# design 1

design_1/gate_families.png
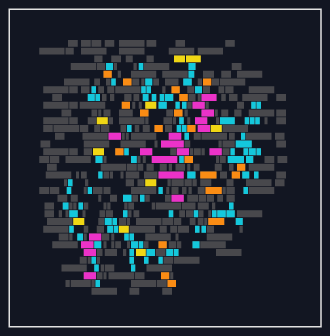

$ cat config.mk
export PLATFORM = sky130hd
export DESIGN_NAME = seed_compare_flat
export DESIGN_NICKNAME = d
export VERILOG_FILES = /design/src/rtl/seed_compare_if.sv /design/src/rtl/seed_compare.sv /design/src/flat_wrapper.sv
export SDC_FILE = /design/constraint.sdc
export NUM_CORES = 1
export LEC_CHECK = 0
export CORE_AREA = 10 10 99 101
export CTS_CLUSTER_DIAMETER = 40
export DETAILED_ROUTE_END_ITERATION = 8
export DIE_AREA = 0 0 109 111
export PLACE_DENSITY_LB_ADDON = 0.3
export SLEW_MARGIN = 5
export SYNTH_ARGS = -nofsm -noshare
export SYNTH_HDL_FRONTEND = slang
export SYNTH_SLANG_ARGS = --single-unit
$ cat constraint.sdc
create_clock -name clk -period 2.9 [get_ports clk]
set_clock_uncertainty 0.05 [all_clocks]
set_input_delay 0.87 -clock clk [delete_from_list [all_inputs] [get_ports clk]]
set_output_delay 0.87 -clock clk [all_outputs]
set_load 0.05 [all_outputs]
$ cat src/rtl/seed_compare_if.sv
// seed_compare_if: memory read ports and match-run counter link of the seed comparator
//   master: tagt_addr/ref_addr/valid/match out, tagt_data/ref_data/hit in
//   slave : mirror of master (memories and counter side)
interface seed_compare_if #(
    parameter int TAGT_LENGTH = 6,
    parameter int REF_LENGTH  = 10
);
    logic [TAGT_LENGTH-1:0] tagt_addr;
    logic [1:0]             tagt_data;
    logic [REF_LENGTH-1:0]  ref_addr;
    logic [1:0]             ref_data;
    logic                   valid;
    logic                   match;
    logic                   hit;
    modport master (output tagt_addr, ref_addr, valid, match, input tagt_data, ref_data, hit);
    modport slave  (input tagt_addr, ref_addr, valid, match, output tagt_data, ref_data, hit);
endinterface

$ cat src/rtl/seed_compare.sv
// seed_compare: serial 2-bit base comparator sliding a target over a reference window
//   clk, rst_n     : clock, asynchronous active-low reset
//   start          : begin a search (accepted in IDLE only)
//   bus            : target/reference sync-read ports and counter valid/match/hit
//   busy/done      : search in progress / finished (done held until next start)
//   found/err      : alignment found / counter never confirmed the full run
//   hit_pos        : reference start of the alignment
module seed_compare #(
    parameter int TAGT_NUM    = 64,
    parameter int TAGT_LENGTH = 6,
    parameter int REF_NUM     = 1024,
    parameter int REF_LENGTH  = 10
) (
    input  logic                  clk,
    input  logic                  rst_n,
    input  logic                  start,
    seed_compare_if.master        bus,
    output logic                  busy,
    output logic                  done,
    output logic                  found,
    output logic                  err,
    output logic [REF_LENGTH-1:0] hit_pos
);
    typedef enum logic [2:0] {IDLE, PRIME, SLOT, GAP, WAIT_HIT, FINISH} state_t;

    localparam logic [REF_LENGTH-1:0]  POS_MAX  = REF_LENGTH'(REF_NUM - TAGT_NUM);
    localparam logic [TAGT_LENGTH-1:0] IDX_MAX  = TAGT_LENGTH'(TAGT_NUM - 1);
    localparam logic [2:0]             WAIT_MAX = 3'd5;

    state_t                 state_q, state_d;
    logic [REF_LENGTH-1:0]  pos_q, pos_d, ref_addr_q, ref_addr_d, hit_pos_q, hit_pos_d;
    logic [TAGT_LENGTH-1:0] idx_q, idx_d, tagt_addr_q, tagt_addr_d;
    logic [2:0]             ph_q, ph_d;
    logic valid_q, valid_d, match_q, match_d, nxt_q, nxt_d;
    logic busy_q, busy_d, done_q, done_d, found_q, found_d, err_q, err_d;
    logic                   eq, last;
    logic [TAGT_LENGTH-1:0] base;

    assign eq = bus.tagt_data == bus.ref_data;
    // base whose slot begins on this edge; its successor's address is issued now
    assign base = state_q == SLOT ? idx_q + TAGT_LENGTH'(1) : idx_q;
    assign last = base == IDX_MAX;

    always_comb begin
        state_d     = state_q;
        pos_d       = pos_q;
        idx_d       = idx_q;
        ph_d        = ph_q;
        tagt_addr_d = tagt_addr_q;
        ref_addr_d  = ref_addr_q;
        valid_d     = valid_q;
        match_d     = match_q;
        nxt_d       = nxt_q;
        busy_d      = busy_q;
        done_d      = done_q;
        found_d     = found_q;
        err_d       = err_q;
        hit_pos_d   = hit_pos_q;
        case (state_q)
            IDLE: if (start) begin
                state_d     = PRIME;
                pos_d       = '0;
                idx_d       = '0;
                ph_d        = '0;
                tagt_addr_d = '0;
                ref_addr_d  = '0;
                busy_d      = 1'b1;
                done_d      = 1'b0;
                found_d     = 1'b0;
                err_d       = 1'b0;
                hit_pos_d   = '0;
            end
            PRIME: if (ph_q == 3'd0) ph_d = 3'd1;
            else begin
                state_d = SLOT;
                ph_d    = '0;
                valid_d = 1'b1;
                match_d = eq;
                if (!last) begin
                    tagt_addr_d = base + TAGT_LENGTH'(1);
                    ref_addr_d  = pos_q + REF_LENGTH'(base) + REF_LENGTH'(1);
                end
            end
            SLOT: begin
                ph_d = ph_q + 3'd1;
                if (ph_q == 3'd1) nxt_d = eq;
                if (ph_q == 3'd2) begin
                    ph_d = '0;
                    if (!match_q) begin
                        state_d = GAP;
                        valid_d = 1'b0;
                    end else if (idx_q == IDX_MAX) state_d = WAIT_HIT;
                    else begin
                        idx_d   = base;
                        match_d = nxt_q;
                        if (!last) begin
                            tagt_addr_d = base + TAGT_LENGTH'(1);
                            ref_addr_d  = pos_q + REF_LENGTH'(base) + REF_LENGTH'(1);
                        end
                    end
                end
            end
            GAP: if (pos_q == POS_MAX) begin
                state_d = FINISH;
                busy_d  = 1'b0;
                done_d  = 1'b1;
            end else begin
                state_d     = PRIME;
                pos_d       = pos_q + REF_LENGTH'(1);
                idx_d       = '0;
                ph_d        = '0;
                tagt_addr_d = '0;
                ref_addr_d  = pos_q + REF_LENGTH'(1);
            end
            WAIT_HIT: begin
                ph_d = ph_q + 3'd1;
                // an unknown hit falls through to the timeout branch
                if (bus.hit) begin
                    state_d   = FINISH;
                    valid_d   = 1'b0;
                    match_d   = 1'b0;
                    busy_d    = 1'b0;
                    done_d    = 1'b1;
                    found_d   = 1'b1;
                    hit_pos_d = pos_q;
                end else if (ph_q == WAIT_MAX) begin
                    state_d = FINISH;
                    valid_d = 1'b0;
                    match_d = 1'b0;
                    busy_d  = 1'b0;
                    done_d  = 1'b1;
                    err_d   = 1'b1;
                end
            end
            FINISH: state_d = IDLE;
            default: state_d = IDLE;
        endcase
    end

    always_ff @(posedge clk or negedge rst_n) begin
        if (!rst_n) begin
            state_q     <= IDLE;
            pos_q       <= '0;
            idx_q       <= '0;
            ph_q        <= '0;
            tagt_addr_q <= '0;
            ref_addr_q  <= '0;
            valid_q     <= 1'b0;
            match_q     <= 1'b0;
            nxt_q       <= 1'b0;
            busy_q      <= 1'b0;
            done_q      <= 1'b0;
            found_q     <= 1'b0;
            err_q       <= 1'b0;
            hit_pos_q   <= '0;
        end else begin
            state_q     <= state_d;
            pos_q       <= pos_d;
            idx_q       <= idx_d;
            ph_q        <= ph_d;
            tagt_addr_q <= tagt_addr_d;
            ref_addr_q  <= ref_addr_d;
            valid_q     <= valid_d;
            match_q     <= match_d;
            nxt_q       <= nxt_d;
            busy_q      <= busy_d;
            done_q      <= done_d;
            found_q     <= found_d;
            err_q       <= err_d;
            hit_pos_q   <= hit_pos_d;
        end
    end

    assign bus.tagt_addr = tagt_addr_q;
    assign bus.ref_addr  = ref_addr_q;
    assign bus.valid     = valid_q;
    assign bus.match     = match_q;
    assign busy          = busy_q;
    assign done          = done_q;
    assign found         = found_q;
    assign err           = err_q;
    assign hit_pos       = hit_pos_q;
endmodule

$ cat src/flat_wrapper.sv
// flat-port wrapper written by rule: the top's interface ports become plain ports
module seed_compare_flat 
#(
    parameter int TAGT_NUM    = 64,
    parameter int TAGT_LENGTH = 6,
    parameter int REF_NUM     = 1024,
    parameter int REF_LENGTH  = 10
)
  (clk, rst_n, start, busy, done, found, err, hit_pos, bus_tagt_addr, bus_ref_addr, bus_valid, bus_match, bus_tagt_data, bus_ref_data, bus_hit);
  seed_compare_if #(.TAGT_LENGTH(TAGT_LENGTH), .REF_LENGTH(REF_LENGTH)) bus_i ();
  input  logic clk;
  input  logic rst_n;
  input  logic start;
  output logic busy;
  output logic done;
  output logic found;
  output logic err;
  output logic [REF_LENGTH-1:0] hit_pos;
  output wire logic [$bits(bus_i.tagt_addr)-1:0] bus_tagt_addr;
  output wire logic [$bits(bus_i.ref_addr)-1:0] bus_ref_addr;
  output wire logic [$bits(bus_i.valid)-1:0] bus_valid;
  output wire logic [$bits(bus_i.match)-1:0] bus_match;
  input wire logic [$bits(bus_i.tagt_data)-1:0] bus_tagt_data;
  input wire logic [$bits(bus_i.ref_data)-1:0] bus_ref_data;
  input wire logic [$bits(bus_i.hit)-1:0] bus_hit;
  assign bus_tagt_addr = bus_i.tagt_addr;
  assign bus_ref_addr = bus_i.ref_addr;
  assign bus_valid = bus_i.valid;
  assign bus_match = bus_i.match;
  assign bus_i.tagt_data = bus_tagt_data;
  assign bus_i.ref_data = bus_ref_data;
  assign bus_i.hit = bus_hit;
  seed_compare #(.TAGT_NUM(TAGT_NUM), .TAGT_LENGTH(TAGT_LENGTH), .REF_NUM(REF_NUM), .REF_LENGTH(REF_LENGTH)) u_core (.clk(clk), .rst_n(rst_n), .start(start), .bus(bus_i), .busy(busy), .done(done), .found(found), .err(err), .hit_pos(hit_pos));
endmodule
# design 2

<file path="src/rtl/if_id_hazard_ctrl_if.sv">
// IF/ID hazard-control bus: stall/flush requests and fetched words in,
// IF/ID register contents, stall actions and stall statistics out.
interface if_id_hazard_ctrl_if #(
  parameter int DATA_W = 32,
  parameter int CNT_W  = 16
);
  logic              stall;
  logic              flush;
  logic [DATA_W-1:0] instr_if;
  logic [DATA_W-1:0] pc_plus4_if;
  logic              pc_if_write;
  logic              bubble_ex;
  logic [DATA_W-1:0] instr_id;
  logic [DATA_W-1:0] pc_plus4_id;
  logic              valid_id;
  logic [1:0]        state_o;
  logic [CNT_W-1:0]  stall_cnt;
  logic              stall_timeout;

  modport master (
    output stall, flush, instr_if, pc_plus4_if,
    input  pc_if_write, bubble_ex, instr_id, pc_plus4_id, valid_id,
           state_o, stall_cnt, stall_timeout
  );

  modport slave (
    input  stall, flush, instr_if, pc_plus4_if,
    output pc_if_write, bubble_ex, instr_id, pc_plus4_id, valid_id,
           state_o, stall_cnt, stall_timeout
  );
endinterface

</file>
<file path="src/rtl/if_id_hazard_ctrl.sv">
// IF/ID pipeline register with load-use stall / branch flush handling,
// a saturating stall performance counter and a sticky stall-length watchdog.
module if_id_hazard_ctrl #(
  parameter int                DATA_W    = 32,
  parameter logic [DATA_W-1:0] NOP_INSTR = {DATA_W{1'b0}},
  parameter int                MAX_STALL = 8,
  parameter int                CNT_W     = 16
) (
  input  logic                clk,
  input  logic                rst_n,
  if_id_hazard_ctrl_if.slave  bus
);

  typedef enum logic [1:0] {
    ST_RUN     = 2'd0,
    ST_HOLD    = 2'd1,
    ST_FLUSHED = 2'd2
  } state_t;

  localparam logic [7:0] MAX_STALL_W = 8'(MAX_STALL);

  state_t            r_state;
  logic [DATA_W-1:0] r_instr_id;
  logic [DATA_W-1:0] r_pc_plus4_id;
  logic              r_valid_id;
  logic [CNT_W-1:0]  r_stall_cnt;
  logic [7:0]        r_consec;
  logic              r_timeout;

  logic              w_pc_write;
  logic              w_bubble;
  logic [CNT_W-1:0]  w_cnt_nxt;
  logic [7:0]        w_consec_nxt;

  function automatic logic [CNT_W-1:0] sat_inc_cnt(input logic [CNT_W-1:0] v);
    if (v == {CNT_W{1'b1}}) begin
      sat_inc_cnt = v;
    end else begin
      sat_inc_cnt = v + {{(CNT_W-1){1'b0}}, 1'b1};
    end
  endfunction

  function automatic logic [7:0] sat_inc_consec(input logic [7:0] v);
    if (v == 8'hFF) begin
      sat_inc_consec = v;
    end else begin
      sat_inc_consec = v + 8'd1;
    end
  endfunction

  // Zero-latency stall actions; flush wins so a squashed slot never bubbles.
  always_comb begin
    w_pc_write   = bus.flush | ~bus.stall;
    w_bubble     = bus.stall & ~bus.flush;
    w_cnt_nxt    = sat_inc_cnt(r_stall_cnt);
    w_consec_nxt = sat_inc_consec(r_consec);
  end

  // Pipeline register, FSM, counters and watchdog share one priority chain.
  always_ff @(posedge clk or negedge rst_n) begin
    if (!rst_n) begin
      r_state       <= ST_RUN;
      r_instr_id    <= NOP_INSTR;
      r_pc_plus4_id <= {DATA_W{1'b0}};
      r_valid_id    <= 1'b0;
      r_stall_cnt   <= {CNT_W{1'b0}};
      r_consec      <= 8'd0;
      r_timeout     <= 1'b0;
    end else if (bus.flush) begin
      r_state       <= ST_FLUSHED;
      r_instr_id    <= NOP_INSTR;
      r_pc_plus4_id <= bus.pc_plus4_if;
      r_valid_id    <= 1'b0;
      r_consec      <= 8'd0;
    end else if (bus.stall) begin
      r_state     <= ST_HOLD;
      r_stall_cnt <= w_cnt_nxt;
      r_consec    <= w_consec_nxt;
      if (w_consec_nxt >= MAX_STALL_W) begin
        r_timeout <= 1'b1;
      end else begin
        r_timeout <= r_timeout;
      end
    end else begin
      r_state       <= ST_RUN;
      r_instr_id    <= bus.instr_if;
      r_pc_plus4_id <= bus.pc_plus4_if;
      r_valid_id    <= 1'b1;
      r_consec      <= 8'd0;
    end
  end

  assign bus.pc_if_write   = w_pc_write;
  assign bus.bubble_ex     = w_bubble;
  assign bus.instr_id      = r_instr_id;
  assign bus.pc_plus4_id   = r_pc_plus4_id;
  assign bus.valid_id      = r_valid_id;
  assign bus.state_o       = r_state;
  assign bus.stall_cnt     = r_stall_cnt;
  assign bus.stall_timeout = r_timeout;

endmodule

</file>
<file path="src/flat_wrapper.sv">
// flat-port wrapper written by rule: the top's interface ports become plain ports
module if_id_hazard_ctrl_flat 
#(
  parameter int                DATA_W    = 32,
  parameter logic [DATA_W-1:0] NOP_INSTR = {DATA_W{1'b0}},
  parameter int                MAX_STALL = 8,
  parameter int                CNT_W     = 16
)
  (clk, rst_n, bus_stall, bus_flush, bus_instr_if, bus_pc_plus4_if, bus_pc_if_write, bus_bubble_ex, bus_instr_id, bus_pc_plus4_id, bus_valid_id, bus_state_o, bus_stall_cnt, bus_stall_timeout);
  if_id_hazard_ctrl_if #(.DATA_W(DATA_W), .CNT_W(CNT_W)) bus_i ();
  input  logic clk;
  input  logic rst_n;
  input wire logic [$bits(bus_i.stall)-1:0] bus_stall;
  input wire logic [$bits(bus_i.flush)-1:0] bus_flush;
  input wire logic [$bits(bus_i.instr_if)-1:0] bus_instr_if;
  input wire logic [$bits(bus_i.pc_plus4_if)-1:0] bus_pc_plus4_if;
  output wire logic [$bits(bus_i.pc_if_write)-1:0] bus_pc_if_write;
  output wire logic [$bits(bus_i.bubble_ex)-1:0] bus_bubble_ex;
  output wire logic [$bits(bus_i.instr_id)-1:0] bus_instr_id;
  output wire logic [$bits(bus_i.pc_plus4_id)-1:0] bus_pc_plus4_id;
  output wire logic [$bits(bus_i.valid_id)-1:0] bus_valid_id;
  output wire logic [$bits(bus_i.state_o)-1:0] bus_state_o;
  output wire logic [$bits(bus_i.stall_cnt)-1:0] bus_stall_cnt;
  output wire logic [$bits(bus_i.stall_timeout)-1:0] bus_stall_timeout;
  assign bus_i.stall = bus_stall;
  assign bus_i.flush = bus_flush;
  assign bus_i.instr_if = bus_instr_if;
  assign bus_i.pc_plus4_if = bus_pc_plus4_if;
  assign bus_pc_if_write = bus_i.pc_if_write;
  assign bus_bubble_ex = bus_i.bubble_ex;
  assign bus_instr_id = bus_i.instr_id;
  assign bus_pc_plus4_id = bus_i.pc_plus4_id;
  assign bus_valid_id = bus_i.valid_id;
  assign bus_state_o = bus_i.state_o;
  assign bus_stall_cnt = bus_i.stall_cnt;
  assign bus_stall_timeout = bus_i.stall_timeout;
  if_id_hazard_ctrl #(.DATA_W(DATA_W), .NOP_INSTR(NOP_INSTR), .MAX_STALL(MAX_STALL), .CNT_W(CNT_W)) u_core (.clk(clk), .rst_n(rst_n), .bus(bus_i));
endmodule
</file>
<file path="config.mk">
export PLATFORM = sky130hd
export DESIGN_NAME = if_id_hazard_ctrl_flat
export DESIGN_NICKNAME = d
export VERILOG_FILES = /design/src/rtl/if_id_hazard_ctrl_if.sv /design/src/rtl/if_id_hazard_ctrl.sv /design/src/flat_wrapper.sv
export SDC_FILE = /design/constraint.sdc
export NUM_CORES = 1
export LEC_CHECK = 0
export CORE_ASPECT_RATIO = 1.1
export CORE_MARGIN = 8
export CORE_UTILIZATION = 47
export DETAILED_ROUTE_END_ITERATION = 6
export GPL_ROUTABILITY_DRIVEN = 0
export PLACE_DENSITY = 0.86
export RECOVER_POWER = 25
export SETUP_SLACK_MARGIN = 0.05
export SLEW_MARGIN = 20
export SYNTH_ARGS = -nofsm -noshare
export SYNTH_HDL_FRONTEND = slang
export SYNTH_SLANG_ARGS = --single-unit
</file>
<file path="constraint.sdc">
create_clock -name clk -period 2.9 [get_ports clk]
set_input_delay 0.29 -clock clk [delete_from_list [all_inputs] [get_ports clk]]
set_output_delay 0.29 -clock clk [all_outputs]
set_load 0.05 [all_outputs]
</file>
design_2/gate_families.png
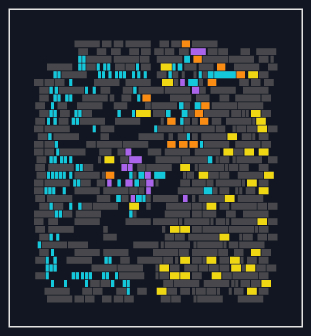
[inverting AOI/OAI gates] purple | cells: 14 | where: middle
[XOR/XNOR gates] orange | cells: 14
[multiplexers] yellow | cells: 37
[NAND gates] cyan | cells: 123

==> out/results.env, design 2 <==
STATUS='finished clean'
GR-USAGE-MET3_PCT=6.281
NUMBER_OF_GLOBAL_ROUTE_VIAS_BEFORE_REPAIR=3390
YS_WARN_COUNT=0
UNREPAIRED_SETUP_ENDPOINTS_AFTER_GLOBAL_ROUTING='false'
END_OF_THE_WORST_REGISTER_TO_REGISTER_PATH='u_core.bus.stall_cnt[1]'
TOP_CELLS_EXCL_FILL_TAP='clkdlybuf4s50_1 (149), nand2_1 (107), dfrtp_1 (92), nor2_1 (40), mux2i_1 (34)'
MET2WIRELENGTH_MM=4.846
CLK_SHARE_PCT=3.752
CRITPATHKIND='in -> out'
INSTANCES_NO_FILL=631
PRE_CTS_SLACK_PS=737.5
YS_SH_AOI_PCT=2.973
FIN_CRIT_SHARE_PCT=69.61
LAYOUT.NON_CLOCK_INVERTERS=2
YOSYSMOSTFREQUENTCELL='nand2_1'
FINAL-HOLD-VIOLATION-COUNT=0
SYN_AREA_PER_CELL_UM2=10.58
CRITICAL_PATH_REQUIRED_PS=2610
TIMING.CRITICAL_PATH.TO_TYPE='primary output'
FLOORPLAN.DIE_AREA_UM2=11400
POST_SYNTH_XOR_XNOR_AREA_PCT=3.166
DRC_ERRORS=0
DRT-MET1-WL_MM=4.410
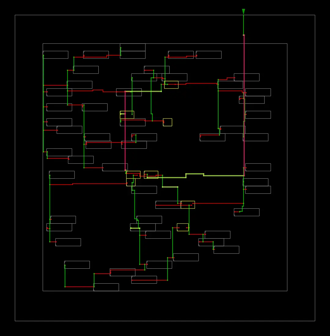
design_1/final_clocks.png
num sequential: 55
number of buffers created by CTS: 5

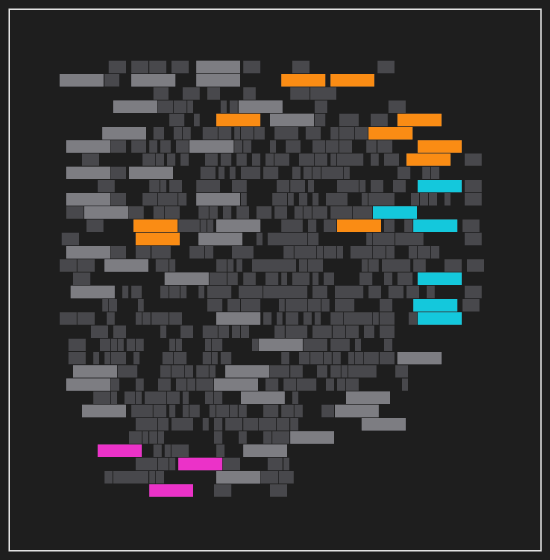
design_1/registers.png
Other sequential cells in the stronger gray, the rest of the logic in the fainter gray.
[u_core.bus.ref_addr] orange | placed flops: 10
[u_core.bus.tagt_addr] cyan | placed flops: 6 | where: right middle
[u_core.ph_q] magenta | placed flops: 3
not colored: 36

Notes on design_1/gate_families.png above:
[inverting AOI/OAI gates] cyan | cells: 90
[XOR/XNOR gates] orange | cells: 20
[adder and majority cells] magenta | cells: 18
[multiplexers] yellow | cells: 10

==> out/results.env, design 1 <==
DRT-MET1-WL_MM=4.110
SYNTH_FLOP_COUNT=55
NETLIST_AREA_PRE_PLACE_UM2=3463
FINAL.CLKBUF_COUNT=5
CTS_HOLD_BUF=0
MULTI_INPUT_COMB_CELLS=284
CLKSLEWWORSTSETUPHOLDPATHS_PS=120
DRTITER0DRC=179
UNREPAIRED_SETUP_ENDPOINTS_AFTER_GLOBAL_ROUTING='true'
SYNTH-CELLS-YOSYS=373
BOUNDARYPINS=40
SLOWEST_DELAY_PS=450
MAXIMUM_NUMBER_OF_PINS_ON_ONE_NET_BEFORE_GLOBAL_ROUTE_REPAIR=56
POWER.DENSITY_CELL_AREA_nW_PER_UM2=815.7
YS_SEQ_SHARE_PCT=39.74
PATH_CELLS='or3b_4 -> nor2_4 -> and3_4 -> xnor2_2 -> inv_1 -> ha_2 -> or3_4 -> o211ai_1 -> xor2_1 -> o22ai_1 -> mux2_4'
TIMING.CRITICAL_PATH.MAX_DELAY_FAMILY='simple AND/OR/NAND/NOR gates'
YS_SH_AOI_PCT=23.48
POST_SYNTH_XOR_XNOR_AREA_PCT=5.275
DRT_FIRST_PASS_ITERS=4
POWER.TOTAL_mW=3.496
MAX_CAP_VIOLATIONS=0
COMB_SHARE_PCT=46.99
FINAL_LAYOUT_SIZE_SUFFIX_GT1_SHARE_PCT=15.85
POST_CTS_SETUP_BUFFERS=0
FIN_CRIT_SHARE_PCT=97.76
LOG.WARNING_COUNT=34
LEFTOVER_OVERFLOW_AT_THE_END_OF_GLOBAL_ROUTING=0
REGTOREGSTARTPOINT='u_core.state_q[2]'
SETUP_VIOLATIONS=0
HOLD_END='u_core.bus.ref_addr[8]'
YS_CHIP_AREA_UM2=3463
ANTENNA-DIODE-COUNT=0
EDF_COUNT=0
PLACE.DETAILED.HPWL_MM=6.504
GRT_FIRST_PASS_WIRELENGTH_MM=15.04
TOP_CELLS_BY_AREA='dfrtp_1 (40%), ha_1 (6.1%), o21ai_0 (4.8%)'
CLK_SHARE_PCT=2.277
STATUS='finished clean'

# design 3

design_3/registers.png
Other sequential cells in the stronger gray, the rest of the logic in the fainter gray.
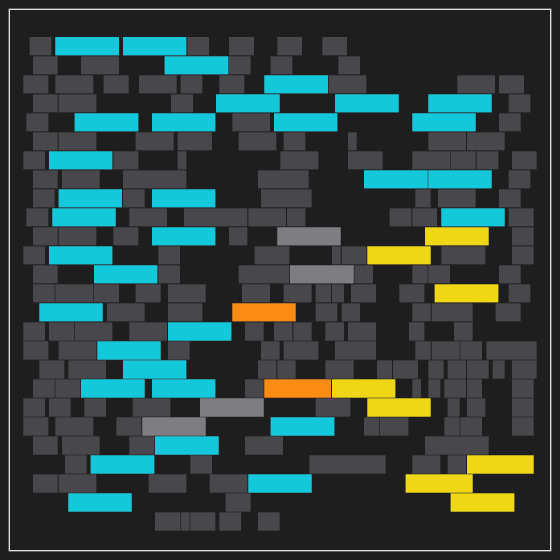

$ cat config.mk
export PLATFORM = sky130hd
export DESIGN_NAME = bot_updt_requester
export DESIGN_NICKNAME = d
export VERILOG_FILES = /design/src/rtl/bot_updt_requester.sv
export SDC_FILE = /design/constraint.sdc
export NUM_CORES = 1
export LEC_CHECK = 0
export CORE_MARGIN = 1.5
export CORE_UTILIZATION = 35
export DETAILED_ROUTE_END_ITERATION = 16
export GPL_ROUTABILITY_DRIVEN = 1
export PLACE_DENSITY = 0.73
export SYNTH_ARGS = -nofsm -noshare
export SYNTH_HDL_FRONTEND = slang
export SYNTH_SLANG_ARGS = --single-unit
$ cat constraint.sdc
create_clock -name clk75 -period 1.6 [get_ports clk75]
set_clock_uncertainty 0.15 [all_clocks]
set_input_delay 0.24 -clock clk75 [delete_from_list [all_inputs] [get_ports clk75]]
set_output_delay 0.24 -clock clk75 [all_outputs]
set_load 0.02 [all_outputs]
$ cat src/rtl/bot_updt_requester.sv
// Requester side of the Rojobot-to-CPU 4-phase update handshake (clk75 domain).
// Optional macro ACK_TIMEOUT_EN adds a REQ-phase timeout with a sticky timeout_err flag.
module bot_updt_requester #(
  parameter int unsigned DATA_W      = 32,
  parameter int unsigned CNT_W       = 8,
  parameter int unsigned TIMEOUT_CYC = 65535
) (
  input  logic              clk75,
  input  logic              reset_n,
  input  logic              upd_tick,
  input  logic [DATA_W-1:0] bot_data_in,
  input  logic              IO_INT_ACK,
  output logic              IO_BotUpdt,
  output logic [DATA_W-1:0] bot_data_out,
  output logic              busy,
  output logic [CNT_W-1:0]  missed_cnt,
  output logic              timeout_err
);

  if (TIMEOUT_CYC < 1) begin : g_param_chk
    $error("TIMEOUT_CYC must be at least 1");
  end

  typedef enum logic [1:0] {StIdle, StReq, StWaitLow} state_e;

  state_e            state_q;
  logic              ack_meta_q, ack_s_q;
  logic              pending_q, req_q;
  logic [DATA_W-1:0] data_q;
  logic [CNT_W-1:0]  miss_q, miss_inc;
  logic              launch;

`ifdef ACK_TIMEOUT_EN
  localparam int unsigned TmoW = $clog2(TIMEOUT_CYC + 1);
  logic [TmoW-1:0] tmo_cnt_q;
  logic            tmo_err_q;
  logic            tmo_hit;
  assign tmo_hit = (tmo_cnt_q == TmoW'(TIMEOUT_CYC - 1));
`endif

  // IO_INT_ACK comes from the 50 MHz domain; plain 2-flop synchronizer.
  always_ff @(posedge clk75 or negedge reset_n) begin
    if (!reset_n) begin
      ack_meta_q <= 1'b0;
      ack_s_q    <= 1'b0;
    end else begin
      ack_meta_q <= IO_INT_ACK;
      ack_s_q    <= ack_meta_q;
    end
  end

  always_comb begin
    miss_inc = (&miss_q) ? miss_q : miss_q + 1'b1;
    launch   = ((state_q == StIdle) && upd_tick) ||
               ((state_q == StWaitLow) && !ack_s_q && (pending_q || upd_tick));
  end

  always_ff @(posedge clk75 or negedge reset_n) begin
    if (!reset_n) begin
      state_q   <= StIdle;
      req_q     <= 1'b0;
      data_q    <= '0;
      pending_q <= 1'b0;
      miss_q    <= '0;
`ifdef ACK_TIMEOUT_EN
      tmo_cnt_q <= '0;
      tmo_err_q <= 1'b0;
`endif
    end else if (launch) begin
      // Sample at launch time so a deferred request carries the newest data.
      data_q    <= bot_data_in;
      req_q     <= 1'b1;
      pending_q <= 1'b0;
      state_q   <= StReq;
`ifdef ACK_TIMEOUT_EN
      tmo_cnt_q <= '0;
`endif
    end else begin
      unique case (state_q)
        StIdle: ;
        StReq: begin
          if (upd_tick) begin
            if (pending_q) miss_q <= miss_inc;
            else           pending_q <= 1'b1;
          end
          if (ack_s_q) begin
            req_q   <= 1'b0;
            state_q <= StWaitLow;
          end
`ifdef ACK_TIMEOUT_EN
          else if (tmo_hit) begin
            req_q     <= 1'b0;
            pending_q <= 1'b0;
            state_q   <= StIdle;
            tmo_err_q <= 1'b1;
            if (pending_q || upd_tick) miss_q <= miss_inc;
          end else begin
            tmo_cnt_q <= tmo_cnt_q + 1'b1;
          end
`endif
        end
        StWaitLow: begin
          if (!ack_s_q) begin
            state_q <= StIdle;
          end else if (upd_tick) begin
            if (pending_q) miss_q <= miss_inc;
            else           pending_q <= 1'b1;
          end
        end
        default: state_q <= StIdle;
      endcase
    end
  end

  assign IO_BotUpdt   = req_q;
  assign bot_data_out = data_q;
  assign busy         = (state_q != StIdle);
  assign missed_cnt   = miss_q;
`ifdef ACK_TIMEOUT_EN
  assign timeout_err  = tmo_err_q;
`else
  assign timeout_err  = 1'b0;
`endif

endmodule

# design 4

**config.mk**
```make
export PLATFORM = sky130hd
export DESIGN_NAME = uart_rx
export DESIGN_NICKNAME = d
export VERILOG_FILES = /design/src/rtl/uart_rx.sv
export SDC_FILE = /design/constraint.sdc
export NUM_CORES = 1
export LEC_CHECK = 0
export CAP_MARGIN = 15
export CORE_UTILIZATION = 46
export CTS_BUF_LIST = sky130_fd_sc_hd__clkbuf_4
export DETAILED_ROUTE_END_ITERATION = 8
export GPL_TIMING_DRIVEN = 0
export PLACE_DENSITY_LB_ADDON = 0.08
export SYNTH_ARGS = -nofsm -noshare
export SYNTH_HDL_FRONTEND = slang
export SYNTH_SLANG_ARGS = --single-unit
```
**constraint.sdc**
```tcl
create_clock -name clk_i -period 3.2 [get_ports clk_i]
set_input_delay 0.48 -clock clk_i [delete_from_list [all_inputs] [get_ports clk_i]]
set_output_delay 0.48 -clock clk_i [all_outputs]
set_load 0.02 [all_outputs]
```
**src/rtl/uart_rx.sv**
```systemverilog
// -----------------------------------------------------------------------------
// uart_rx : 8N1 UART receiver, the receive-side partner of the uart transmitter
// on clk_sys.
//
// Each received byte is held in data_o. valid_o stays high until the consumer
// acknowledges the byte. overrun_o and frame_err_o report lost or bad frames.
//
// Optional feature macro: UART_RX_PARITY_EN
//   When defined, an even-parity bit is expected between bit 7 and the stop
//   bit, and the parity_err_o port is present.
//   When undefined, the frame is plain 8N1 and the port does not exist.
//
// Parameters
//   CLK_FREQ_HZ  system clock frequency in Hz
//   BAUDRATE     line rate in bit/s
//   DIV = round(CLK_FREQ_HZ / BAUDRATE) clocks per bit (must be >= 2)
//
// Ports
//   clk_i         system clock (clk_sys)
//   rst_ni        asynchronous active-low reset
//   uart_rx_i     asynchronous serial line, idle high
//   rx_ack_i      1-cycle strobe: consumer has read data_o
//   data_o        last received byte
//   valid_o       level: data_o holds an unread byte
//   overrun_o     sticky: a byte was overwritten before being acked
//   frame_err_o   1-cycle strobe: stop bit sampled low
//   parity_err_o  1-cycle strobe: parity mismatch (UART_RX_PARITY_EN only)
//   busy_o        receiver is not idle
// -----------------------------------------------------------------------------
`timescale 1ns/1ps
module uart_rx #(
  parameter int CLK_FREQ_HZ = 25_000_000,
  parameter int BAUDRATE    = 115_200
) (
  input  logic       clk_i,
  input  logic       rst_ni,
  input  logic       uart_rx_i,
  input  logic       rx_ack_i,
  output logic [7:0] data_o,
  output logic       valid_o,
  output logic       overrun_o,
  output logic       frame_err_o,
`ifdef UART_RX_PARITY_EN
  output logic       parity_err_o,
`endif
  output logic       busy_o
);

  localparam int DIV   = (CLK_FREQ_HZ + BAUDRATE / 2) / BAUDRATE;
  localparam int HALF  = DIV / 2;
  localparam int CNT_W = (DIV >= 2) ? $clog2(DIV) : 1;

  localparam logic [CNT_W-1:0] CNT_HALF = CNT_W'(HALF - 1);
  localparam logic [CNT_W-1:0] CNT_FULL = CNT_W'(DIV - 1);

  generate
    if (DIV < 2) begin : g_div_check
      $error("uart_rx: CLK_FREQ_HZ/BAUDRATE gives fewer than 2 clocks per bit");
    end
  endgenerate

  typedef enum logic [2:0] {
    S_IDLE,
    S_START,
    S_DATA,
`ifdef UART_RX_PARITY_EN
    S_PARITY,
`endif
    S_STOP,
    S_WAIT_IDLE
  } state_t;

  // Even parity: data bits plus parity bit must XOR to zero.
  function automatic logic parity_fail(input logic [7:0] d, input logic p);
    return ^{d, p};
  endfunction

  state_t           state_q, state_d;
  logic [CNT_W-1:0] cnt_q;
  logic [2:0]       idx_q;
  logic [7:0]       shift_q;
  logic [1:0]       settle_q;

  logic rx_sync_p0, rx_s, rx_d;
  logic settled, fall, tick;

  logic ld_half, ld_full, shift_en, load_byte, ferr_set;
`ifdef UART_RX_PARITY_EN
  logic par_q, par_en, stop_smp;
`endif

  // ---- input synchronizer and edge detect ----
  always_ff @(posedge clk_i or negedge rst_ni) begin
    if (!rst_ni) begin
      rx_sync_p0 <= 1'b1;
      rx_s       <= 1'b1;
      rx_d       <= 1'b1;
    end else begin
      rx_sync_p0 <= uart_rx_i;
      rx_s       <= rx_sync_p0;
      rx_d       <= rx_s;
    end
  end

  // After reset the synchronizer holds preset ones rather than pin samples.
  // Edges are ignored until all three flops carry real samples, so a line
  // that is already low at reset release is not mistaken for a start edge.
  always_ff @(posedge clk_i or negedge rst_ni) begin
    if (!rst_ni)               settle_q <= 2'd0;
    else if (settle_q != 2'd3) settle_q <= settle_q + 2'd1;
  end

  assign settled = (settle_q == 2'd3);
  assign fall    = settled & rx_d & ~rx_s;
  assign tick    = (cnt_q == '0);

  // ---- receive FSM ----
  always_ff @(posedge clk_i or negedge rst_ni) begin
    if (!rst_ni) state_q <= S_IDLE;
    else         state_q <= state_d;
  end

  always_comb begin
    state_d   = state_q;
    ld_half   = 1'b0;
    ld_full   = 1'b0;
    shift_en  = 1'b0;
    load_byte = 1'b0;
    ferr_set  = 1'b0;
`ifdef UART_RX_PARITY_EN
    par_en    = 1'b0;
    stop_smp  = 1'b0;
`endif
    case (state_q)
      S_IDLE: begin
        if (fall) begin
          ld_half = 1'b1;
          state_d = S_START;
        end
      end
      S_START: begin
        if (tick) begin
          if (rx_s) begin
            state_d = S_IDLE;
          end else begin
            ld_full = 1'b1;
            state_d = S_DATA;
          end
        end
      end
      S_DATA: begin
        if (tick) begin
          shift_en = 1'b1;
          ld_full  = 1'b1;
          if (idx_q == 3'd7) begin
`ifdef UART_RX_PARITY_EN
            state_d = S_PARITY;
`else
            state_d = S_STOP;
`endif
          end
        end
      end
`ifdef UART_RX_PARITY_EN
      S_PARITY: begin
        if (tick) begin
          par_en  = 1'b1;
          ld_full = 1'b1;
          state_d = S_STOP;
        end
      end
`endif
      S_STOP: begin
        if (tick) begin
`ifdef UART_RX_PARITY_EN
          stop_smp = 1'b1;
`endif
          if (rx_s) begin
            load_byte = 1'b1;
            state_d   = S_IDLE;
          end else begin
            ferr_set = 1'b1;
            state_d  = S_WAIT_IDLE;
          end
        end
      end
      // A held-low line (break) must return high before a new start edge
      // can be recognised.
      S_WAIT_IDLE: begin
        if (rx_s) state_d = S_IDLE;
      end
      default: state_d = S_IDLE;
    endcase
  end

  // ---- bit timing and index ----
  always_ff @(posedge clk_i or negedge rst_ni) begin
    if (!rst_ni) begin
      cnt_q <= '0;
      idx_q <= 3'd0;
    end else begin
      if (ld_half)      cnt_q <= CNT_HALF;
      else if (ld_full) cnt_q <= CNT_FULL;
      else if (!tick)   cnt_q <= cnt_q - 1'b1;

      if (state_q == S_START) idx_q <= 3'd0;
      else if (shift_en)      idx_q <= idx_q + 3'd1;
    end
  end

  // ---- data capture (no reset on datapath) ----
  always_ff @(posedge clk_i) begin
    if (shift_en) shift_q <= {rx_s, shift_q[7:1]};
  end

`ifdef UART_RX_PARITY_EN
  always_ff @(posedge clk_i) begin
    if (par_en) par_q <= rx_s;
  end

  always_ff @(posedge clk_i or negedge rst_ni) begin
    if (!rst_ni) parity_err_o <= 1'b0;
    else         parity_err_o <= stop_smp & parity_fail(shift_q, par_q);
  end
`endif

  // ---- output register and handshake ----
  always_ff @(posedge clk_i or negedge rst_ni) begin
    if (!rst_ni) begin
      data_o      <= 8'h00;
      valid_o     <= 1'b0;
      overrun_o   <= 1'b0;
      frame_err_o <= 1'b0;
    end else begin
      frame_err_o <= ferr_set;
      if (load_byte) begin
        data_o  <= shift_q;
        valid_o <= 1'b1;
        // An ack in the same cycle consumes the old byte, so no overrun.
        if (rx_ack_i)     overrun_o <= 1'b0;
        else if (valid_o) overrun_o <= 1'b1;
      end else if (rx_ack_i && valid_o) begin
        valid_o   <= 1'b0;
        overrun_o <= 1'b0;
      end
    end
  end

  assign busy_o = (state_q != S_IDLE);

endmodule

```
design_3/clock_map.png
The bar under the picture is 20 µm long.
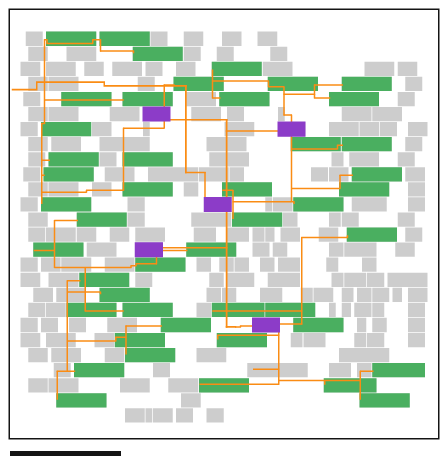
[flip-flops] green | count: 46
[clock wires] orange | length: 587 µm
[cells driving clock nets] purple | count: 5
flops lie: spread over the die
routed clock nets: 6

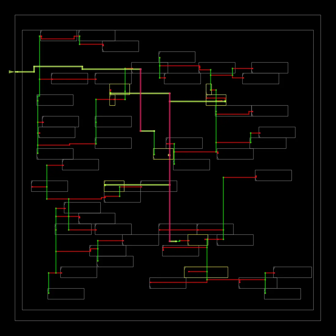
design_3/final_clocks.png
clk pwr: 849 µW
final-layout clock buffer total: 7
Late-Pin Clk Latency: 300 ps

Notes on design_3/registers.png above:
[state_q] orange | placed flops: 2
[missed_cnt] yellow | placed flops: 8
[bot_data_out] cyan | placed flops: 32 | where: spread over the die

==> out/results.env, design 3 <==
PWR.GROUP.COMBINATIONAL_mW=3.22
N_FILL_CELL=462
POST-ROUTE-WORST-SETUP-SLACK_PS=-72.64
CP_MAX_FO=10
STATUS='finished with violations'
SYN_INST=122
FLOORPLAN.DIE_AREA_UM2=5971
UTILIZATION_PCT=60.65
GLOBALROUTETOTALUTIL_PCT=15.33
ASYNC_RESET_FF_SHARE_PCT=100.0
REGTOREGSTARTPOINT='state_q[1]'
ANTENNA-DIODE-COUNT=0
REG2REG_DEPTH=5
DPL-INSTANCE-AREA_UM2=2893
H-TREE-DEPTH=2
POWER_LEAKAGE_nW=1.467
TIMING.CRITICAL_PATH.MAX_DELAY_FAMILY='buffers and inverters'
POWER.TOTAL_mW=6.090
POST-PLACE-CELLS=277
VIOLATIONS='negative setup slack'
WORSTSETUPSTARTPOINT='upd_tick'
SYNTH_FLOP_COUNT=46
CP_DATA_ARRIVAL_TIME_PS=1710
ROUTE.VIAS.TOTAL=1359
FLOW.AREA_GROWTH_FROM_SYNTHESIS_PCT=63.51
MAXIMUM_NUMBER_OF_PINS_ON_ONE_NET_BEFORE_GLOBAL_ROUTE_REPAIR=47
CTS_ROOT_BUFFER='clkbuf_8'
MULTI_INPUT_COMB_CELLS=72
POWER_SEQUENTIAL_mW=2.02
SETUP_VIOLATIONS=32
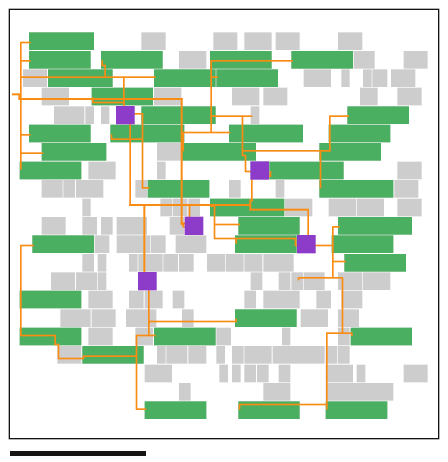
design_4/clock_map.png
The bar under the picture is 20 µm long.
[flip-flops] green | count: 38
[clock wires] orange | length: 423 µm
[cells driving clock nets] purple | count: 5
routed clock nets: 6
flops lie: spread over the die

==> out/results.env, design 4 <==
STATUS='finished clean'
P_CLK_uW=233
MAXCLOCKFREQUENCY_MHz=398.7
SLOWEST_DELAY_PS=550
BOUNDARYPINS=16
POST_CTS_SETUP_BUFFERS=0
GR-USAGE-MET2_PCT=27.55
TIMING.CRITICAL_PATH.TO_TYPE='primary output'
CTS_ROOT_BUFFER='clkbuf_4'
SYN_INST=131
AREA.SEQUENTIAL_UM2=994.7
SEQ_POWER_SHARE_PCT=55.8
POWER.CLOCK.FRACTION_PCT=20.1
WORST_IR_DROP_VDD_V=0.0002092
SETUP_VIOLATIONS=0
INSTANCES_NO_FILL=201
SYNTH_FLOP_COUNT=38
FIN_CRIT_SHARE_PCT=78.38
EDF_COUNT=8
PWR.GROUP.COMBINATIONAL_uW=279
WORSTMARGINPINSLEW_PS=804.8
REG.LARGEST.LIST='cnt_q (8), data_o (8), shift_q (8)'
ROUTED-WL-MET3_UM=95
NUMBER_OF_GLOBAL_ROUTE_VIAS_BEFORE_REPAIR=1134
POWER.COMBINATIONAL.FRACTION_PCT=24.1
END_OF_THE_WORST_REGISTER_TO_REGISTER_PATH='shift_q[2]'
ROUTE.VIAS.TOTAL=1148
YS_WARN_COUNT=0
CRITICAL_PATH.SLOWEST_CELL='clkdlybuf4s50_1'
NETLIST_AREA_PRE_PLACE_UM2=1717
TIMING.REG2REG.SETUP_SLACK_PS=870
CTS_INSERTED_BUFFERS=5
DRTITER0DRC=65
CP_DATA_ARRIVAL_TIME_PS=2030
GLOBALROUTETOTALUTIL_PCT=17.75
SWITCHING_SHARE_PCT=33.19
SETUP.WORST_PATH.START_CLASS='register'
FLOORPLAN.DIE.WIDTH_UM=63.09
DRT-MET1-WL_MM=1.454
FIN_HOLD_WS_PS=365.1
HOLD_PATH_DEPTH=0
LOG.WARNING_COUNT=26
GRT_MOST_USED_LAYER='met2'
ROWS=21

==> notes/layouts.md <==
Pictures saved along the way, in no particular order.

Gate-type map.
picture 1
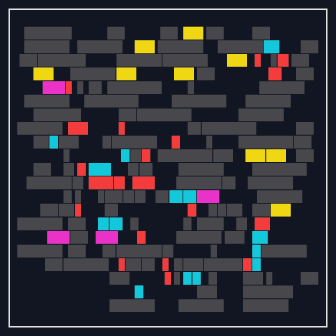
picture 2
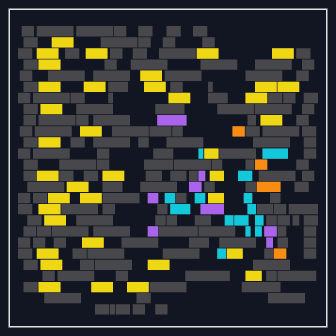
picture 1: design 4
picture 2: design 3

Key to picture 2:
[XOR/XNOR gates] orange | cells: 4 | where: right middle
[NAND gates] cyan | cells: 14
[inverting AOI/OAI gates] purple | cells: 8
[multiplexers] yellow | cells: 37 | where: spread over the die


# design 5

design_5/final_clocks.png
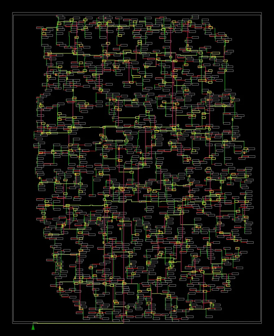

[src/rtl/regfile_pkg.sv]
// -----------------------------------------------------------------------------
// regfile_pkg
// Shared definitions for the multi-port integer register file:
//   - default data width and register count
//   - named architectural register indices (zero, stack pointer, global pointer)
//   - dump engine state encoding
//   - helper for locating a port's lane inside a packed multi-port bus
// No ports (package).
// -----------------------------------------------------------------------------
package regfile_pkg;

    localparam int XLEN_DEFAULT = 32;
    localparam int NREG_DEFAULT = 32;

    localparam int REG_ZERO = 0;
    localparam int REG_SP   = 2;
    localparam int REG_GP   = 3;

    typedef enum logic [1:0] {
        IDLE = 2'd0,
        RUN  = 2'd1,
        DONE = 2'd2
    } dump_state_t;

    // Low bit position of lane k in a bus made of equal lanes of width w.
    function automatic int lane_lo(input int k, input int w);
        return k * w;
    endfunction

endpackage

[src/rtl/regfile_dump_ctrl.sv]
// -----------------------------------------------------------------------------
// regfile_dump_ctrl
// Handshaked register-dump sequencer. Walks the register index 0..NREG-1,
// presenting one register per beat with valid/ready flow control, then emits a
// single-cycle done pulse.
//
// Ports:
//   clk, rst       clock, asynchronous active-high reset
//   dump_start     one-cycle request; honoured only while idle
//   dump_ready     consumer accepts the current beat
//   dump_word      array contents at dump_index, supplied by the parent
//   dump_index     register index being presented (to the parent's array mux)
//   dump_valid     current beat valid
//   dump_addr      register index of the current beat
//   dump_data      register contents of the current beat (live array value)
//   dump_busy      engine active (RUN or DONE)
//   dump_done      one-cycle pulse after the final beat is accepted
// -----------------------------------------------------------------------------
module regfile_dump_ctrl
    import regfile_pkg::*;
#(
    parameter  int XLEN = XLEN_DEFAULT,
    parameter  int NREG = NREG_DEFAULT,
    localparam int AW   = $clog2(NREG)
) (
    input  logic            clk,
    input  logic            rst,
    input  logic            dump_start,
    input  logic            dump_ready,
    input  logic [XLEN-1:0] dump_word,
    output logic [AW-1:0]   dump_index,
    output logic            dump_valid,
    output logic [AW-1:0]   dump_addr,
    output logic [XLEN-1:0] dump_data,
    output logic            dump_busy,
    output logic            dump_done
);

    localparam logic [AW-1:0] LAST_IDX = AW'(NREG - 1);

    dump_state_t     state_reg;
    logic [AW-1:0]   index_reg;
    logic            valid_reg;
    logic            busy_reg;
    logic            done_reg;

    always_ff @(posedge clk or posedge rst) begin
        if (rst) begin
            state_reg <= IDLE;
            index_reg <= '0;
            valid_reg <= 1'b0;
            busy_reg  <= 1'b0;
            done_reg  <= 1'b0;
        end else begin
            case (state_reg)
                IDLE: begin
                    done_reg <= 1'b0;
                    if (dump_start) begin
                        index_reg <= '0;
                        state_reg <= RUN;
                        valid_reg <= 1'b1;
                        busy_reg  <= 1'b1;
                    end
                end
                RUN: begin
                    // valid is always high in RUN, so ready alone completes a beat
                    if (dump_ready) begin
                        if (index_reg == LAST_IDX) begin
                            state_reg <= DONE;
                            valid_reg <= 1'b0;
                            done_reg  <= 1'b1;
                        end else begin
                            index_reg <= index_reg + 1'b1;
                        end
                    end
                end
                DONE: begin
                    state_reg <= IDLE;
                    done_reg  <= 1'b0;
                    busy_reg  <= 1'b0;
                end
                default: begin
                    state_reg <= IDLE;
                    valid_reg <= 1'b0;
                    busy_reg  <= 1'b0;
                    done_reg  <= 1'b0;
                end
            endcase
        end
    end

    assign dump_index = index_reg;
    assign dump_addr  = index_reg;
    // Data is the live array word, so a write to the presented register shows
    // up on the following cycle without any extra logic here.
    assign dump_data  = dump_word;
    assign dump_valid = valid_reg;
    assign dump_busy  = busy_reg;
    assign dump_done  = done_reg;

endmodule

[src/rtl/regfile_mp.sv]
// -----------------------------------------------------------------------------
// regfile_mp
// Parametrised multi-port integer register file for the decode stage.
// x0 is hard-wired to zero; x2/x3 reset to SP_INIT/GP_INIT. Reads are
// registered (1-cycle latency) with optional write-first bypass. When several
// write ports hit the same register in one cycle the highest-index port wins.
// A dump engine streams every register out over a valid/ready interface
// without stalling the read or write ports.
//
// Ports:
//   clk, rst     clock, asynchronous active-high reset
//   rs_addr      NRD packed read addresses  (port k at [k*AW +: AW])
//   rs_data      NRD packed read data       (port k at [k*XLEN +: XLEN])
//   we, wa, wd   NWR write enables / packed addresses / packed data
//   dump_*       register dump handshake (see regfile_dump_ctrl)
// -----------------------------------------------------------------------------
module regfile_mp
    import regfile_pkg::*;
#(
    parameter  int              XLEN    = XLEN_DEFAULT,
    parameter  int              NREG    = NREG_DEFAULT,
    parameter  int              NRD     = 2,
    parameter  int              NWR     = 1,
    parameter  bit              BYPASS  = 1'b1,
    parameter  logic [XLEN-1:0] SP_INIT = XLEN'(32'h0000_01F4),
    parameter  logic [XLEN-1:0] GP_INIT = XLEN'(32'h1000_0000),
    localparam int              AW      = $clog2(NREG)
) (
    input  logic                 clk,
    input  logic                 rst,
    input  logic [NRD*AW-1:0]    rs_addr,
    output logic [NRD*XLEN-1:0]  rs_data,
    input  logic [NWR-1:0]       we,
    input  logic [NWR*AW-1:0]    wa,
    input  logic [NWR*XLEN-1:0]  wd,
    input  logic                 dump_start,
    output logic                 dump_valid,
    input  logic                 dump_ready,
    output logic [AW-1:0]        dump_addr,
    output logic [XLEN-1:0]      dump_data,
    output logic                 dump_busy,
    output logic                 dump_done
);

    // Current architectural contents, one word per register (x0 constant 0).
    logic [XLEN-1:0] arr [NREG];
    logic [AW-1:0]   dump_index;

    genvar gi;

    // -------------------------------------------------------------------------
    // Storage: one flop word per register. Flops rather than block RAM because
    // x2/x3 need non-zero reset values and the dump path reads asynchronously.
    // -------------------------------------------------------------------------
    generate
        for (gi = 0; gi < NREG; gi++) begin : g_reg
            if (gi == REG_ZERO) begin : g_zero
                assign arr[gi] = '0;
            end else begin : g_live
                localparam logic [XLEN-1:0] RST_VAL =
                    (gi == REG_SP) ? SP_INIT :
                    (gi == REG_GP) ? GP_INIT : '0;

                logic [XLEN-1:0] word_reg;
                logic [XLEN-1:0] word_next;

                // Ascending scan so the highest-index matching port overrides.
                always_comb begin
                    word_next = word_reg;
                    for (int j = 0; j < NWR; j++) begin
                        if (we[j] && (wa[lane_lo(j, AW) +: AW] == AW'(gi))) begin
                            word_next = wd[lane_lo(j, XLEN) +: XLEN];
                        end
                    end
                end

                always_ff @(posedge clk or posedge rst) begin
                    if (rst) begin
                        word_reg <= RST_VAL;
                    end else begin
                        word_reg <= word_next;
                    end
                end

                assign arr[gi] = word_reg;
            end
        end
    endgenerate

    // -------------------------------------------------------------------------
    // Read ports: registered, independent, optional write-first bypass.
    // -------------------------------------------------------------------------
    generate
        for (gi = 0; gi < NRD; gi++) begin : g_rd
            logic [AW-1:0]   ra;
            logic [XLEN-1:0] rd_reg;
            logic [XLEN-1:0] rd_next;

            assign ra = rs_addr[gi*AW +: AW];

            always_comb begin
                rd_next = arr[ra];
                if (BYPASS) begin
                    for (int j = 0; j < NWR; j++) begin
                        if (we[j] && (wa[lane_lo(j, AW) +: AW] == ra)) begin
                            rd_next = wd[lane_lo(j, XLEN) +: XLEN];
                        end
                    end
                end
                // Last word: x0 stays zero even if a same-cycle write targets it.
                if (ra == AW'(REG_ZERO)) begin
                    rd_next = '0;
                end
            end

            always_ff @(posedge clk or posedge rst) begin
                if (rst) begin
                    rd_reg <= '0;
                end else begin
                    rd_reg <= rd_next;
                end
            end

            assign rs_data[gi*XLEN +: XLEN] = rd_reg;
        end
    endgenerate

    // -------------------------------------------------------------------------
    // Dump engine
    // -------------------------------------------------------------------------
    regfile_dump_ctrl #(
        .XLEN (XLEN),
        .NREG (NREG)
    ) u_dump (
        .clk        (clk),
        .rst        (rst),
        .dump_start (dump_start),
        .dump_ready (dump_ready),
        .dump_word  (arr[dump_index]),
        .dump_index (dump_index),
        .dump_valid (dump_valid),
        .dump_addr  (dump_addr),
        .dump_data  (dump_data),
        .dump_busy  (dump_busy),
        .dump_done  (dump_done)
    );

endmodule

[config.mk]
export PLATFORM = sky130hd
export DESIGN_NAME = regfile_mp
export DESIGN_NICKNAME = d
export VERILOG_FILES = /design/src/rtl/regfile_pkg.sv /design/src/rtl/regfile_dump_ctrl.sv /design/src/rtl/regfile_mp.sv
export SDC_FILE = /design/constraint.sdc
export NUM_CORES = 2
export LEC_CHECK = 0
export CAP_MARGIN = 25
export CORE_ASPECT_RATIO = 1.25
export CORE_UTILIZATION = 43
export CTS_BUF_LIST = sky130_fd_sc_hd__clkbuf_8
export CTS_CLUSTER_SIZE = 16
export DETAILED_ROUTE_END_ITERATION = 8
export PLACE_DENSITY = 0.6
export SYNTH_ARGS = -nofsm -noshare
export SYNTH_HDL_FRONTEND = slang
export SYNTH_SLANG_ARGS = --single-unit
[constraint.sdc]
create_clock -name clk -period 38.6 [get_ports clk]
set_clock_uncertainty 0.15 [all_clocks]
set_input_delay 7.72 -clock clk [delete_from_list [all_inputs] [get_ports clk]]
set_output_delay 7.72 -clock clk [all_outputs]
set_load 0.02 [all_outputs]
# design 6

--- config.mk ---
export PLATFORM = sky130hd
export DESIGN_NAME = baser_66b_lock_monitor
export DESIGN_NICKNAME = d
export VERILOG_FILES = /design/src/rtl/baser_pkg.sv /design/src/rtl/baser_sh_counter.sv /design/src/rtl/baser_66b_lock_monitor.sv
export SDC_FILE = /design/constraint.sdc
export NUM_CORES = 1
export LEC_CHECK = 0
export ABC_AREA = 1
export CAP_MARGIN = 15
export CELL_PAD_IN_SITES_DETAIL_PLACEMENT = 0
export CELL_PAD_IN_SITES_GLOBAL_PLACEMENT = 1
export CORE_AREA = 2 2 243 245
export CTS_CLUSTER_DIAMETER = 200
export CTS_CLUSTER_SIZE = 16
export DETAILED_ROUTE_END_ITERATION = 16
export DIE_AREA = 0 0 245 247
export GPL_ROUTABILITY_DRIVEN = 0
export PLACE_DENSITY_LB_ADDON = 0.1
export SETUP_SLACK_MARGIN = 0.5
export SYNTH_ARGS = -nofsm -noshare
export SYNTH_HDL_FRONTEND = slang
export SYNTH_SLANG_ARGS = --single-unit
--- constraint.sdc ---
create_clock -name clk -period 4.8 [get_ports clk]
set_clock_uncertainty 0.15 [all_clocks]
set_input_delay 0.48 -clock clk [delete_from_list [all_inputs] [get_ports clk]]
set_output_delay 0.48 -clock clk [all_outputs]
set_load 0.1 [all_outputs]
--- src/rtl/baser_pkg.sv ---
// Shared BASE-R sync-header encodings, header check and block-lock states.
package baser_pkg;

  localparam logic [1:0] SH_DATA = 2'b01;
  localparam logic [1:0] SH_CTRL = 2'b10;

  typedef enum logic {UNLOCKED, LOCKED} lock_state_t;

  function automatic logic sh_is_valid(input logic [1:0] sh);
    return (sh == SH_DATA) || (sh == SH_CTRL);
  endfunction

endpackage

--- src/rtl/baser_sh_counter.sv ---
// Combinational sync-header check over NUM_BLOCKS parallel 66b blocks.
// Zero latency; no flow control, purely a function of the current word.
module baser_sh_counter #(
  parameter int NUM_BLOCKS  = 4,
  parameter int FRAME_WIDTH = 66
) (
  input  logic [NUM_BLOCKS*FRAME_WIDTH-1:0] coded,
  output logic [$clog2(NUM_BLOCKS+1)-1:0]   nv,
  output logic [$clog2(NUM_BLOCKS+1)-1:0]   ni
);
  import baser_pkg::*;

  localparam int CW = $clog2(NUM_BLOCKS + 1);

  always_comb begin
    nv = '0;
    // Sync header occupies the top two bits of each block.
    for (int k = 0; k < NUM_BLOCKS; k++) begin
      if (sh_is_valid(coded[k*FRAME_WIDTH + FRAME_WIDTH - 2 +: 2])) begin
        nv = nv + 1'b1;
      end
    end
    ni = CW'(NUM_BLOCKS) - nv;
  end

endmodule

--- src/rtl/baser_66b_lock_monitor.sv ---
// Block-lock FSM, hi-BER window monitor and header statistics for NUM_BLOCKS 66b blocks/cycle.
// All outputs registered, 1-cycle latency; i_valid=0 cycles freeze all state, no backpressure.
module baser_66b_lock_monitor #(
  parameter int NUM_BLOCKS  = 4,
  parameter int FRAME_WIDTH = 66,
  parameter int LOCK_CNT    = 64,
  parameter int UNLOCK_BAD  = 16,
  parameter int BER_WINDOW  = 1024,
  parameter int BER_THRESH  = 97,
  parameter int CNT_WIDTH   = 32
) (
  input  logic                              clk,
  input  logic                              i_rst_n,
  input  logic                              i_valid,
  input  logic [NUM_BLOCKS*FRAME_WIDTH-1:0] i_rx_coded,
  output logic [NUM_BLOCKS*FRAME_WIDTH-1:0] o_rx_coded,
  output logic                              o_valid,
  output logic                              o_block_lock,
  output logic                              o_hi_ber,
  output logic                              o_slip,
  output logic [CNT_WIDTH-1:0]              o_valid_sh_count,
  output logic [CNT_WIDTH-1:0]              o_inv_sh_count,
  output logic [CNT_WIDTH-1:0]              o_lock_loss_count
);
  import baser_pkg::*;

  localparam int CW = $clog2(NUM_BLOCKS + 1);
  localparam int SW = $clog2(LOCK_CNT + 1);
  localparam int BW = $clog2(UNLOCK_BAD + 1);
  localparam int TW = (BER_WINDOW > 1) ? $clog2(BER_WINDOW) : 1;
  localparam int EW = $clog2(BER_THRESH + 1);

  if ((LOCK_CNT % NUM_BLOCKS) != 0) begin : g_lock_cnt_check
    $error("LOCK_CNT must be a multiple of NUM_BLOCKS");
  end

  lock_state_t   state;
  logic [SW-1:0] sh_cnt;
  logic [BW-1:0] bad_cnt;
  logic [TW-1:0] ber_timer;
  logic [EW-1:0] ber_cnt;

  logic [CW-1:0] nv;
  logic [CW-1:0] ni;

  baser_sh_counter #(
    .NUM_BLOCKS  (NUM_BLOCKS),
    .FRAME_WIDTH (FRAME_WIDTH)
  ) u_sh_counter (
    .coded (i_rx_coded),
    .nv    (nv),
    .ni    (ni)
  );

  logic [31:0] sh_sum;
  logic [31:0] bad_sum;
  logic [31:0] ber_sum;
  logic        ber_end;

  always_comb begin
    sh_sum  = 32'(sh_cnt) + 32'(NUM_BLOCKS);
    bad_sum = 32'(bad_cnt) + 32'(ni);
    ber_sum = 32'(ber_cnt) + 32'(ni);
    ber_end = (32'(ber_timer) == 32'(BER_WINDOW - 1));
  end

  function automatic logic [CNT_WIDTH-1:0] sat_add(input logic [CNT_WIDTH-1:0] a,
                                                   input logic [CW-1:0]        b);
    logic [CNT_WIDTH:0] s;
    s = {1'b0, a} + (CNT_WIDTH + 1)'(b);
    return s[CNT_WIDTH] ? '1 : s[CNT_WIDTH-1:0];
  endfunction

  assign o_block_lock = (state == LOCKED);

  always_ff @(posedge clk) begin
    if (!i_rst_n) begin
      state             <= UNLOCKED;
      sh_cnt            <= '0;
      bad_cnt           <= '0;
      ber_timer         <= '0;
      ber_cnt           <= '0;
      o_rx_coded        <= '0;
      o_valid           <= 1'b0;
      o_hi_ber          <= 1'b0;
      o_slip            <= 1'b0;
      o_valid_sh_count  <= '0;
      o_inv_sh_count    <= '0;
      o_lock_loss_count <= '0;
    end else begin
      o_slip  <= 1'b0;
      o_valid <= 1'b0;
      if (i_valid) begin
        o_rx_coded       <= i_rx_coded;
        o_valid_sh_count <= sat_add(o_valid_sh_count, nv);
        o_inv_sh_count   <= sat_add(o_inv_sh_count, ni);
        case (state)
          UNLOCKED: begin
            if (ni != '0) begin
              sh_cnt <= '0;
              o_slip <= 1'b1;
            end else if (sh_sum >= 32'(LOCK_CNT)) begin
              state   <= LOCKED;
              sh_cnt  <= '0;
              bad_cnt <= '0;
              o_valid <= 1'b1;
            end else begin
              sh_cnt <= SW'(sh_sum);
            end
          end
          LOCKED: begin
            // Loss of lock takes priority over a coincident window completion.
            if (bad_sum >= 32'(UNLOCK_BAD)) begin
              state             <= UNLOCKED;
              o_slip            <= 1'b1;
              o_lock_loss_count <= sat_add(o_lock_loss_count, CW'(1));
              sh_cnt            <= '0;
              bad_cnt           <= '0;
              ber_timer         <= '0;
              ber_cnt           <= '0;
              o_hi_ber          <= 1'b0;
            end else begin
              o_valid <= 1'b1;
              if (sh_sum >= 32'(LOCK_CNT)) begin
                sh_cnt  <= '0;
                bad_cnt <= '0;
              end else begin
                sh_cnt  <= SW'(sh_sum);
                bad_cnt <= BW'(bad_sum);
              end
              // ber_cnt saturates at the threshold, so ber_sum >= BER_THRESH also
              // means the threshold was reached earlier in this window.
              if (ber_sum >= 32'(BER_THRESH)) begin
                o_hi_ber <= 1'b1;
              end else if (ber_end) begin
                o_hi_ber <= 1'b0;
              end
              if (ber_end) begin
                ber_timer <= '0;
                ber_cnt   <= '0;
              end else begin
                ber_timer <= ber_timer + 1'b1;
                ber_cnt   <= (ber_sum >= 32'(BER_THRESH)) ? EW'(BER_THRESH) : EW'(ber_sum);
              end
            end
          end
          default: state <= UNLOCKED;
        endcase
      end
    end
  end

endmodule

# design 7

--- src/rtl/m21_rr_arbiter_if.sv ---
// m21_rr_arbiter_if: two requester channels plus the registered output channel of the 2:1 arbiter
interface m21_rr_arbiter_if #(parameter int WIDTH = 8);
  logic [WIDTH-1:0] i0, i1, y;
  logic v0, v1, r0, r1, vy, ry, s0;
  modport master (output i0, v0, i1, v1, ry, input r0, r1, y, vy, s0);
  modport slave (input i0, v0, i1, v1, ry, output r0, r1, y, vy, s0);
endinterface

--- src/rtl/m21_rr_arbiter.sv ---
// m21_rr_arbiter: round-robin 2:1 arbiter feeding a one-word registered output slot
module m21_rr_arbiter #(parameter int WIDTH = 8) (
  input logic clk,
  input logic rst_n,
  m21_rr_arbiter_if.slave bus
);
  typedef enum logic {EMPTY, FULL} state_t;
  state_t state, state_nxt;
  logic pri, gnt, load_ok, xfer, s0_q;
  logic [WIDTH-1:0] y_q;
  always_ff @(posedge clk or negedge rst_n)
    if (!rst_n) state <= EMPTY;
    else state <= state_nxt;
  // rst_n gates xfer so no ready is raised while reset is held
  always_comb begin
    load_ok = state == EMPTY || bus.ry;
    gnt = bus.v0 && bus.v1 ? pri : bus.v1;
    xfer = rst_n && load_ok && (bus.v0 || bus.v1);
    state_nxt = xfer ? FULL : (bus.ry ? EMPTY : state);
  end
  always_comb begin
    bus.r0 = xfer && !gnt;
    bus.r1 = xfer && gnt;
    bus.vy = state == FULL;
    bus.y = y_q;
    bus.s0 = s0_q;
  end
  always_ff @(posedge clk or negedge rst_n)
    if (!rst_n) begin
      y_q <= '0;
      s0_q <= 1'b0;
      pri <= 1'b0;
    end else if (xfer) begin
      y_q <= gnt ? bus.i1 : bus.i0;
      s0_q <= gnt;
      pri <= ~gnt;
    end
endmodule

--- src/flat_wrapper.sv ---
// flat-port wrapper written by rule: the top's interface ports become plain ports
module m21_rr_arbiter_flat 
#(parameter int WIDTH = 8)
  (clk, rst_n, bus_i0, bus_v0, bus_i1, bus_v1, bus_ry, bus_r0, bus_r1, bus_y, bus_vy, bus_s0);
  m21_rr_arbiter_if #(.WIDTH(WIDTH)) bus_i ();
  input logic clk;
  input logic rst_n;
  input wire logic [$bits(bus_i.i0)-1:0] bus_i0;
  input wire logic [$bits(bus_i.v0)-1:0] bus_v0;
  input wire logic [$bits(bus_i.i1)-1:0] bus_i1;
  input wire logic [$bits(bus_i.v1)-1:0] bus_v1;
  input wire logic [$bits(bus_i.ry)-1:0] bus_ry;
  output wire logic [$bits(bus_i.r0)-1:0] bus_r0;
  output wire logic [$bits(bus_i.r1)-1:0] bus_r1;
  output wire logic [$bits(bus_i.y)-1:0] bus_y;
  output wire logic [$bits(bus_i.vy)-1:0] bus_vy;
  output wire logic [$bits(bus_i.s0)-1:0] bus_s0;
  assign bus_i.i0 = bus_i0;
  assign bus_i.v0 = bus_v0;
  assign bus_i.i1 = bus_i1;
  assign bus_i.v1 = bus_v1;
  assign bus_i.ry = bus_ry;
  assign bus_r0 = bus_i.r0;
  assign bus_r1 = bus_i.r1;
  assign bus_y = bus_i.y;
  assign bus_vy = bus_i.vy;
  assign bus_s0 = bus_i.s0;
  m21_rr_arbiter #(.WIDTH(WIDTH)) u_core (.clk(clk), .rst_n(rst_n), .bus(bus_i));
endmodule
--- config.mk ---
export PLATFORM = sky130hd
export DESIGN_NAME = m21_rr_arbiter_flat
export DESIGN_NICKNAME = d
export VERILOG_FILES = /design/src/rtl/m21_rr_arbiter_if.sv /design/src/rtl/m21_rr_arbiter.sv /design/src/flat_wrapper.sv
export SDC_FILE = /design/constraint.sdc
export NUM_CORES = 1
export LEC_CHECK = 0
export ABC_CLOCK_PERIOD_IN_PS = 1600
export CAP_MARGIN = 20
export CORE_UTILIZATION = 36
export DETAILED_ROUTE_END_ITERATION = 8
export PLACE_DENSITY = 0.76
export SLEW_MARGIN = 20
export SYNTH_ARGS = -nofsm -noshare
export SYNTH_HDL_FRONTEND = slang
export SYNTH_SLANG_ARGS = --single-unit
--- constraint.sdc ---
create_clock -name clk -period 1.6 [get_ports clk]
set_input_delay 0.32 -clock clk [delete_from_list [all_inputs] [get_ports clk]]
set_output_delay 0.32 -clock clk [all_outputs]
set_load 0.005 [all_outputs]
design_5/registers.png
Other sequential cells in the stronger gray, the rest of the logic in the fainter gray.
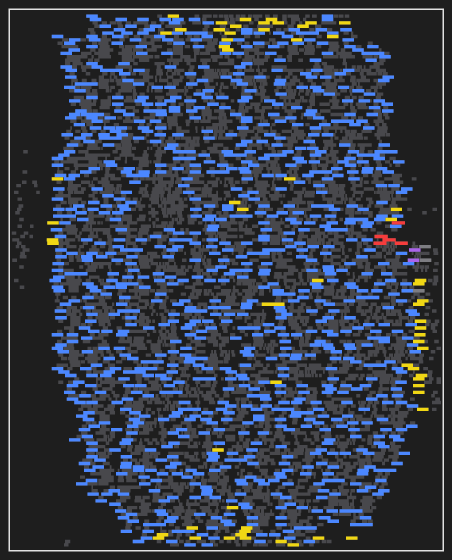
[g_reg.g_live.word_reg] blue | placed flops: 992 | where: spread over the die
[u_dump.dump_addr] red | placed flops: 5 | where: right middle
[u_dump.state_reg] purple | placed flops: 2
[g_rd.rd_reg] yellow | placed flops: 64

About design_5/final_clocks.png:
final-layout clock buffer total: 227
num sequential: 1,066
TritonCTS sink count: 1,066

==> out/results.env, design 5 <==
STATUS='finished clean'
LAYOUT.NON_CLOCK_BUFFERS=319
DPL-INSTANCE-AREA_UM2=67310
POST_SYNTH_XOR_XNOR_AREA_PCT=0.1642
POWER.CLOCK.FRACTION_PCT=25.5
CTS_HOLD_BUF=0
H-TREE-DEPTH=4
CLOCK_LATENCY_PS=960
FINAL_LAYOUT_TOP_LOGIC_CELL='mux2_2'
YOSYSMOSTFREQUENTCELL='mux2_2'
SYNTH-CELLS-YOSYS=4469
GR-USAGE-MET2_PCT=49.25
WORST_SLEW_MARGIN_REL_PCT=21.26
NUMBER_OF_PINS_WITH_NEGATIVE_MAX_SLEW_SLACK_IN_THE_FINAL_REPORT=0
SWITCHING_SHARE_PCT=34.71
DRTITER0DRC=4669
CRITPATHKIND='reg -> out'
PLACE.DETAILED.HPWL_MM=137.6
LARGEST_CELL_CLASS='logic gates'
LARGEST_REGISTER_FF_COUNT=992
DRC_ERRORS=0
DRT_FIRST_PASS_ITERS=6
CRITICAL_PATH_REQUIRED_PS=30730
MULTI_INPUT_COMB_CELLS=2891
GRT_ANTENNA_BEFORE_REPAIR=13
ROUTE.ANTENNA.REMAINING_NETS=0
WORST_IR_DROP_VDD_V=0.00004397
REG2REG_DEPTH=8
DRT-MET1-WL_MM=92.12
NNETSFINAL=4517
ROUTED_WIRELENGTH_MM=237.0
TIMING.CRITICAL_PATH.MAX_DELAY_FAMILY='buffers and inverters'
GRT_MOST_USED_LAYER='met2'
IO_BUFFERS=155
POST-ROUTE-WORST-SETUP-SLACK_PS=25270
CP_MAX_FO=39
POWER_SEQUENTIAL_mW=1.59
SYNTHFLOPTYPE='dfrtp_1'
TAP_CELLS=1908
NUMBER_OF_GLOBAL_ROUTE_VIAS_BEFORE_REPAIR=45750
SYNTHDOMINANTCELLAREASHARE_PCT=41.41
POST_CTS_SETUP_BUFFERS=0
TOP_CELLS_BY_AREA='dfrtp_1 (41%), mux4_2 (23%), mux2_2 (20%)'
CTS_TREE='yes'
PATH_CELLS='buf_4 -> buf_4 -> mux4_2 -> mux2_2 -> o21ai_0 -> a21oi_1 -> clkdlybuf4s50_1'
CTS_INSERTED_BUFFERS=177
SETUP.WORST_PATH.START_CLASS='register'
HOLD_PATH_DEPTH=2
ROUTED-WL-MET3_MM=22.86
FIN_HOLD_WS_PS=353.5
PWR.GROUP.COMBINATIONAL_mW=1.55
SEQ_POWER_SHARE_PCT=37.7
PLACE.GP.CONGESTION=0.8442
MAXIMUM_NUMBER_OF_PINS_ON_ONE_NET_BEFORE_GLOBAL_ROUTE_REPAIR=171
WORSTMARGINPINSLEW_PS=1179
COMMON_CELLS='mux2_2 (1,147), dfrtp_1 (1,059), mux4_2 (652)'
LAYOUT.NON_CLOCK_INVERTERS=8
YS_SEQ_SHARE_PCT=41.69
INSTANCES_NO_FILL=6526
FINAL_LAYOUT_SIZE_SUFFIX_GT1_SHARE_PCT=50.87
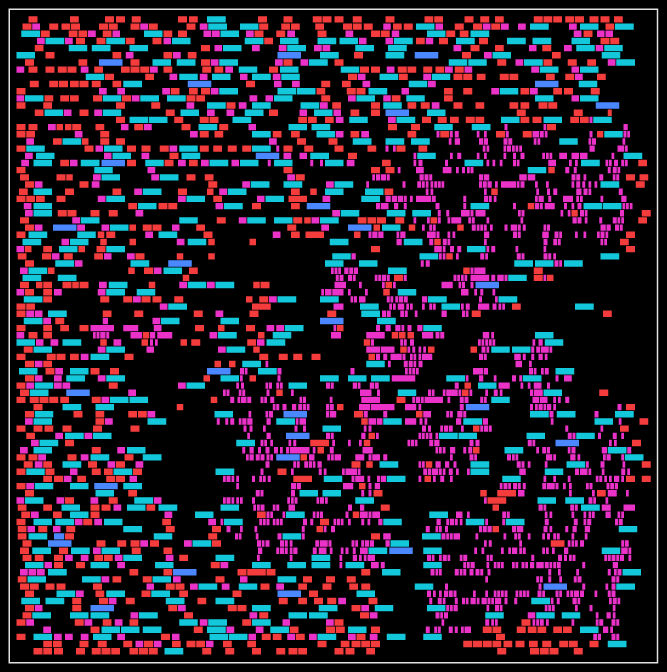
design_6/cell_classes.png
[flip-flops] cyan | cells: 391 | share of their area: 34%
[all other logic] magenta | cells: 1,374 | share of their area: 33%
[other buffers and delay cells] red | cells: 695 | share of their area: 30%
[clock drivers and dummy loads] blue | cells: 30 | share of their area: 3.2%

==> out/results.env, design 6 <==
STATUS='finished clean'
POWER_LEAKAGE_nW=9.446
P_CLK_mW=2.30
YS_CHIP_AREA_UM2=15830
SWITCHINGPOWER_mW=2.900
DRT_FIRST_PASS_ITERS=5
POWER.DENSITY_CELL_AREA_nW_PER_UM2=335.4
WORSTSETUPSTARTPOINT='i_rx_coded[65]'
CELL_INTERNAL_PWR_mW=5.161
REGTOREGSTARTPOINT='o_lock_loss_count[0]'
WORST_IR_DROP_VDD_V=0.0002335
REGMOSTFLOPS='o_rx_coded'
FIN_HOLD_WS_PS=242.9
END_OF_THE_WORST_REGISTER_TO_REGISTER_PATH='o_lock_loss_count[2]'
MAX_CAP_VIOLATIONS=0
CTS_TREE='yes'
INSTANCES_NO_FILL=3266
PLACE.DETAILED.HPWL_MM=59.42
H-TREE-DEPTH=1
HOLD_PATH_DEPTH=3
SYNTH_FLOP_COUNT=391
FINAL_LAYOUT_NON_CLOCK_BUFFER_AREA_SHARE_PCT=28.40
FLOORPLAN.DIE_AREA_UM2=60520
WORSTHOLDSTART='i_rst_n'
CP_MAX_FO=4
MET2WIRELENGTH_MM=35.97
YOSYSMOSTFREQUENTCELL='nand2_1'
WORST_SLEW_MARGIN_REL_PCT=18.87
ROUTE.ANTENNA.REMAINING_NETS=0
DRT-VIAS-PER-INSTANCE=4.753
TIMING.CRITICAL_PATH.TO_TYPE='register'
TOPROUTINGLAYERUSED='met5'
CTS_INSERTED_BUFFERS=28
LARGEST_CELL_CLASS='registers'
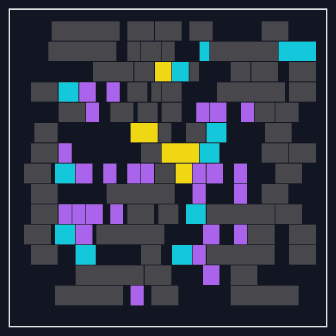
design_7/gate_families.png
[inverting AOI/OAI gates] purple | cells: 26
[NOR gates] yellow | cells: 4 | where: middle
[NAND gates] cyan | cells: 11

==> out/results.env, design 7 <==
REGTOREGSTARTPOINT='u_core.bus.vy'
SYN_INST=62
SYNTH.LOGIC.TOP_FAMILY='AND-OR/OR-AND gates'
CTS_REPAIR_RESIZE_COUNT=14
GRT_ANTENNA_BEFORE_REPAIR=0
PLACEABLECOREAREA_UM2=1506
POST-PLACE-CELLS=114
SETUP.WORST_PATH.START_CLASS='input pin'
FINAL_LAYOUT_NON_CLOCK_BUFFER_AREA_SHARE_PCT=37.56
CRIT_PATH_BUF_INV_COUNT=2
NETLIST_AREA_PRE_PLACE_UM2=583.1
ROWS=14
DRT-MET1-WL_UM=672
STATUS='finished clean'
DRC_ERRORS=0

# design 8

==> src/rtl/census_frame_ctrl_if.sv <==
// Stream, census-beat and output-qualifier signals of census_frame_ctrl.
// The controller takes the slave side; the frame source / census consumer takes master.
interface census_frame_ctrl_if #(
    parameter int N  = 8,
    parameter int CW = 16
);
    logic          i_start;
    logic [N-1:0]  i_pix_data;
    logic          i_pix_valid;
    logic          o_pix_ready;
    logic [N-1:0]  o_ct_data;
    logic          o_ct_dval;
    logic          o_out_valid;
    logic [CW-1:0] o_out_x;
    logic [CW-1:0] o_out_y;
    logic          o_border;
    logic          o_busy;
    logic          o_frame_done;

    modport slave (
        input  i_start, i_pix_data, i_pix_valid,
        output o_pix_ready, o_ct_data, o_ct_dval, o_out_valid,
               o_out_x, o_out_y, o_border, o_busy, o_frame_done
    );

    modport master (
        output i_start, i_pix_data, i_pix_valid,
        input  o_pix_ready, o_ct_data, o_ct_dval, o_out_valid,
               o_out_x, o_out_y, o_border, o_busy, o_frame_done
    );
endinterface

==> src/rtl/census_frame_ctrl.sv <==
// Frame sequencer for census_transform: streams one ROWS x M frame, appends drain
// beats, and emits an (x,y,border) qualifier aligned to the census output registers.
module census_frame_ctrl #(
    parameter int M    = 50,
    parameter int ROWS = 50,
    parameter int WC   = 3,
    parameter int N    = 8,
    parameter int CW   = 16
) (
    input  logic              i_clk,
    input  logic              i_rstn,
    census_frame_ctrl_if.slave bus
);
    localparam int H         = (WC - 1) / 2;
    localparam int FLUSH_LEN = ((WC - 1) * M + (WC - 1)) / 2 + 1;
    localparam int TOTAL     = ROWS * M + FLUSH_LEN;
    localparam int BW        = $clog2(TOTAL + 1);
    localparam int FW        = $clog2(FLUSH_LEN + 1);

    typedef enum logic [1:0] {IDLE, STREAM, FLUSH, DONE} state_e;

    state_e        state_q, state_d;
    logic [CW-1:0] in_col_q, in_col_d, in_row_q, in_row_d;
    logic [BW-1:0] beat_q, beat_d;
    logic [FW-1:0] flush_q, flush_d;
    logic [CW-1:0] oc_q, oc_d, or_q, or_d;
    logic [N-1:0]  ct_data_q, ct_data_d;
    logic          ct_dval_q, ct_dval_d;
    logic          ov_q, ov_d;
    logic [CW-1:0] ox_q, ox_d, oy_q, oy_d;
    logic          bord_q, bord_d;
    logic          accept, edge_pix;

    assign bus.o_pix_ready  = (state_q == STREAM);
    assign accept           = bus.i_pix_valid && (state_q == STREAM);
    assign edge_pix         = (oc_q < CW'(H)) || (oc_q > CW'(M - 1 - H)) ||
                              (or_q < CW'(H)) || (or_q > CW'(ROWS - 1 - H));
    assign bus.o_ct_data    = ct_data_q;
    assign bus.o_ct_dval    = ct_dval_q;
    assign bus.o_out_valid  = ov_q;
    assign bus.o_out_x      = ox_q;
    assign bus.o_out_y      = oy_q;
    assign bus.o_border     = bord_q;
    assign bus.o_busy       = (state_q != IDLE);
    assign bus.o_frame_done = (state_q == DONE);

    always_comb begin
        state_d   = state_q;
        in_col_d  = in_col_q;
        in_row_d  = in_row_q;
        beat_d    = beat_q;
        flush_d   = flush_q;
        oc_d      = oc_q;
        or_d      = or_q;
        ct_data_d = ct_data_q;
        ct_dval_d = 1'b0;
        ov_d      = 1'b0;
        ox_d      = ox_q;
        oy_d      = oy_q;
        bord_d    = bord_q;

        // The beat on the census input now has index beat_q; the census output
        // registers hold its centre pixel one clock later, once the window has filled.
        if (ct_dval_q) begin
            if (~&beat_q) beat_d = beat_q + 1'b1;
            if (beat_q >= BW'(FLUSH_LEN)) begin
                ov_d   = 1'b1;
                ox_d   = oc_q;
                oy_d   = or_q;
                bord_d = edge_pix;
                if (oc_q == CW'(M - 1)) begin
                    oc_d = '0;
                    or_d = or_q + 1'b1;
                end else begin
                    oc_d = oc_q + 1'b1;
                end
            end
        end

        unique case (state_q)
            IDLE: begin
                if (bus.i_start) begin
                    in_col_d = '0;
                    in_row_d = '0;
                    beat_d   = '0;
                    flush_d  = '0;
                    oc_d     = '0;
                    or_d     = '0;
                    state_d  = STREAM;
                end
            end
            STREAM: begin
                if (accept) begin
                    ct_data_d = bus.i_pix_data;
                    ct_dval_d = 1'b1;
                    if (in_col_q == CW'(M - 1)) begin
                        in_col_d = '0;
                        in_row_d = in_row_q + 1'b1;
                        if (in_row_q == CW'(ROWS - 1)) state_d = FLUSH;
                    end else begin
                        in_col_d = in_col_q + 1'b1;
                    end
                end
            end
            FLUSH: begin
                if (flush_q != FW'(FLUSH_LEN)) begin
                    ct_data_d = '0;
                    ct_dval_d = 1'b1;
                    flush_d   = flush_q + 1'b1;
                end else begin
                    state_d = DONE;
                end
            end
            DONE: state_d = IDLE;
            default: state_d = IDLE;
        endcase
    end

    always_ff @(posedge i_clk or negedge i_rstn) begin
        if (!i_rstn) begin
            state_q   <= IDLE;
            in_col_q  <= '0;
            in_row_q  <= '0;
            beat_q    <= '0;
            flush_q   <= '0;
            oc_q      <= '0;
            or_q      <= '0;
            ct_data_q <= '0;
            ct_dval_q <= 1'b0;
            ov_q      <= 1'b0;
            ox_q      <= '0;
            oy_q      <= '0;
            bord_q    <= 1'b0;
        end else begin
            state_q   <= state_d;
            in_col_q  <= in_col_d;
            in_row_q  <= in_row_d;
            beat_q    <= beat_d;
            flush_q   <= flush_d;
            oc_q      <= oc_d;
            or_q      <= or_d;
            ct_data_q <= ct_data_d;
            ct_dval_q <= ct_dval_d;
            ov_q      <= ov_d;
            ox_q      <= ox_d;
            oy_q      <= oy_d;
            bord_q    <= bord_d;
        end
    end
endmodule
==> src/flat_wrapper.sv <==
// flat-port wrapper written by rule: the top's interface ports become plain ports
module census_frame_ctrl_flat 
#(
    parameter int M    = 50,
    parameter int ROWS = 50,
    parameter int WC   = 3,
    parameter int N    = 8,
    parameter int CW   = 16
)
  (i_clk, i_rstn, bus_i_start, bus_i_pix_data, bus_i_pix_valid, bus_o_pix_ready, bus_o_ct_data, bus_o_ct_dval, bus_o_out_valid, bus_o_out_x, bus_o_out_y, bus_o_border, bus_o_busy, bus_o_frame_done);
  census_frame_ctrl_if #(.N(N), .CW(CW)) bus_i ();
  input  logic i_clk;
  input  logic i_rstn;
  input wire logic [$bits(bus_i.i_start)-1:0] bus_i_start;
  input wire logic [$bits(bus_i.i_pix_data)-1:0] bus_i_pix_data;
  input wire logic [$bits(bus_i.i_pix_valid)-1:0] bus_i_pix_valid;
  output wire logic [$bits(bus_i.o_pix_ready)-1:0] bus_o_pix_ready;
  output wire logic [$bits(bus_i.o_ct_data)-1:0] bus_o_ct_data;
  output wire logic [$bits(bus_i.o_ct_dval)-1:0] bus_o_ct_dval;
  output wire logic [$bits(bus_i.o_out_valid)-1:0] bus_o_out_valid;
  output wire logic [$bits(bus_i.o_out_x)-1:0] bus_o_out_x;
  output wire logic [$bits(bus_i.o_out_y)-1:0] bus_o_out_y;
  output wire logic [$bits(bus_i.o_border)-1:0] bus_o_border;
  output wire logic [$bits(bus_i.o_busy)-1:0] bus_o_busy;
  output wire logic [$bits(bus_i.o_frame_done)-1:0] bus_o_frame_done;
  assign bus_i.i_start = bus_i_start;
  assign bus_i.i_pix_data = bus_i_pix_data;
  assign bus_i.i_pix_valid = bus_i_pix_valid;
  assign bus_o_pix_ready = bus_i.o_pix_ready;
  assign bus_o_ct_data = bus_i.o_ct_data;
  assign bus_o_ct_dval = bus_i.o_ct_dval;
  assign bus_o_out_valid = bus_i.o_out_valid;
  assign bus_o_out_x = bus_i.o_out_x;
  assign bus_o_out_y = bus_i.o_out_y;
  assign bus_o_border = bus_i.o_border;
  assign bus_o_busy = bus_i.o_busy;
  assign bus_o_frame_done = bus_i.o_frame_done;
  census_frame_ctrl #(.M(M), .ROWS(ROWS), .WC(WC), .N(N), .CW(CW)) u_core (.i_clk(i_clk), .i_rstn(i_rstn), .bus(bus_i));
endmodule
==> config.mk <==
export PLATFORM = sky130hd
export DESIGN_NAME = census_frame_ctrl_flat
export DESIGN_NICKNAME = d
export VERILOG_FILES = /design/src/rtl/census_frame_ctrl_if.sv /design/src/rtl/census_frame_ctrl.sv /design/src/flat_wrapper.sv
export SDC_FILE = /design/constraint.sdc
export NUM_CORES = 1
export LEC_CHECK = 0
export CAP_MARGIN = 0
export CORE_MARGIN = 3
export CORE_UTILIZATION = 55
export CTS_CLUSTER_DIAMETER = 120
export DETAILED_ROUTE_END_ITERATION = 7
export GPL_ROUTABILITY_DRIVEN = 0
export PLACE_DENSITY = 0.84
export SLEW_MARGIN = 10
export SYNTH_ARGS = -nofsm -noshare
export SYNTH_HDL_FRONTEND = slang
export SYNTH_SLANG_ARGS = --single-unit
==> constraint.sdc <==
create_clock -name i_clk -period 2.8 [get_ports i_clk]
set_input_delay 0.42 -clock i_clk [delete_from_list [all_inputs] [get_ports i_clk]]
set_output_delay 0.42 -clock i_clk [all_outputs]
set_load 0.01 [all_outputs]
# design 9

--- config.mk ---
export PLATFORM = sky130hd
export DESIGN_NAME = alu_wb_sequencer
export DESIGN_NICKNAME = d
export VERILOG_FILES = /design/src/rtl/alu_wb_pkg.sv /design/src/rtl/seq_multiplier.sv /design/src/rtl/alu_wb_sequencer.sv
export SDC_FILE = /design/constraint.sdc
export NUM_CORES = 1
export LEC_CHECK = 0
export CORE_MARGIN = 3
export CORE_UTILIZATION = 59
export DETAILED_ROUTE_END_ITERATION = 7
export GPL_TIMING_DRIVEN = 0
export PLACE_DENSITY = 0.83
export SKIP_CTS_REPAIR_TIMING = 1
export SYNTH_ARGS = -nofsm -noshare
export SYNTH_HDL_FRONTEND = slang
export SYNTH_SLANG_ARGS = --single-unit
--- constraint.sdc ---
create_clock -name clk -period 5.11 [get_ports clk]
set_input_delay 1.022 -clock clk [delete_from_list [all_inputs] [get_ports clk]]
set_output_delay 1.022 -clock clk [all_outputs]
set_load 0.005 [all_outputs]
--- src/rtl/alu_wb_pkg.sv ---
// Shared opcodes, state encoding, datapath types and ALU helper for alu_wb_sequencer.
// `ALU_WB_MUL_EN adds the MUL state and makes opcode 7 legal.
package alu_wb_pkg;

  typedef logic [31:0] data_t;
  typedef logic [3:0]  idx_t;

  localparam logic [3:0] OP_ADD = 4'd0;
  localparam logic [3:0] OP_SUB = 4'd1;
  localparam logic [3:0] OP_AND = 4'd2;
  localparam logic [3:0] OP_OR  = 4'd3;
  localparam logic [3:0] OP_XOR = 4'd4;
  localparam logic [3:0] OP_SLL = 4'd5;
  localparam logic [3:0] OP_SRL = 4'd6;
  localparam logic [3:0] OP_MUL = 4'd7;

`ifdef ALU_WB_MUL_EN
  typedef enum logic [2:0] {S_IDLE, S_READ, S_EXEC, S_MUL, S_WB} state_t;
`else
  typedef enum logic [2:0] {S_IDLE, S_READ, S_EXEC, S_WB} state_t;
`endif

  function automatic logic op_legal(input logic [3:0] op);
`ifdef ALU_WB_MUL_EN
    return op <= OP_MUL;
`else
    return op < OP_MUL;
`endif
  endfunction

  // Single-step ops only; MUL goes through seq_multiplier.
  function automatic data_t alu_f(input logic [3:0] op, input data_t a, input data_t b);
    data_t r;
    case (op)
      OP_ADD:  r = a + b;
      OP_SUB:  r = a - b;
      OP_AND:  r = a & b;
      OP_OR:   r = a | b;
      OP_XOR:  r = a ^ b;
      OP_SLL:  r = a << b[4:0];
      OP_SRL:  r = a >> b[4:0];
      default: r = '0;
    endcase
    return r;
  endfunction

endpackage

--- src/rtl/seq_multiplier.sv ---
// 32-iteration shift-add multiplier, low 32 bits of the unsigned product.
// done/product are combinational during the final iteration so the caller can register them.
module seq_multiplier
  import alu_wb_pkg::*;
(
  input  logic        clk,
  input  logic        rst_n,
  input  logic        start,
  input  logic [31:0] mcand_in,
  input  logic [31:0] mplier_in,
  output logic        busy,
  output logic        done,
  output logic [31:0] product
);

  data_t      mcand;
  data_t      mplier;
  data_t      acc;
  logic [4:0] cnt;

  // Accumulator value after the current iteration.
  assign product = acc + (mplier[0] ? mcand : '0);
  assign done    = busy && (cnt == 5'd31);

  always_ff @(posedge clk) begin
    if (!rst_n) begin
      busy   <= 1'b0;
      mcand  <= '0;
      mplier <= '0;
      acc    <= '0;
      cnt    <= '0;
    end else if (start) begin
      busy   <= 1'b1;
      mcand  <= mcand_in;
      mplier <= mplier_in;
      acc    <= '0;
      cnt    <= '0;
    end else if (busy) begin
      acc    <= product;
      mcand  <= mcand << 1;
      mplier <= mplier >> 1;
      cnt    <= cnt + 5'd1;
      if (cnt == 5'd31) busy <= 1'b0;
    end
  end

endmodule

--- src/rtl/alu_wb_sequencer.sv ---
// Execute/writeback sequencer and sole writer of the 16x32 register file; `ALU_WB_MUL_EN enables MUL.
// Latency accept-to-accept: 4 cycles ALU, 36 MUL, 3 illegal; one-cycle registered write/done pulse.
// Backpressure: in_ready is high only in IDLE; in_* are ignored otherwise.
module alu_wb_sequencer
  import alu_wb_pkg::*;
(
  input  logic        clk,
  input  logic        rst_n,
  input  logic        in_valid,
  output logic        in_ready,
  input  logic [3:0]  in_op,
  input  logic [3:0]  in_rs1,
  input  logic [3:0]  in_rs2,
  input  logic [3:0]  in_rd,
  output logic [3:0]  RN1,
  output logic [3:0]  RN2,
  input  logic [31:0] RD1,
  input  logic [31:0] RD2,
  output logic        EnRW,
  output logic [3:0]  WN,
  output logic [31:0] WD,
  output logic        done,
  output logic        illegal
);

  state_t     state, state_d;
  logic [3:0] op;
  idx_t       rd;
  data_t      opa, opb;

  logic       enrw_d, done_d, illegal_d;
  idx_t       wn_d;
  data_t      wd_d;

`ifdef ALU_WB_MUL_EN
  logic       mul_start, mul_busy, mul_done;
  data_t      mul_product;

  seq_multiplier u_mul (
    .clk       (clk),
    .rst_n     (rst_n),
    .start     (mul_start),
    .mcand_in  (opa),
    .mplier_in (opb),
    .busy      (mul_busy),
    .done      (mul_done),
    .product   (mul_product)
  );
`endif

  assign in_ready = (state == S_IDLE);

  always_comb begin
    state_d   = state;
    enrw_d    = 1'b0;
    done_d    = 1'b0;
    illegal_d = 1'b0;
    wn_d      = WN;
    wd_d      = WD;
`ifdef ALU_WB_MUL_EN
    mul_start = 1'b0;
`endif
    case (state)
      S_IDLE: if (in_valid) state_d = S_READ;
      S_READ: begin
        state_d = S_EXEC;
        // Registered pulse lands in the EXEC cycle of an unsupported opcode.
        if (!op_legal(op)) begin
          illegal_d = 1'b1;
          done_d    = 1'b1;
        end
      end
      S_EXEC: begin
        if (!op_legal(op)) begin
          state_d = S_IDLE;
`ifdef ALU_WB_MUL_EN
        end else if (op == OP_MUL) begin
          mul_start = 1'b1;
          state_d   = S_MUL;
`endif
        end else begin
          state_d = S_WB;
          enrw_d  = 1'b1;
          done_d  = 1'b1;
          wn_d    = rd;
          wd_d    = alu_f(op, opa, opb);
        end
      end
`ifdef ALU_WB_MUL_EN
      S_MUL: begin
        if (!mul_busy) begin
          state_d = S_IDLE;
        end else if (mul_done) begin
          state_d = S_WB;
          enrw_d  = 1'b1;
          done_d  = 1'b1;
          wn_d    = rd;
          wd_d    = mul_product;
        end
      end
`endif
      S_WB:    state_d = S_IDLE;
      default: state_d = S_IDLE;
    endcase
  end

  always_ff @(posedge clk) begin
    if (!rst_n) begin
      state   <= S_IDLE;
      op      <= '0;
      rd      <= '0;
      RN1     <= '0;
      RN2     <= '0;
      opa     <= '0;
      opb     <= '0;
      EnRW    <= 1'b0;
      WN      <= '0;
      WD      <= '0;
      done    <= 1'b0;
      illegal <= 1'b0;
    end else begin
      state   <= state_d;
      EnRW    <= enrw_d;
      WN      <= wn_d;
      WD      <= wd_d;
      done    <= done_d;
      illegal <= illegal_d;
      // Read addresses load at accept and then hold until the next accept.
      if (state == S_IDLE && in_valid) begin
        op  <= in_op;
        rd  <= in_rd;
        RN1 <= in_rs1;
        RN2 <= in_rs2;
      end
      if (state == S_READ) begin
        opa <= RD1;
        opb <= RD2;
      end
    end
  end

endmodule
# design 10

$ cat config.mk
export PLATFORM = sky130hd
export DESIGN_NAME = saa_tone_bank
export DESIGN_NICKNAME = d
export VERILOG_FILES = /design/src/rtl/saa_tone_bank.sv
export SDC_FILE = /design/constraint.sdc
export NUM_CORES = 1
export LEC_CHECK = 0
export CAP_MARGIN = 20
export CORE_ASPECT_RATIO = 1.1
export CORE_MARGIN = 4
export CORE_UTILIZATION = 62
export CTS_CLUSTER_DIAMETER = 200
export CTS_CLUSTER_SIZE = 12
export DETAILED_ROUTE_END_ITERATION = 10
export PLACE_DENSITY = 0.92
export SETUP_SLACK_MARGIN = 0.2
export SLEW_MARGIN = 20
export SYNTH_ARGS = -nofsm -noshare
export SYNTH_HDL_FRONTEND = slang
export SYNTH_SLANG_ARGS = --single-unit
$ cat constraint.sdc
create_clock -name clk_sys -period 8.1 [get_ports clk_sys]
set_input_delay 1.62 -clock clk_sys [delete_from_list [all_inputs] [get_ports clk_sys]]
set_output_delay 1.62 -clock clk_sys [all_outputs]
set_load 0.05 [all_outputs]
$ cat src/rtl/saa_tone_bank.sv
// Time-multiplexed square-wave tone bank: one shared decrement/reload datapath sweeps
// all channels after each ce tick, with double-buffered period registers and phase sync.
module saa_tone_bank #(
  parameter int CHANNELS = 6,
  parameter int FREQ_W   = 8,
  parameter int OCT_W    = 3,
  localparam int CNT_W   = FREQ_W + 1 + 2**OCT_W,
  localparam int IDX_W   = (CHANNELS > 1) ? $clog2(CHANNELS) : 1
) (
  input  logic                clk_sys,
  input  logic                rst,
  input  logic                ce,
  input  logic                cfg_we,
  input  logic [IDX_W-1:0]    cfg_ch,
  input  logic [FREQ_W-1:0]   cfg_freq,
  input  logic [OCT_W-1:0]    cfg_oct,
  input  logic                cfg_sync,
  input  logic [CHANNELS-1:0] enable,
  output logic [CHANNELS-1:0] tone,
  output logic [CHANNELS-1:0] pulse,
  output logic                overrun
);

  localparam int SH_W = OCT_W + 1;
  localparam logic [CNT_W-1:0] FMAX = CNT_W'((2**(FREQ_W+1)) - 1);
  localparam logic [IDX_W-1:0] LAST = IDX_W'(CHANNELS - 1);

  typedef enum logic {IDLE, SWEEP} state_t;

  // Reload value R(f,o); half-period in ce ticks is R+1.
  function automatic logic [CNT_W-1:0] reload_f(input logic [FREQ_W-1:0] f,
                                                 input logic [OCT_W-1:0]  o);
    logic [CNT_W-1:0] base;
    logic [SH_W-1:0]  sh;
    base = FMAX - CNT_W'(f);
    sh   = SH_W'(2**OCT_W) - SH_W'(o);
    return (base << sh) - CNT_W'(1);
  endfunction

  state_t              state_q;
  logic [IDX_W-1:0]    idx_q;
  logic [FREQ_W-1:0]   freq_q [CHANNELS];
  logic [OCT_W-1:0]    oct_q  [CHANNELS];
  logic [CNT_W-1:0]    cnt_q  [CHANNELS];
  logic [CHANNELS-1:0] tone_q;
  logic [CHANNELS-1:0] pulse_q;
  logic [CHANNELS-1:0] sync_q;
  logic                overrun_q;

  logic [CNT_W-1:0]    reload_d;
  logic [CNT_W-1:0]    cnt_d;
  logic                tone_d;
  logic                pulse_d;
  logic                cfg_hit;

  assign cfg_hit = (32'(cfg_ch) < CHANNELS);

  // Next state of the channel currently on the shared datapath.
  always_comb begin
    reload_d = reload_f(freq_q[idx_q], oct_q[idx_q]);
    cnt_d    = cnt_q[idx_q];
    tone_d   = tone_q[idx_q];
    pulse_d  = 1'b0;
    if (sync_q[idx_q] || !enable[idx_q]) begin
      cnt_d  = reload_d;
      tone_d = 1'b0;
    end else if (cnt_q[idx_q] == '0) begin
      cnt_d   = reload_d;
      tone_d  = ~tone_q[idx_q];
      pulse_d = 1'b1;
    end else begin
      cnt_d = cnt_q[idx_q] - CNT_W'(1);
    end
  end

  always_ff @(posedge clk_sys or posedge rst) begin
    if (rst) begin
      state_q   <= IDLE;
      idx_q     <= '0;
      tone_q    <= '0;
      pulse_q   <= '0;
      sync_q    <= '0;
      overrun_q <= 1'b0;
      for (int k = 0; k < CHANNELS; k++) begin
        freq_q[k] <= '0;
        oct_q[k]  <= '0;
        cnt_q[k]  <= reload_f('0, '0);
      end
    end else begin
      pulse_q <= '0;
      case (state_q)
        IDLE: begin
          if (ce) begin
            state_q <= SWEEP;
            idx_q   <= '0;
          end
        end
        SWEEP: begin
          if (ce) overrun_q <= 1'b1;
          cnt_q[idx_q]   <= cnt_d;
          tone_q[idx_q]  <= tone_d;
          pulse_q[idx_q] <= pulse_d;
          sync_q[idx_q]  <= 1'b0;
          if (idx_q == LAST) begin
            state_q <= IDLE;
            idx_q   <= '0;
          end else begin
            idx_q <= idx_q + IDX_W'(1);
          end
        end
        default: state_q <= IDLE;
      endcase
      // Shadow writes land after the service read, so a same-slot reload sees the old value.
      if (cfg_hit && cfg_we) begin
        freq_q[cfg_ch] <= cfg_freq;
        oct_q[cfg_ch]  <= cfg_oct;
      end
      if (cfg_hit && cfg_sync) sync_q[cfg_ch] <= 1'b1;
    end
  end

  assign tone    = tone_q;
  assign pulse   = pulse_q;
  assign overrun = overrun_q;

endmodule

# design 11

**src/rtl/lsu_pkg.sv**
```systemverilog
// Shared types, size encodings and alignment check for the load/store unit.
package lsu_pkg;

   typedef enum logic [1:0] {
      StIdle,
      StRead,
      StWrite,
      StResp
   } state_t;

   localparam logic [1:0] SZ_B = 2'd0;
   localparam logic [1:0] SZ_H = 2'd1;
   localparam logic [1:0] SZ_W = 2'd2;

   // Layout matches the req_op port: {store, unsigned, size[1:0]}
   typedef struct packed {
      logic       store;
      logic       uns;
      logic [1:0] size;
   } op_t;

   // Natural alignment check; the reserved size is handled separately
   function automatic logic misaligned(input logic [1:0] size, input logic [1:0] addr);
      case (size)
         SZ_H:    return addr[0];
         SZ_W:    return addr != 2'b00;
         default: return 1'b0;
      endcase
   endfunction

endpackage

```
**src/rtl/lsu_align.sv**
```systemverilog
// Byte-lane steering: load extract/extend and sub-word store merge (little-endian).
module lsu_align
   import lsu_pkg::*;
(
   input  logic [31:0] rdata,
   input  logic [1:0]  off,
   input  logic [1:0]  size,
   input  logic        is_unsigned,
   input  logic [31:0] wdata,
   output logic [31:0] load_data,
   output logic [31:0] store_word
);

   logic [31:0] shifted;

   // Right-justify the addressed lane, then zero- or sign-extend
   always_comb begin
      shifted   = rdata >> {off, 3'b000};
      load_data = shifted;
      case (size)
         SZ_B: load_data = is_unsigned ? {24'd0, shifted[7:0]}
                                       : {{24{shifted[7]}}, shifted[7:0]};
         SZ_H: load_data = is_unsigned ? {16'd0, shifted[15:0]}
                                       : {{16{shifted[15]}}, shifted[15:0]};
         default: load_data = rdata;
      endcase
   end

   // Overlay the low byte/half of the store data onto the old word
   always_comb begin
      store_word = rdata;
      case (size)
         SZ_B:    store_word[{off, 3'b000} +: 8]       = wdata[7:0];
         SZ_H:    store_word[{off[1], 4'b0000} +: 16]  = wdata[15:0];
         SZ_W:    store_word                           = wdata;
         default: store_word                           = rdata;
      endcase
   end

endmodule

```
**src/rtl/dmem_lsu.sv**
```systemverilog
// Load/store unit driving the umem data port; one request in flight at a time.
// Sub-word stores are read-modify-write because the port has no byte enables.
module dmem_lsu
   import lsu_pkg::*;
#(
   parameter int unsigned MEM_LATENCY = 1, // legal 1..7
   parameter int unsigned RD_W        = 5
) (
   input  logic            clk,
   input  logic            nreset,
   input  logic            req_valid,
   output logic            req_ready,
   input  logic [3:0]      req_op,
   input  logic [31:0]     req_addr,
   input  logic [31:0]     req_wdata,
   input  logic [RD_W-1:0] req_rd,
   output logic            rsp_valid,
   output logic [RD_W-1:0] rsp_rd,
   output logic [31:0]     rsp_data,
   output logic            rsp_err,
   output logic [31:0]     mem_addr,
   output logic [31:0]     mem_wdata,
   output logic            mem_rw,
   input  logic [31:0]     mem_rdata
);

   localparam logic [2:0] LAT = 3'(MEM_LATENCY);

   state_t          state;
   op_t             op_r;
   op_t             req_op_s;
   logic [1:0]      off_r;
   logic [31:0]     wdata_r;
   logic [RD_W-1:0] rd_r;
   logic [2:0]      cnt;
   logic [31:0]     load_data;
   logic [31:0]     store_word;
   logic            req_bad;

   assign req_op_s  = op_t'(req_op);
   assign req_bad   = (req_op_s.size == 2'd3) || misaligned(req_op_s.size, req_addr[1:0]);
   assign req_ready = (state == StIdle);

   lsu_align u_align (
      .rdata       (mem_rdata),
      .off         (off_r),
      .size        (op_r.size),
      .is_unsigned (op_r.uns),
      .wdata       (wdata_r),
      .load_data   (load_data),
      .store_word  (store_word)
   );

   // Request FSM with registered memory-port and response outputs
   always_ff @(posedge clk or negedge nreset) begin
      if (!nreset) begin
         state     <= StIdle;
         op_r      <= '0;
         off_r     <= '0;
         wdata_r   <= '0;
         rd_r      <= '0;
         cnt       <= '0;
         rsp_valid <= 1'b0;
         rsp_err   <= 1'b0;
         rsp_rd    <= '0;
         rsp_data  <= '0;
         mem_addr  <= '0;
         mem_wdata <= '0;
         mem_rw    <= 1'b0;
      end else begin
         case (state)
            StIdle: begin
               if (req_valid) begin
                  op_r    <= req_op_s;
                  off_r   <= req_addr[1:0];
                  wdata_r <= req_wdata;
                  rd_r    <= req_rd;
                  cnt     <= '0;
                  if (req_bad) begin
                     // Errors never touch memory
                     state     <= StResp;
                     rsp_valid <= 1'b1;
                     rsp_err   <= 1'b1;
                     rsp_rd    <= '0;
                     rsp_data  <= '0;
                  end else if (req_op_s.store && (req_op_s.size == SZ_W)) begin
                     state     <= StWrite;
                     mem_addr  <= {req_addr[31:2], 2'b00};
                     mem_wdata <= req_wdata;
                     mem_rw    <= 1'b1;
                  end else begin
                     // Loads and the read half of sub-word stores
                     state    <= StRead;
                     mem_addr <= {req_addr[31:2], 2'b00};
                     mem_rw   <= 1'b0;
                  end
               end
            end
            StRead: begin
               if (cnt == LAT) begin
                  if (op_r.store) begin
                     state     <= StWrite;
                     mem_wdata <= store_word;
                     mem_rw    <= 1'b1;
                  end else begin
                     state     <= StResp;
                     rsp_valid <= 1'b1;
                     rsp_err   <= 1'b0;
                     rsp_rd    <= rd_r;
                     rsp_data  <= load_data;
                  end
               end else begin
                  cnt <= cnt + 3'd1;
               end
            end
            StWrite: begin
               state     <= StResp;
               mem_rw    <= 1'b0;
               rsp_valid <= 1'b1;
               rsp_err   <= 1'b0;
               rsp_rd    <= '0;
               rsp_data  <= '0;
            end
            StResp: begin
               state     <= StIdle;
               rsp_valid <= 1'b0;
               rsp_err   <= 1'b0;
               rsp_rd    <= '0;
               rsp_data  <= '0;
            end
            default: state <= StIdle;
         endcase
      end
   end

endmodule

```
**config.mk**
```make
export PLATFORM = sky130hd
export DESIGN_NAME = dmem_lsu
export DESIGN_NICKNAME = d
export VERILOG_FILES = /design/src/rtl/lsu_pkg.sv /design/src/rtl/lsu_align.sv /design/src/rtl/dmem_lsu.sv
export SDC_FILE = /design/constraint.sdc
export NUM_CORES = 1
export LEC_CHECK = 0
export CELL_PAD_IN_SITES_DETAIL_PLACEMENT = 1
export CELL_PAD_IN_SITES_GLOBAL_PLACEMENT = 2
export CORE_ASPECT_RATIO = 1.4
export CORE_MARGIN = 1
export CORE_UTILIZATION = 30
export CTS_BUF_LIST = sky130_fd_sc_hd__clkbuf_8
export CTS_CLUSTER_DIAMETER = 200
export DETAILED_ROUTE_END_ITERATION = 8
export PLACE_DENSITY = 0.86
export SLEW_MARGIN = 30
export SYNTH_ARGS = -nofsm -noshare
export SYNTH_HDL_FRONTEND = slang
export SYNTH_HIERARCHICAL = 1
export SYNTH_SLANG_ARGS = --single-unit
```
**constraint.sdc**
```tcl
create_clock -name clk -period 2.9 [get_ports clk]
set_input_delay 0.725 -clock clk [delete_from_list [all_inputs] [get_ports clk]]
set_output_delay 0.725 -clock clk [all_outputs]
set_load 0.005 [all_outputs]
```
design_11/cell_classes.png
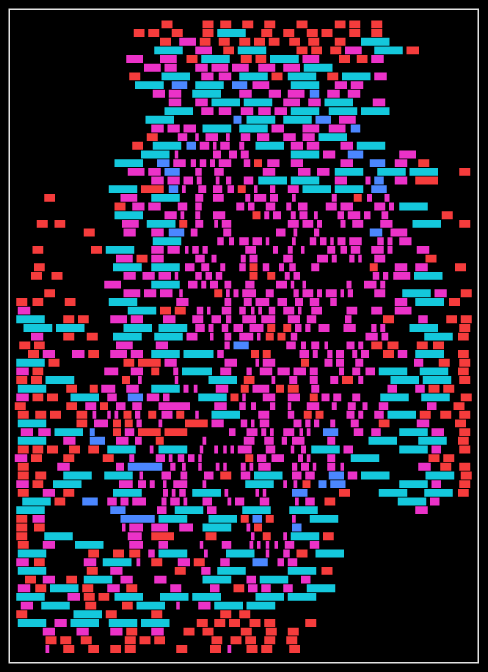
[all other logic] magenta | cells: 565 | share of their area: 41%
[flip-flops] cyan | cells: 150 | share of their area: 33%
[other buffers and delay cells] red | cells: 257 | share of their area: 22%
[clock drivers and dummy loads] blue | cells: 32 | share of their area: 3.6%

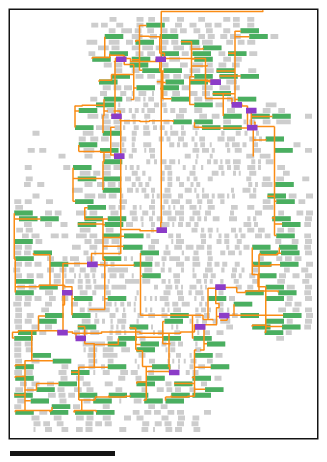
design_11/clock_map.png
The bar under the picture is 50 µm long.
[flip-flops] green | count: 150
[cells driving clock nets] purple | count: 17
[clock wires] orange | length: 2,180 µm
routed clock nets: 18

==> out/results.env, design 11 <==
STATUS='finished clean'
FINAL.CLKBUF_COUNT=18
DIE_HEIGHT_UM=204.4
SYNTH-SIMPLE-AREA-SHARE_PCT=7.240
GR-USAGE-MET3_PCT=4.576
AREA.SHARE.SEQUENTIAL_PCT=31.66
PLACE.DETAILED.HPWL_MM=22.09
SETUP_VIOLATIONS=0
SYNTHFLOPTYPE='dfrtp_1'
SYNTHDOMINANTCELLAREASHARE_PCT=42.75
POSTLAYOUTCELLAREA_UM2=11870
MAXCLOCKFREQUENCY_MHz=366.5
FINAL_LAYOUT_SIZE_SUFFIX_GT1_SHARE_PCT=26.79
COMB_SHARE_PCT=39.02
HP-CLASS='in -> async'
TIMING.REG2REG.SETUP_SLACK_PS=170
MUX_AREA_SHARE_PCT=24.21
SYNTH_FLOP_COUNT=150
UNREPAIRED_SETUP_ENDPOINTS_AFTER_GLOBAL_ROUTING='false'
CTS_INSERTED_BUFFERS=17
POST-PLACE-CELLS=1347
REG.LARGEST.LIST='mem_wdata (32), rsp_data (32), wdata_r (32)'
NNETSFINAL=1115
DRT_FIRST_PASS_ITERS=5
FIN_CRIT_SHARE_PCT=94.08
UTILIZATION_PCT=41.50
MET1_USAGE_PCT=23.40
ROUTE.ANTENNA.REMAINING_NETS=0
TAP_CELLS=375
SETUP.WORST_PATH.START_CLASS='register'
NETLIST_AREA_PRE_PLACE_UM2=8780
POST-ROUTE-WORST-SETUP-SLACK_PS=171.6
PLACE.GP.CONGESTION=0.8734
YS_WARN_COUNT=6
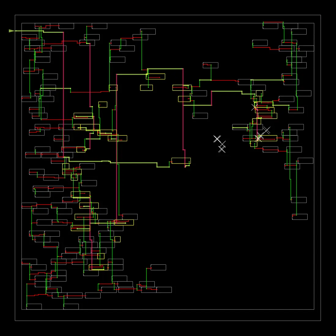
design_9/final_clocks.png
TritonCTS sink count: 121
number of buffers created by CTS: 17
largest clock skew in the final design: 14.87 ps

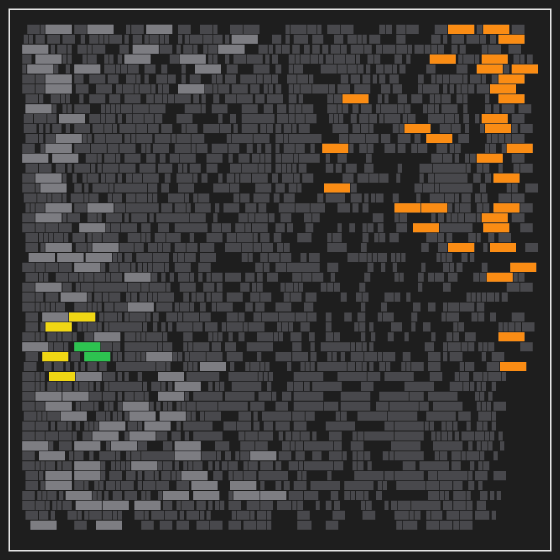
design_9/registers.png
Other sequential cells in the stronger gray, the rest of the logic in the fainter gray.
[WN] yellow | placed flops: 4 | where: left middle
[WD] orange | placed flops: 32
[state] green | placed flops: 2

==> out/results.env, design 9 <==
ASYNC_RESET_FF_SHARE_PCT=0
FIN_HOLD_WS_PS=471.4
SETUP_VIOLATIONS=0
INITIAL_CORE_UTIL_PCT=60.63
SYN_INST=1548
REG.LARGEST.LIST='WD (32), opa (32), opb (32)'
CRITICAL_PATH_REQUIRED_PS=5430
SYNTHDISTINCTLIBCELLS=80
TIMING.CRITICAL_PATH.TO_TYPE='register'
MULTI_INPUT_COMB_CELLS=1221
GR-USAGE-MET3_PCT=21.12
SYNTHDOMINANTAREACELLTYPE='dfxtp_1'
FLOORPLAN.DIE_AREA_UM2=21940
UTILIZATION_PCT=72.36
INSTANCES_NO_FILL=1982
SLOWEST_DELAY_PS=610
DPL-INSTANCE-AREA_UM2=13550
FINAL.CLKBUF_COUNT=17
N_FILL_CELL=1592
FIN_CRIT_SHARE_PCT=95.79
LARGEST_CELL_CLASS='logic gates'
PRE_CTS_SLACK_PS=-34.32
ANTENNA-DIODE-COUNT=0
WORSTMARGINPINSLEW_PS=1149
CRIT_PATH_BUF_INV_COUNT=3
SYNTHFLOPTYPE='dfxtp_1'
POST_SYNTH_FA_HA_MAJ_AREA_FRACTION_PCT=10.35
DRC_ERRORS=21
DESIGN.SEQ.COUNT=121
ROUTE.VIAS.TOTAL=13940
SYN_AREA_PER_CELL_UM2=7.698
CP_MAX_FO=10
CRITPATHKIND='reg -> reg'
NETLIST_AREA_PRE_PLACE_UM2=11920
CTS_ROOT_BUFFER='clkbuf_16'
CP-ENDPOINT='WD[31]'
POST-PLACE-CELLS=1943
NNETSFINAL=1885
TAP_CELLS=265
SYNTHDOMINANTCELLAREASHARE_PCT=20.33
WORSTSETUPSTARTPOINT='op[3]'
STATUS='finished with violations'
YS_SEQ_SHARE_PCT=20.33
H-TREE-DEPTH=4
END_OF_THE_WORST_REGISTER_TO_REGISTER_PATH='WD[31]'
MET1_USAGE_PCT=61.51
TIMING.CRITICAL_PATH.MAX_DELAY_FAMILY='AND-OR/OR-AND gates'
HOLD_END='RN2[2]'
DRT-VIAS-PER-INSTANCE=7.034
DRT_FIRST_PASS_ITERS=8
LOG.WARNING_COUNT=60
CLOCK_LATENCY_PS=450
ROUTED_WIRELENGTH_MM=55.35
YOSYSMOSTFREQUENTCELL='nand2_1'
ROWS=51
CTS_TREE='yes'
GR-USAGE-MET2_PCT=71.59
VIOLATIONS='design-rule violations'
COMBINATIONAL_GATE_AREA_UM2=8652
GRT_ANTENNA_BEFORE_REPAIR=0
LAYOUT.NON_CLOCK_BUFFERS=269
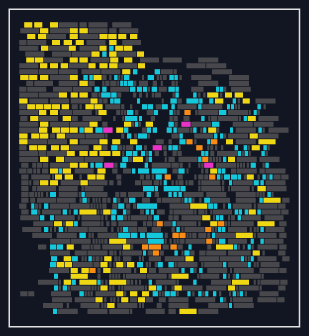
design_10/gate_families.png
[inverting AOI/OAI gates] cyan | cells: 226
[adder and majority cells] magenta | cells: 5 | where: middle
[XOR/XNOR gates] orange | cells: 18
[multiplexers] yellow | cells: 167 | where: spread over the die

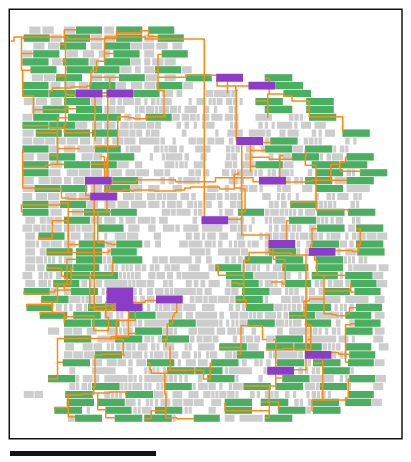
design_10/clock_map.png
The bar under the picture is 50 µm long.
[flip-flops] green | count: 191
[clock wires] orange | length: 2,240 µm
[cells driving clock nets] purple | count: 17
routed clock nets: 18

==> out/results.env, design 10 <==
CRITICAL_PATH_CELL_COUNT=14
IO_BUFFERS=37
INITIAL_CORE_UTIL_PCT=63.54
SYNTH-SIMPLE-AREA-SHARE_PCT=15.34
N_FILL_CELL=1213
NNETSFINAL=1092
STATUS='finished clean'
ANTENNA-DIODE-COUNT=0
UNREPAIRED_SETUP_ENDPOINTS_AFTER_GLOBAL_ROUTING='false'
AREA.SHARE.SEQUENTIAL_PCT=40.93
ROUTE.VIAS.TOTAL=8834
SYNTHDOMINANTCELLAREASHARE_PCT=23.16
REG.LARGEST.LIST='cnt_q (102), freq_q (48), oct_q (18)'
FINAL_LAYOUT_SIZE_SUFFIX_GT1_SHARE_PCT=28.09
DRT_FIRST_PASS_ITERS=9
GRT_MOST_USED_LAYER='met2'
CTS_ROOT_BUFFER='clkbuf_16'
DIE_HEIGHT_UM=147.0
TOP_CELLS_BY_AREA='dfstp_2 (23%), dfrtp_1 (22%), mux2_2 (9.3%)'
CP_DATA_ARRIVAL_TIME_PS=6080
WORSTSETUPSTARTPOINT='idx_q[2]'
PERIOD_NEEDED_PS=5734
FIN_CRIT_SHARE_PCT=70.79
SYNTH_FLOP_COUNT=191
CRITICAL_PATH.SLOWEST_CELL='dfrtp_1'
PLACEABLECOREAREA_UM2=17140
FINAL-HOLD-VIOLATION-COUNT=0
TIMING.REG2REG.SETUP_SLACK_PS=2370
ROUTE.ANTENNA.REMAINING_NETS=0
POST-ROUTE-WORST-SETUP-SLACK_PS=2366
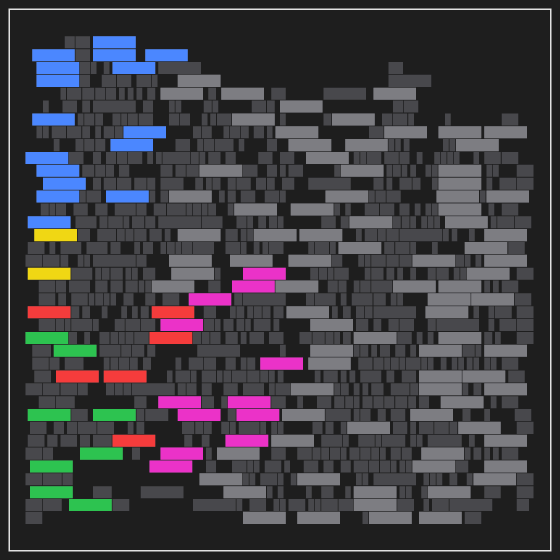
design_8/registers.png
Other sequential cells in the stronger gray, the rest of the logic in the fainter gray.
[u_core.state_q] yellow | placed flops: 2
[u_core.beat_q] magenta | placed flops: 12
[u_core.bus.o_ct_data] green | placed flops: 8 | where: bottom left
[u_core.in_row_q] blue | placed flops: 16 | where: top left
[u_core.flush_q] red | placed flops: 6
not colored: 83

==> out/results.env, design 8 <==
SYNTHDOMINANTAREACELLTYPE='dfrtp_1'
REG2REG_DEPTH=5
WORSTMARGINPINSLEW_PS=712.8
FINAL_LAYOUT_TOP_LOGIC_CELL='nand2_1'
WORSTSETUPSTARTPOINT='u_core.oc_q[10]'
HOLD_PATH_DEPTH=2
DPL-INSTANCE-AREA_UM2=7209
GLOBALROUTETOTALUTIL_PCT=24.15
WORST_SLEW_MARGIN_REL_PCT=52.48
AREA.SEQUENTIAL_UM2=3178
COMMON_CELLS='nand2_1 (132), dfrtp_1 (127), nor2_1 (76)'
TOPROUTINGLAYERUSED='met4'
AREA.SHARE.SEQUENTIAL_PCT=40.94
POSTSYNTHNETCOUNT=740
YS_SH_AOI_PCT=7.412
SYNTH.LOGIC.TOP_FAMILY='simple AND/OR/NAND/NOR gates'
ROUTE.ANTENNA.REMAINING_NETS=0
STATUS='finished clean'
NUMBER_OF_PINS_WITH_NEGATIVE_MAX_SLEW_SLACK_IN_THE_FINAL_REPORT=0
DRT-MET1-WL_MM=6.375
H-TREE-DEPTH=4
DRTITER0DRC=580


==> gallery <==
Placed cells, one color a class.
shot_01.png
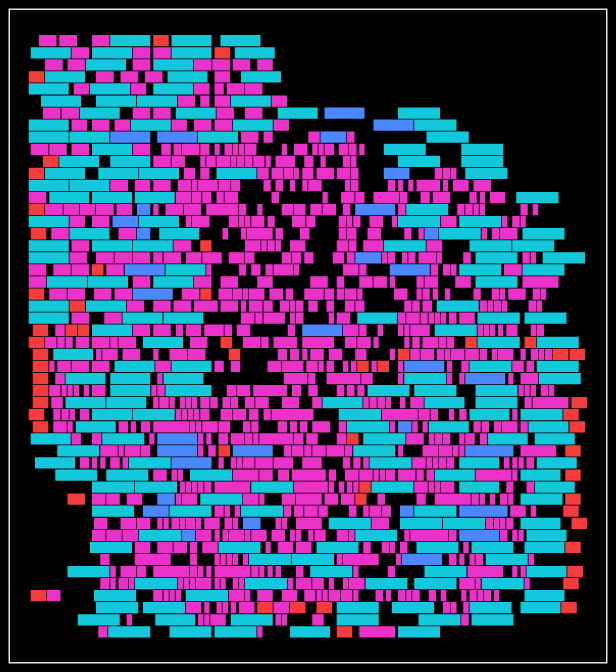
shot_02.png
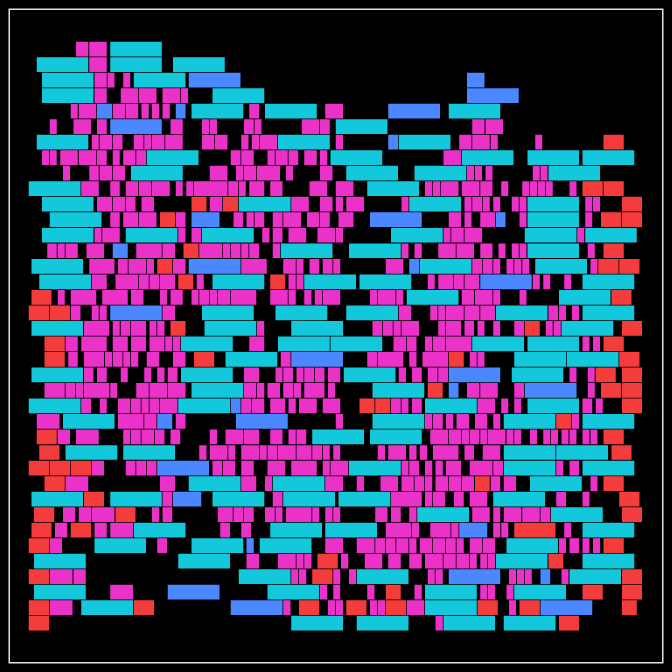
shot_03.png
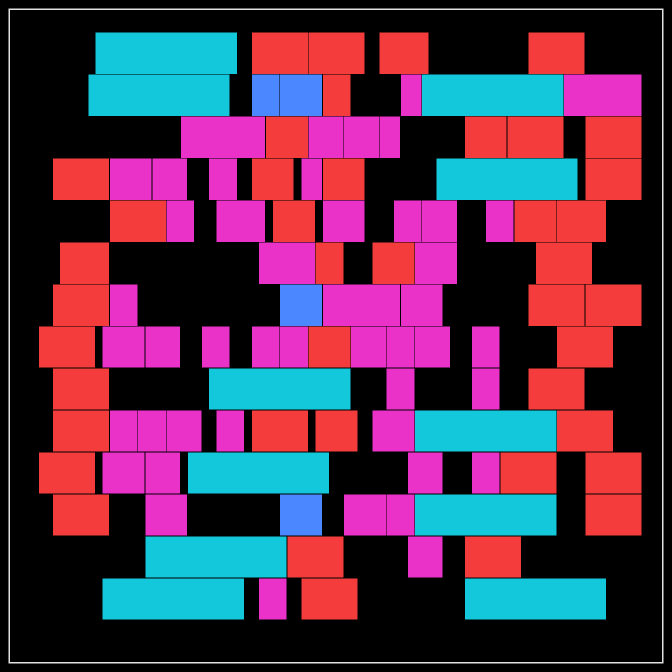
shot_04.png
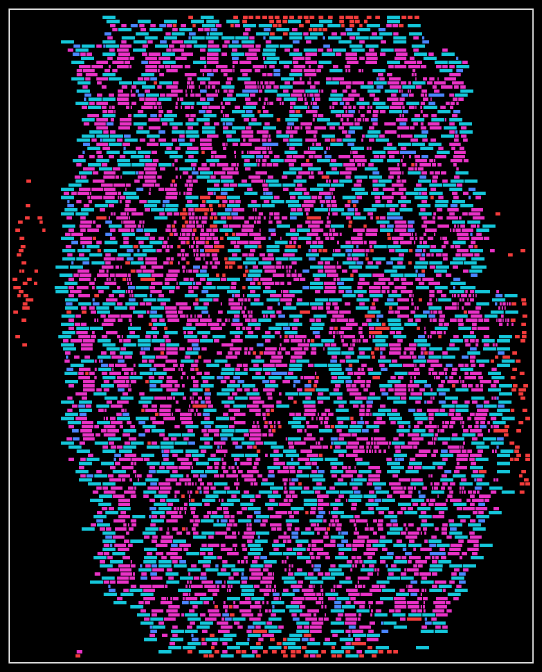
shot_05.png
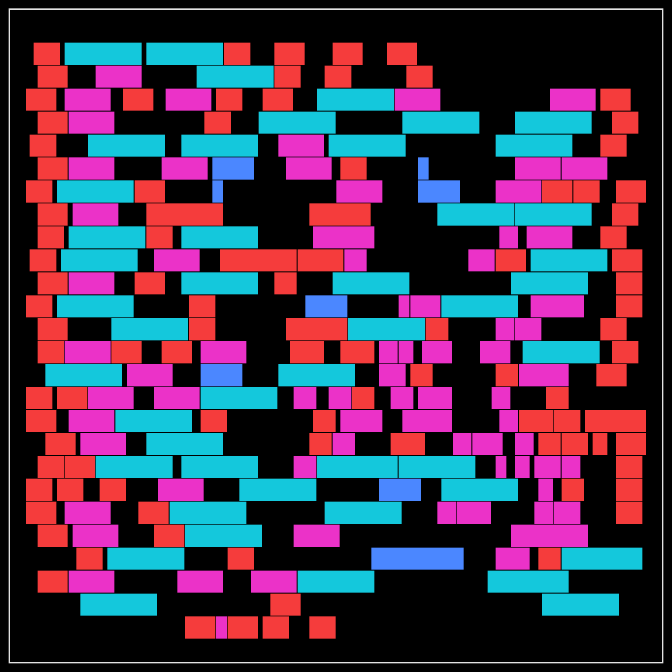
shot_06.png
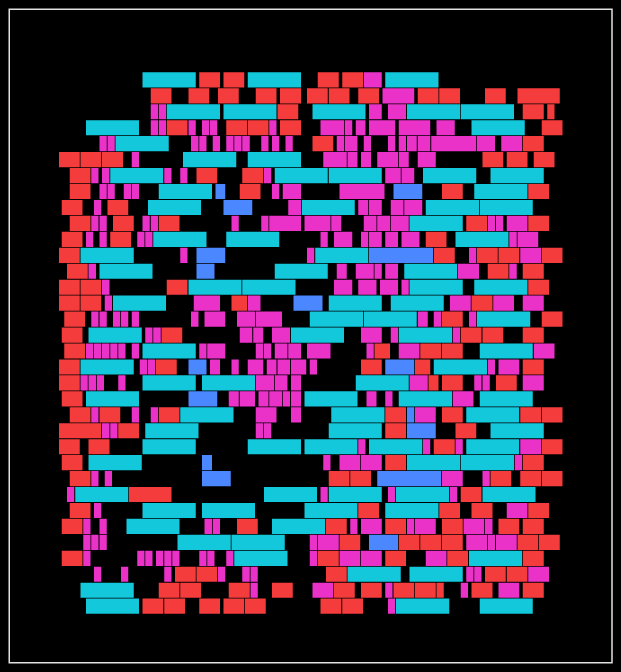
- design 7 = shot_03.png
- design 2 = shot_06.png
- design 8 = shot_02.png
- design 5 = shot_04.png
- design 3 = shot_05.png
- design 10 = shot_01.png


==> screenshots <==
Sequential cells colored by netlist name.
Other sequential cells in the stronger gray, the rest of the logic in the fainter gray.
Plate I
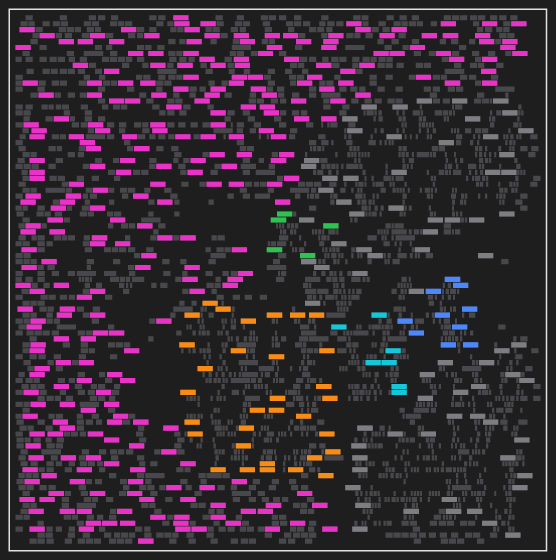
Plate II
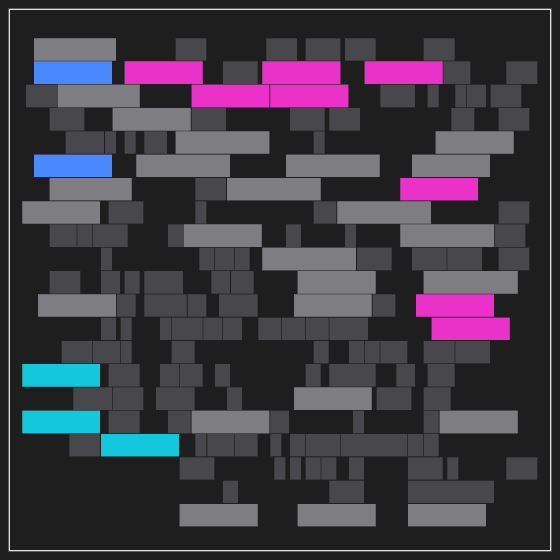
Plate III
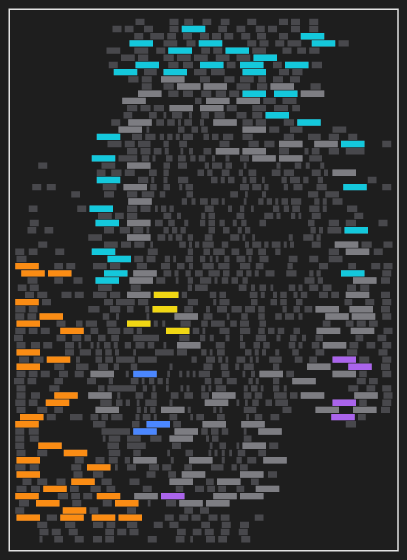
Plate IV
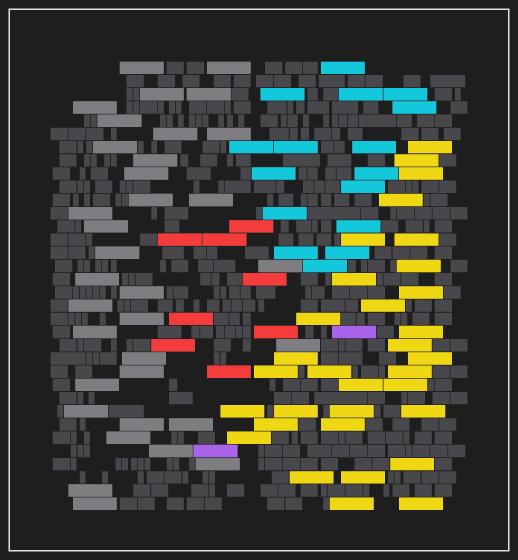
Plate V
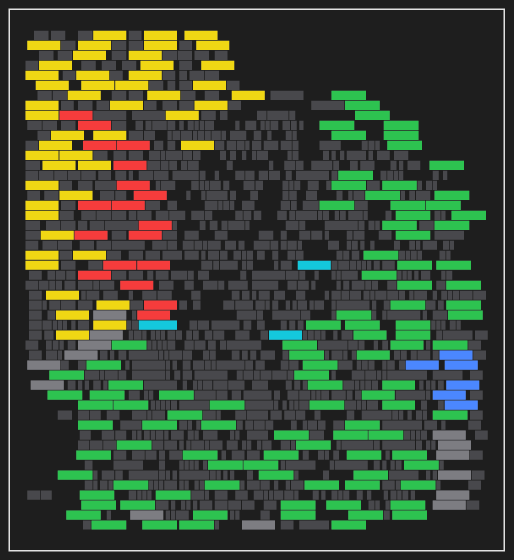
- design 6 = Plate I
- design 11 = Plate III
- design 2 = Plate IV
- design 10 = Plate V
- design 4 = Plate II
Of these, most sequential cells: Plate I
Of these, fewest sequential cells: Plate II

Key to Plate IV:
[u_core.r_consec] red | placed flops: 8 | where: middle
[u_core.bus.stall_cnt] cyan | placed flops: 16
[u_core.bus.state_o] purple | placed flops: 2
[u_core.bus.instr_id] yellow | placed flops: 32

Power figures rest on the tool's default switching activity, not on a simulated workload.
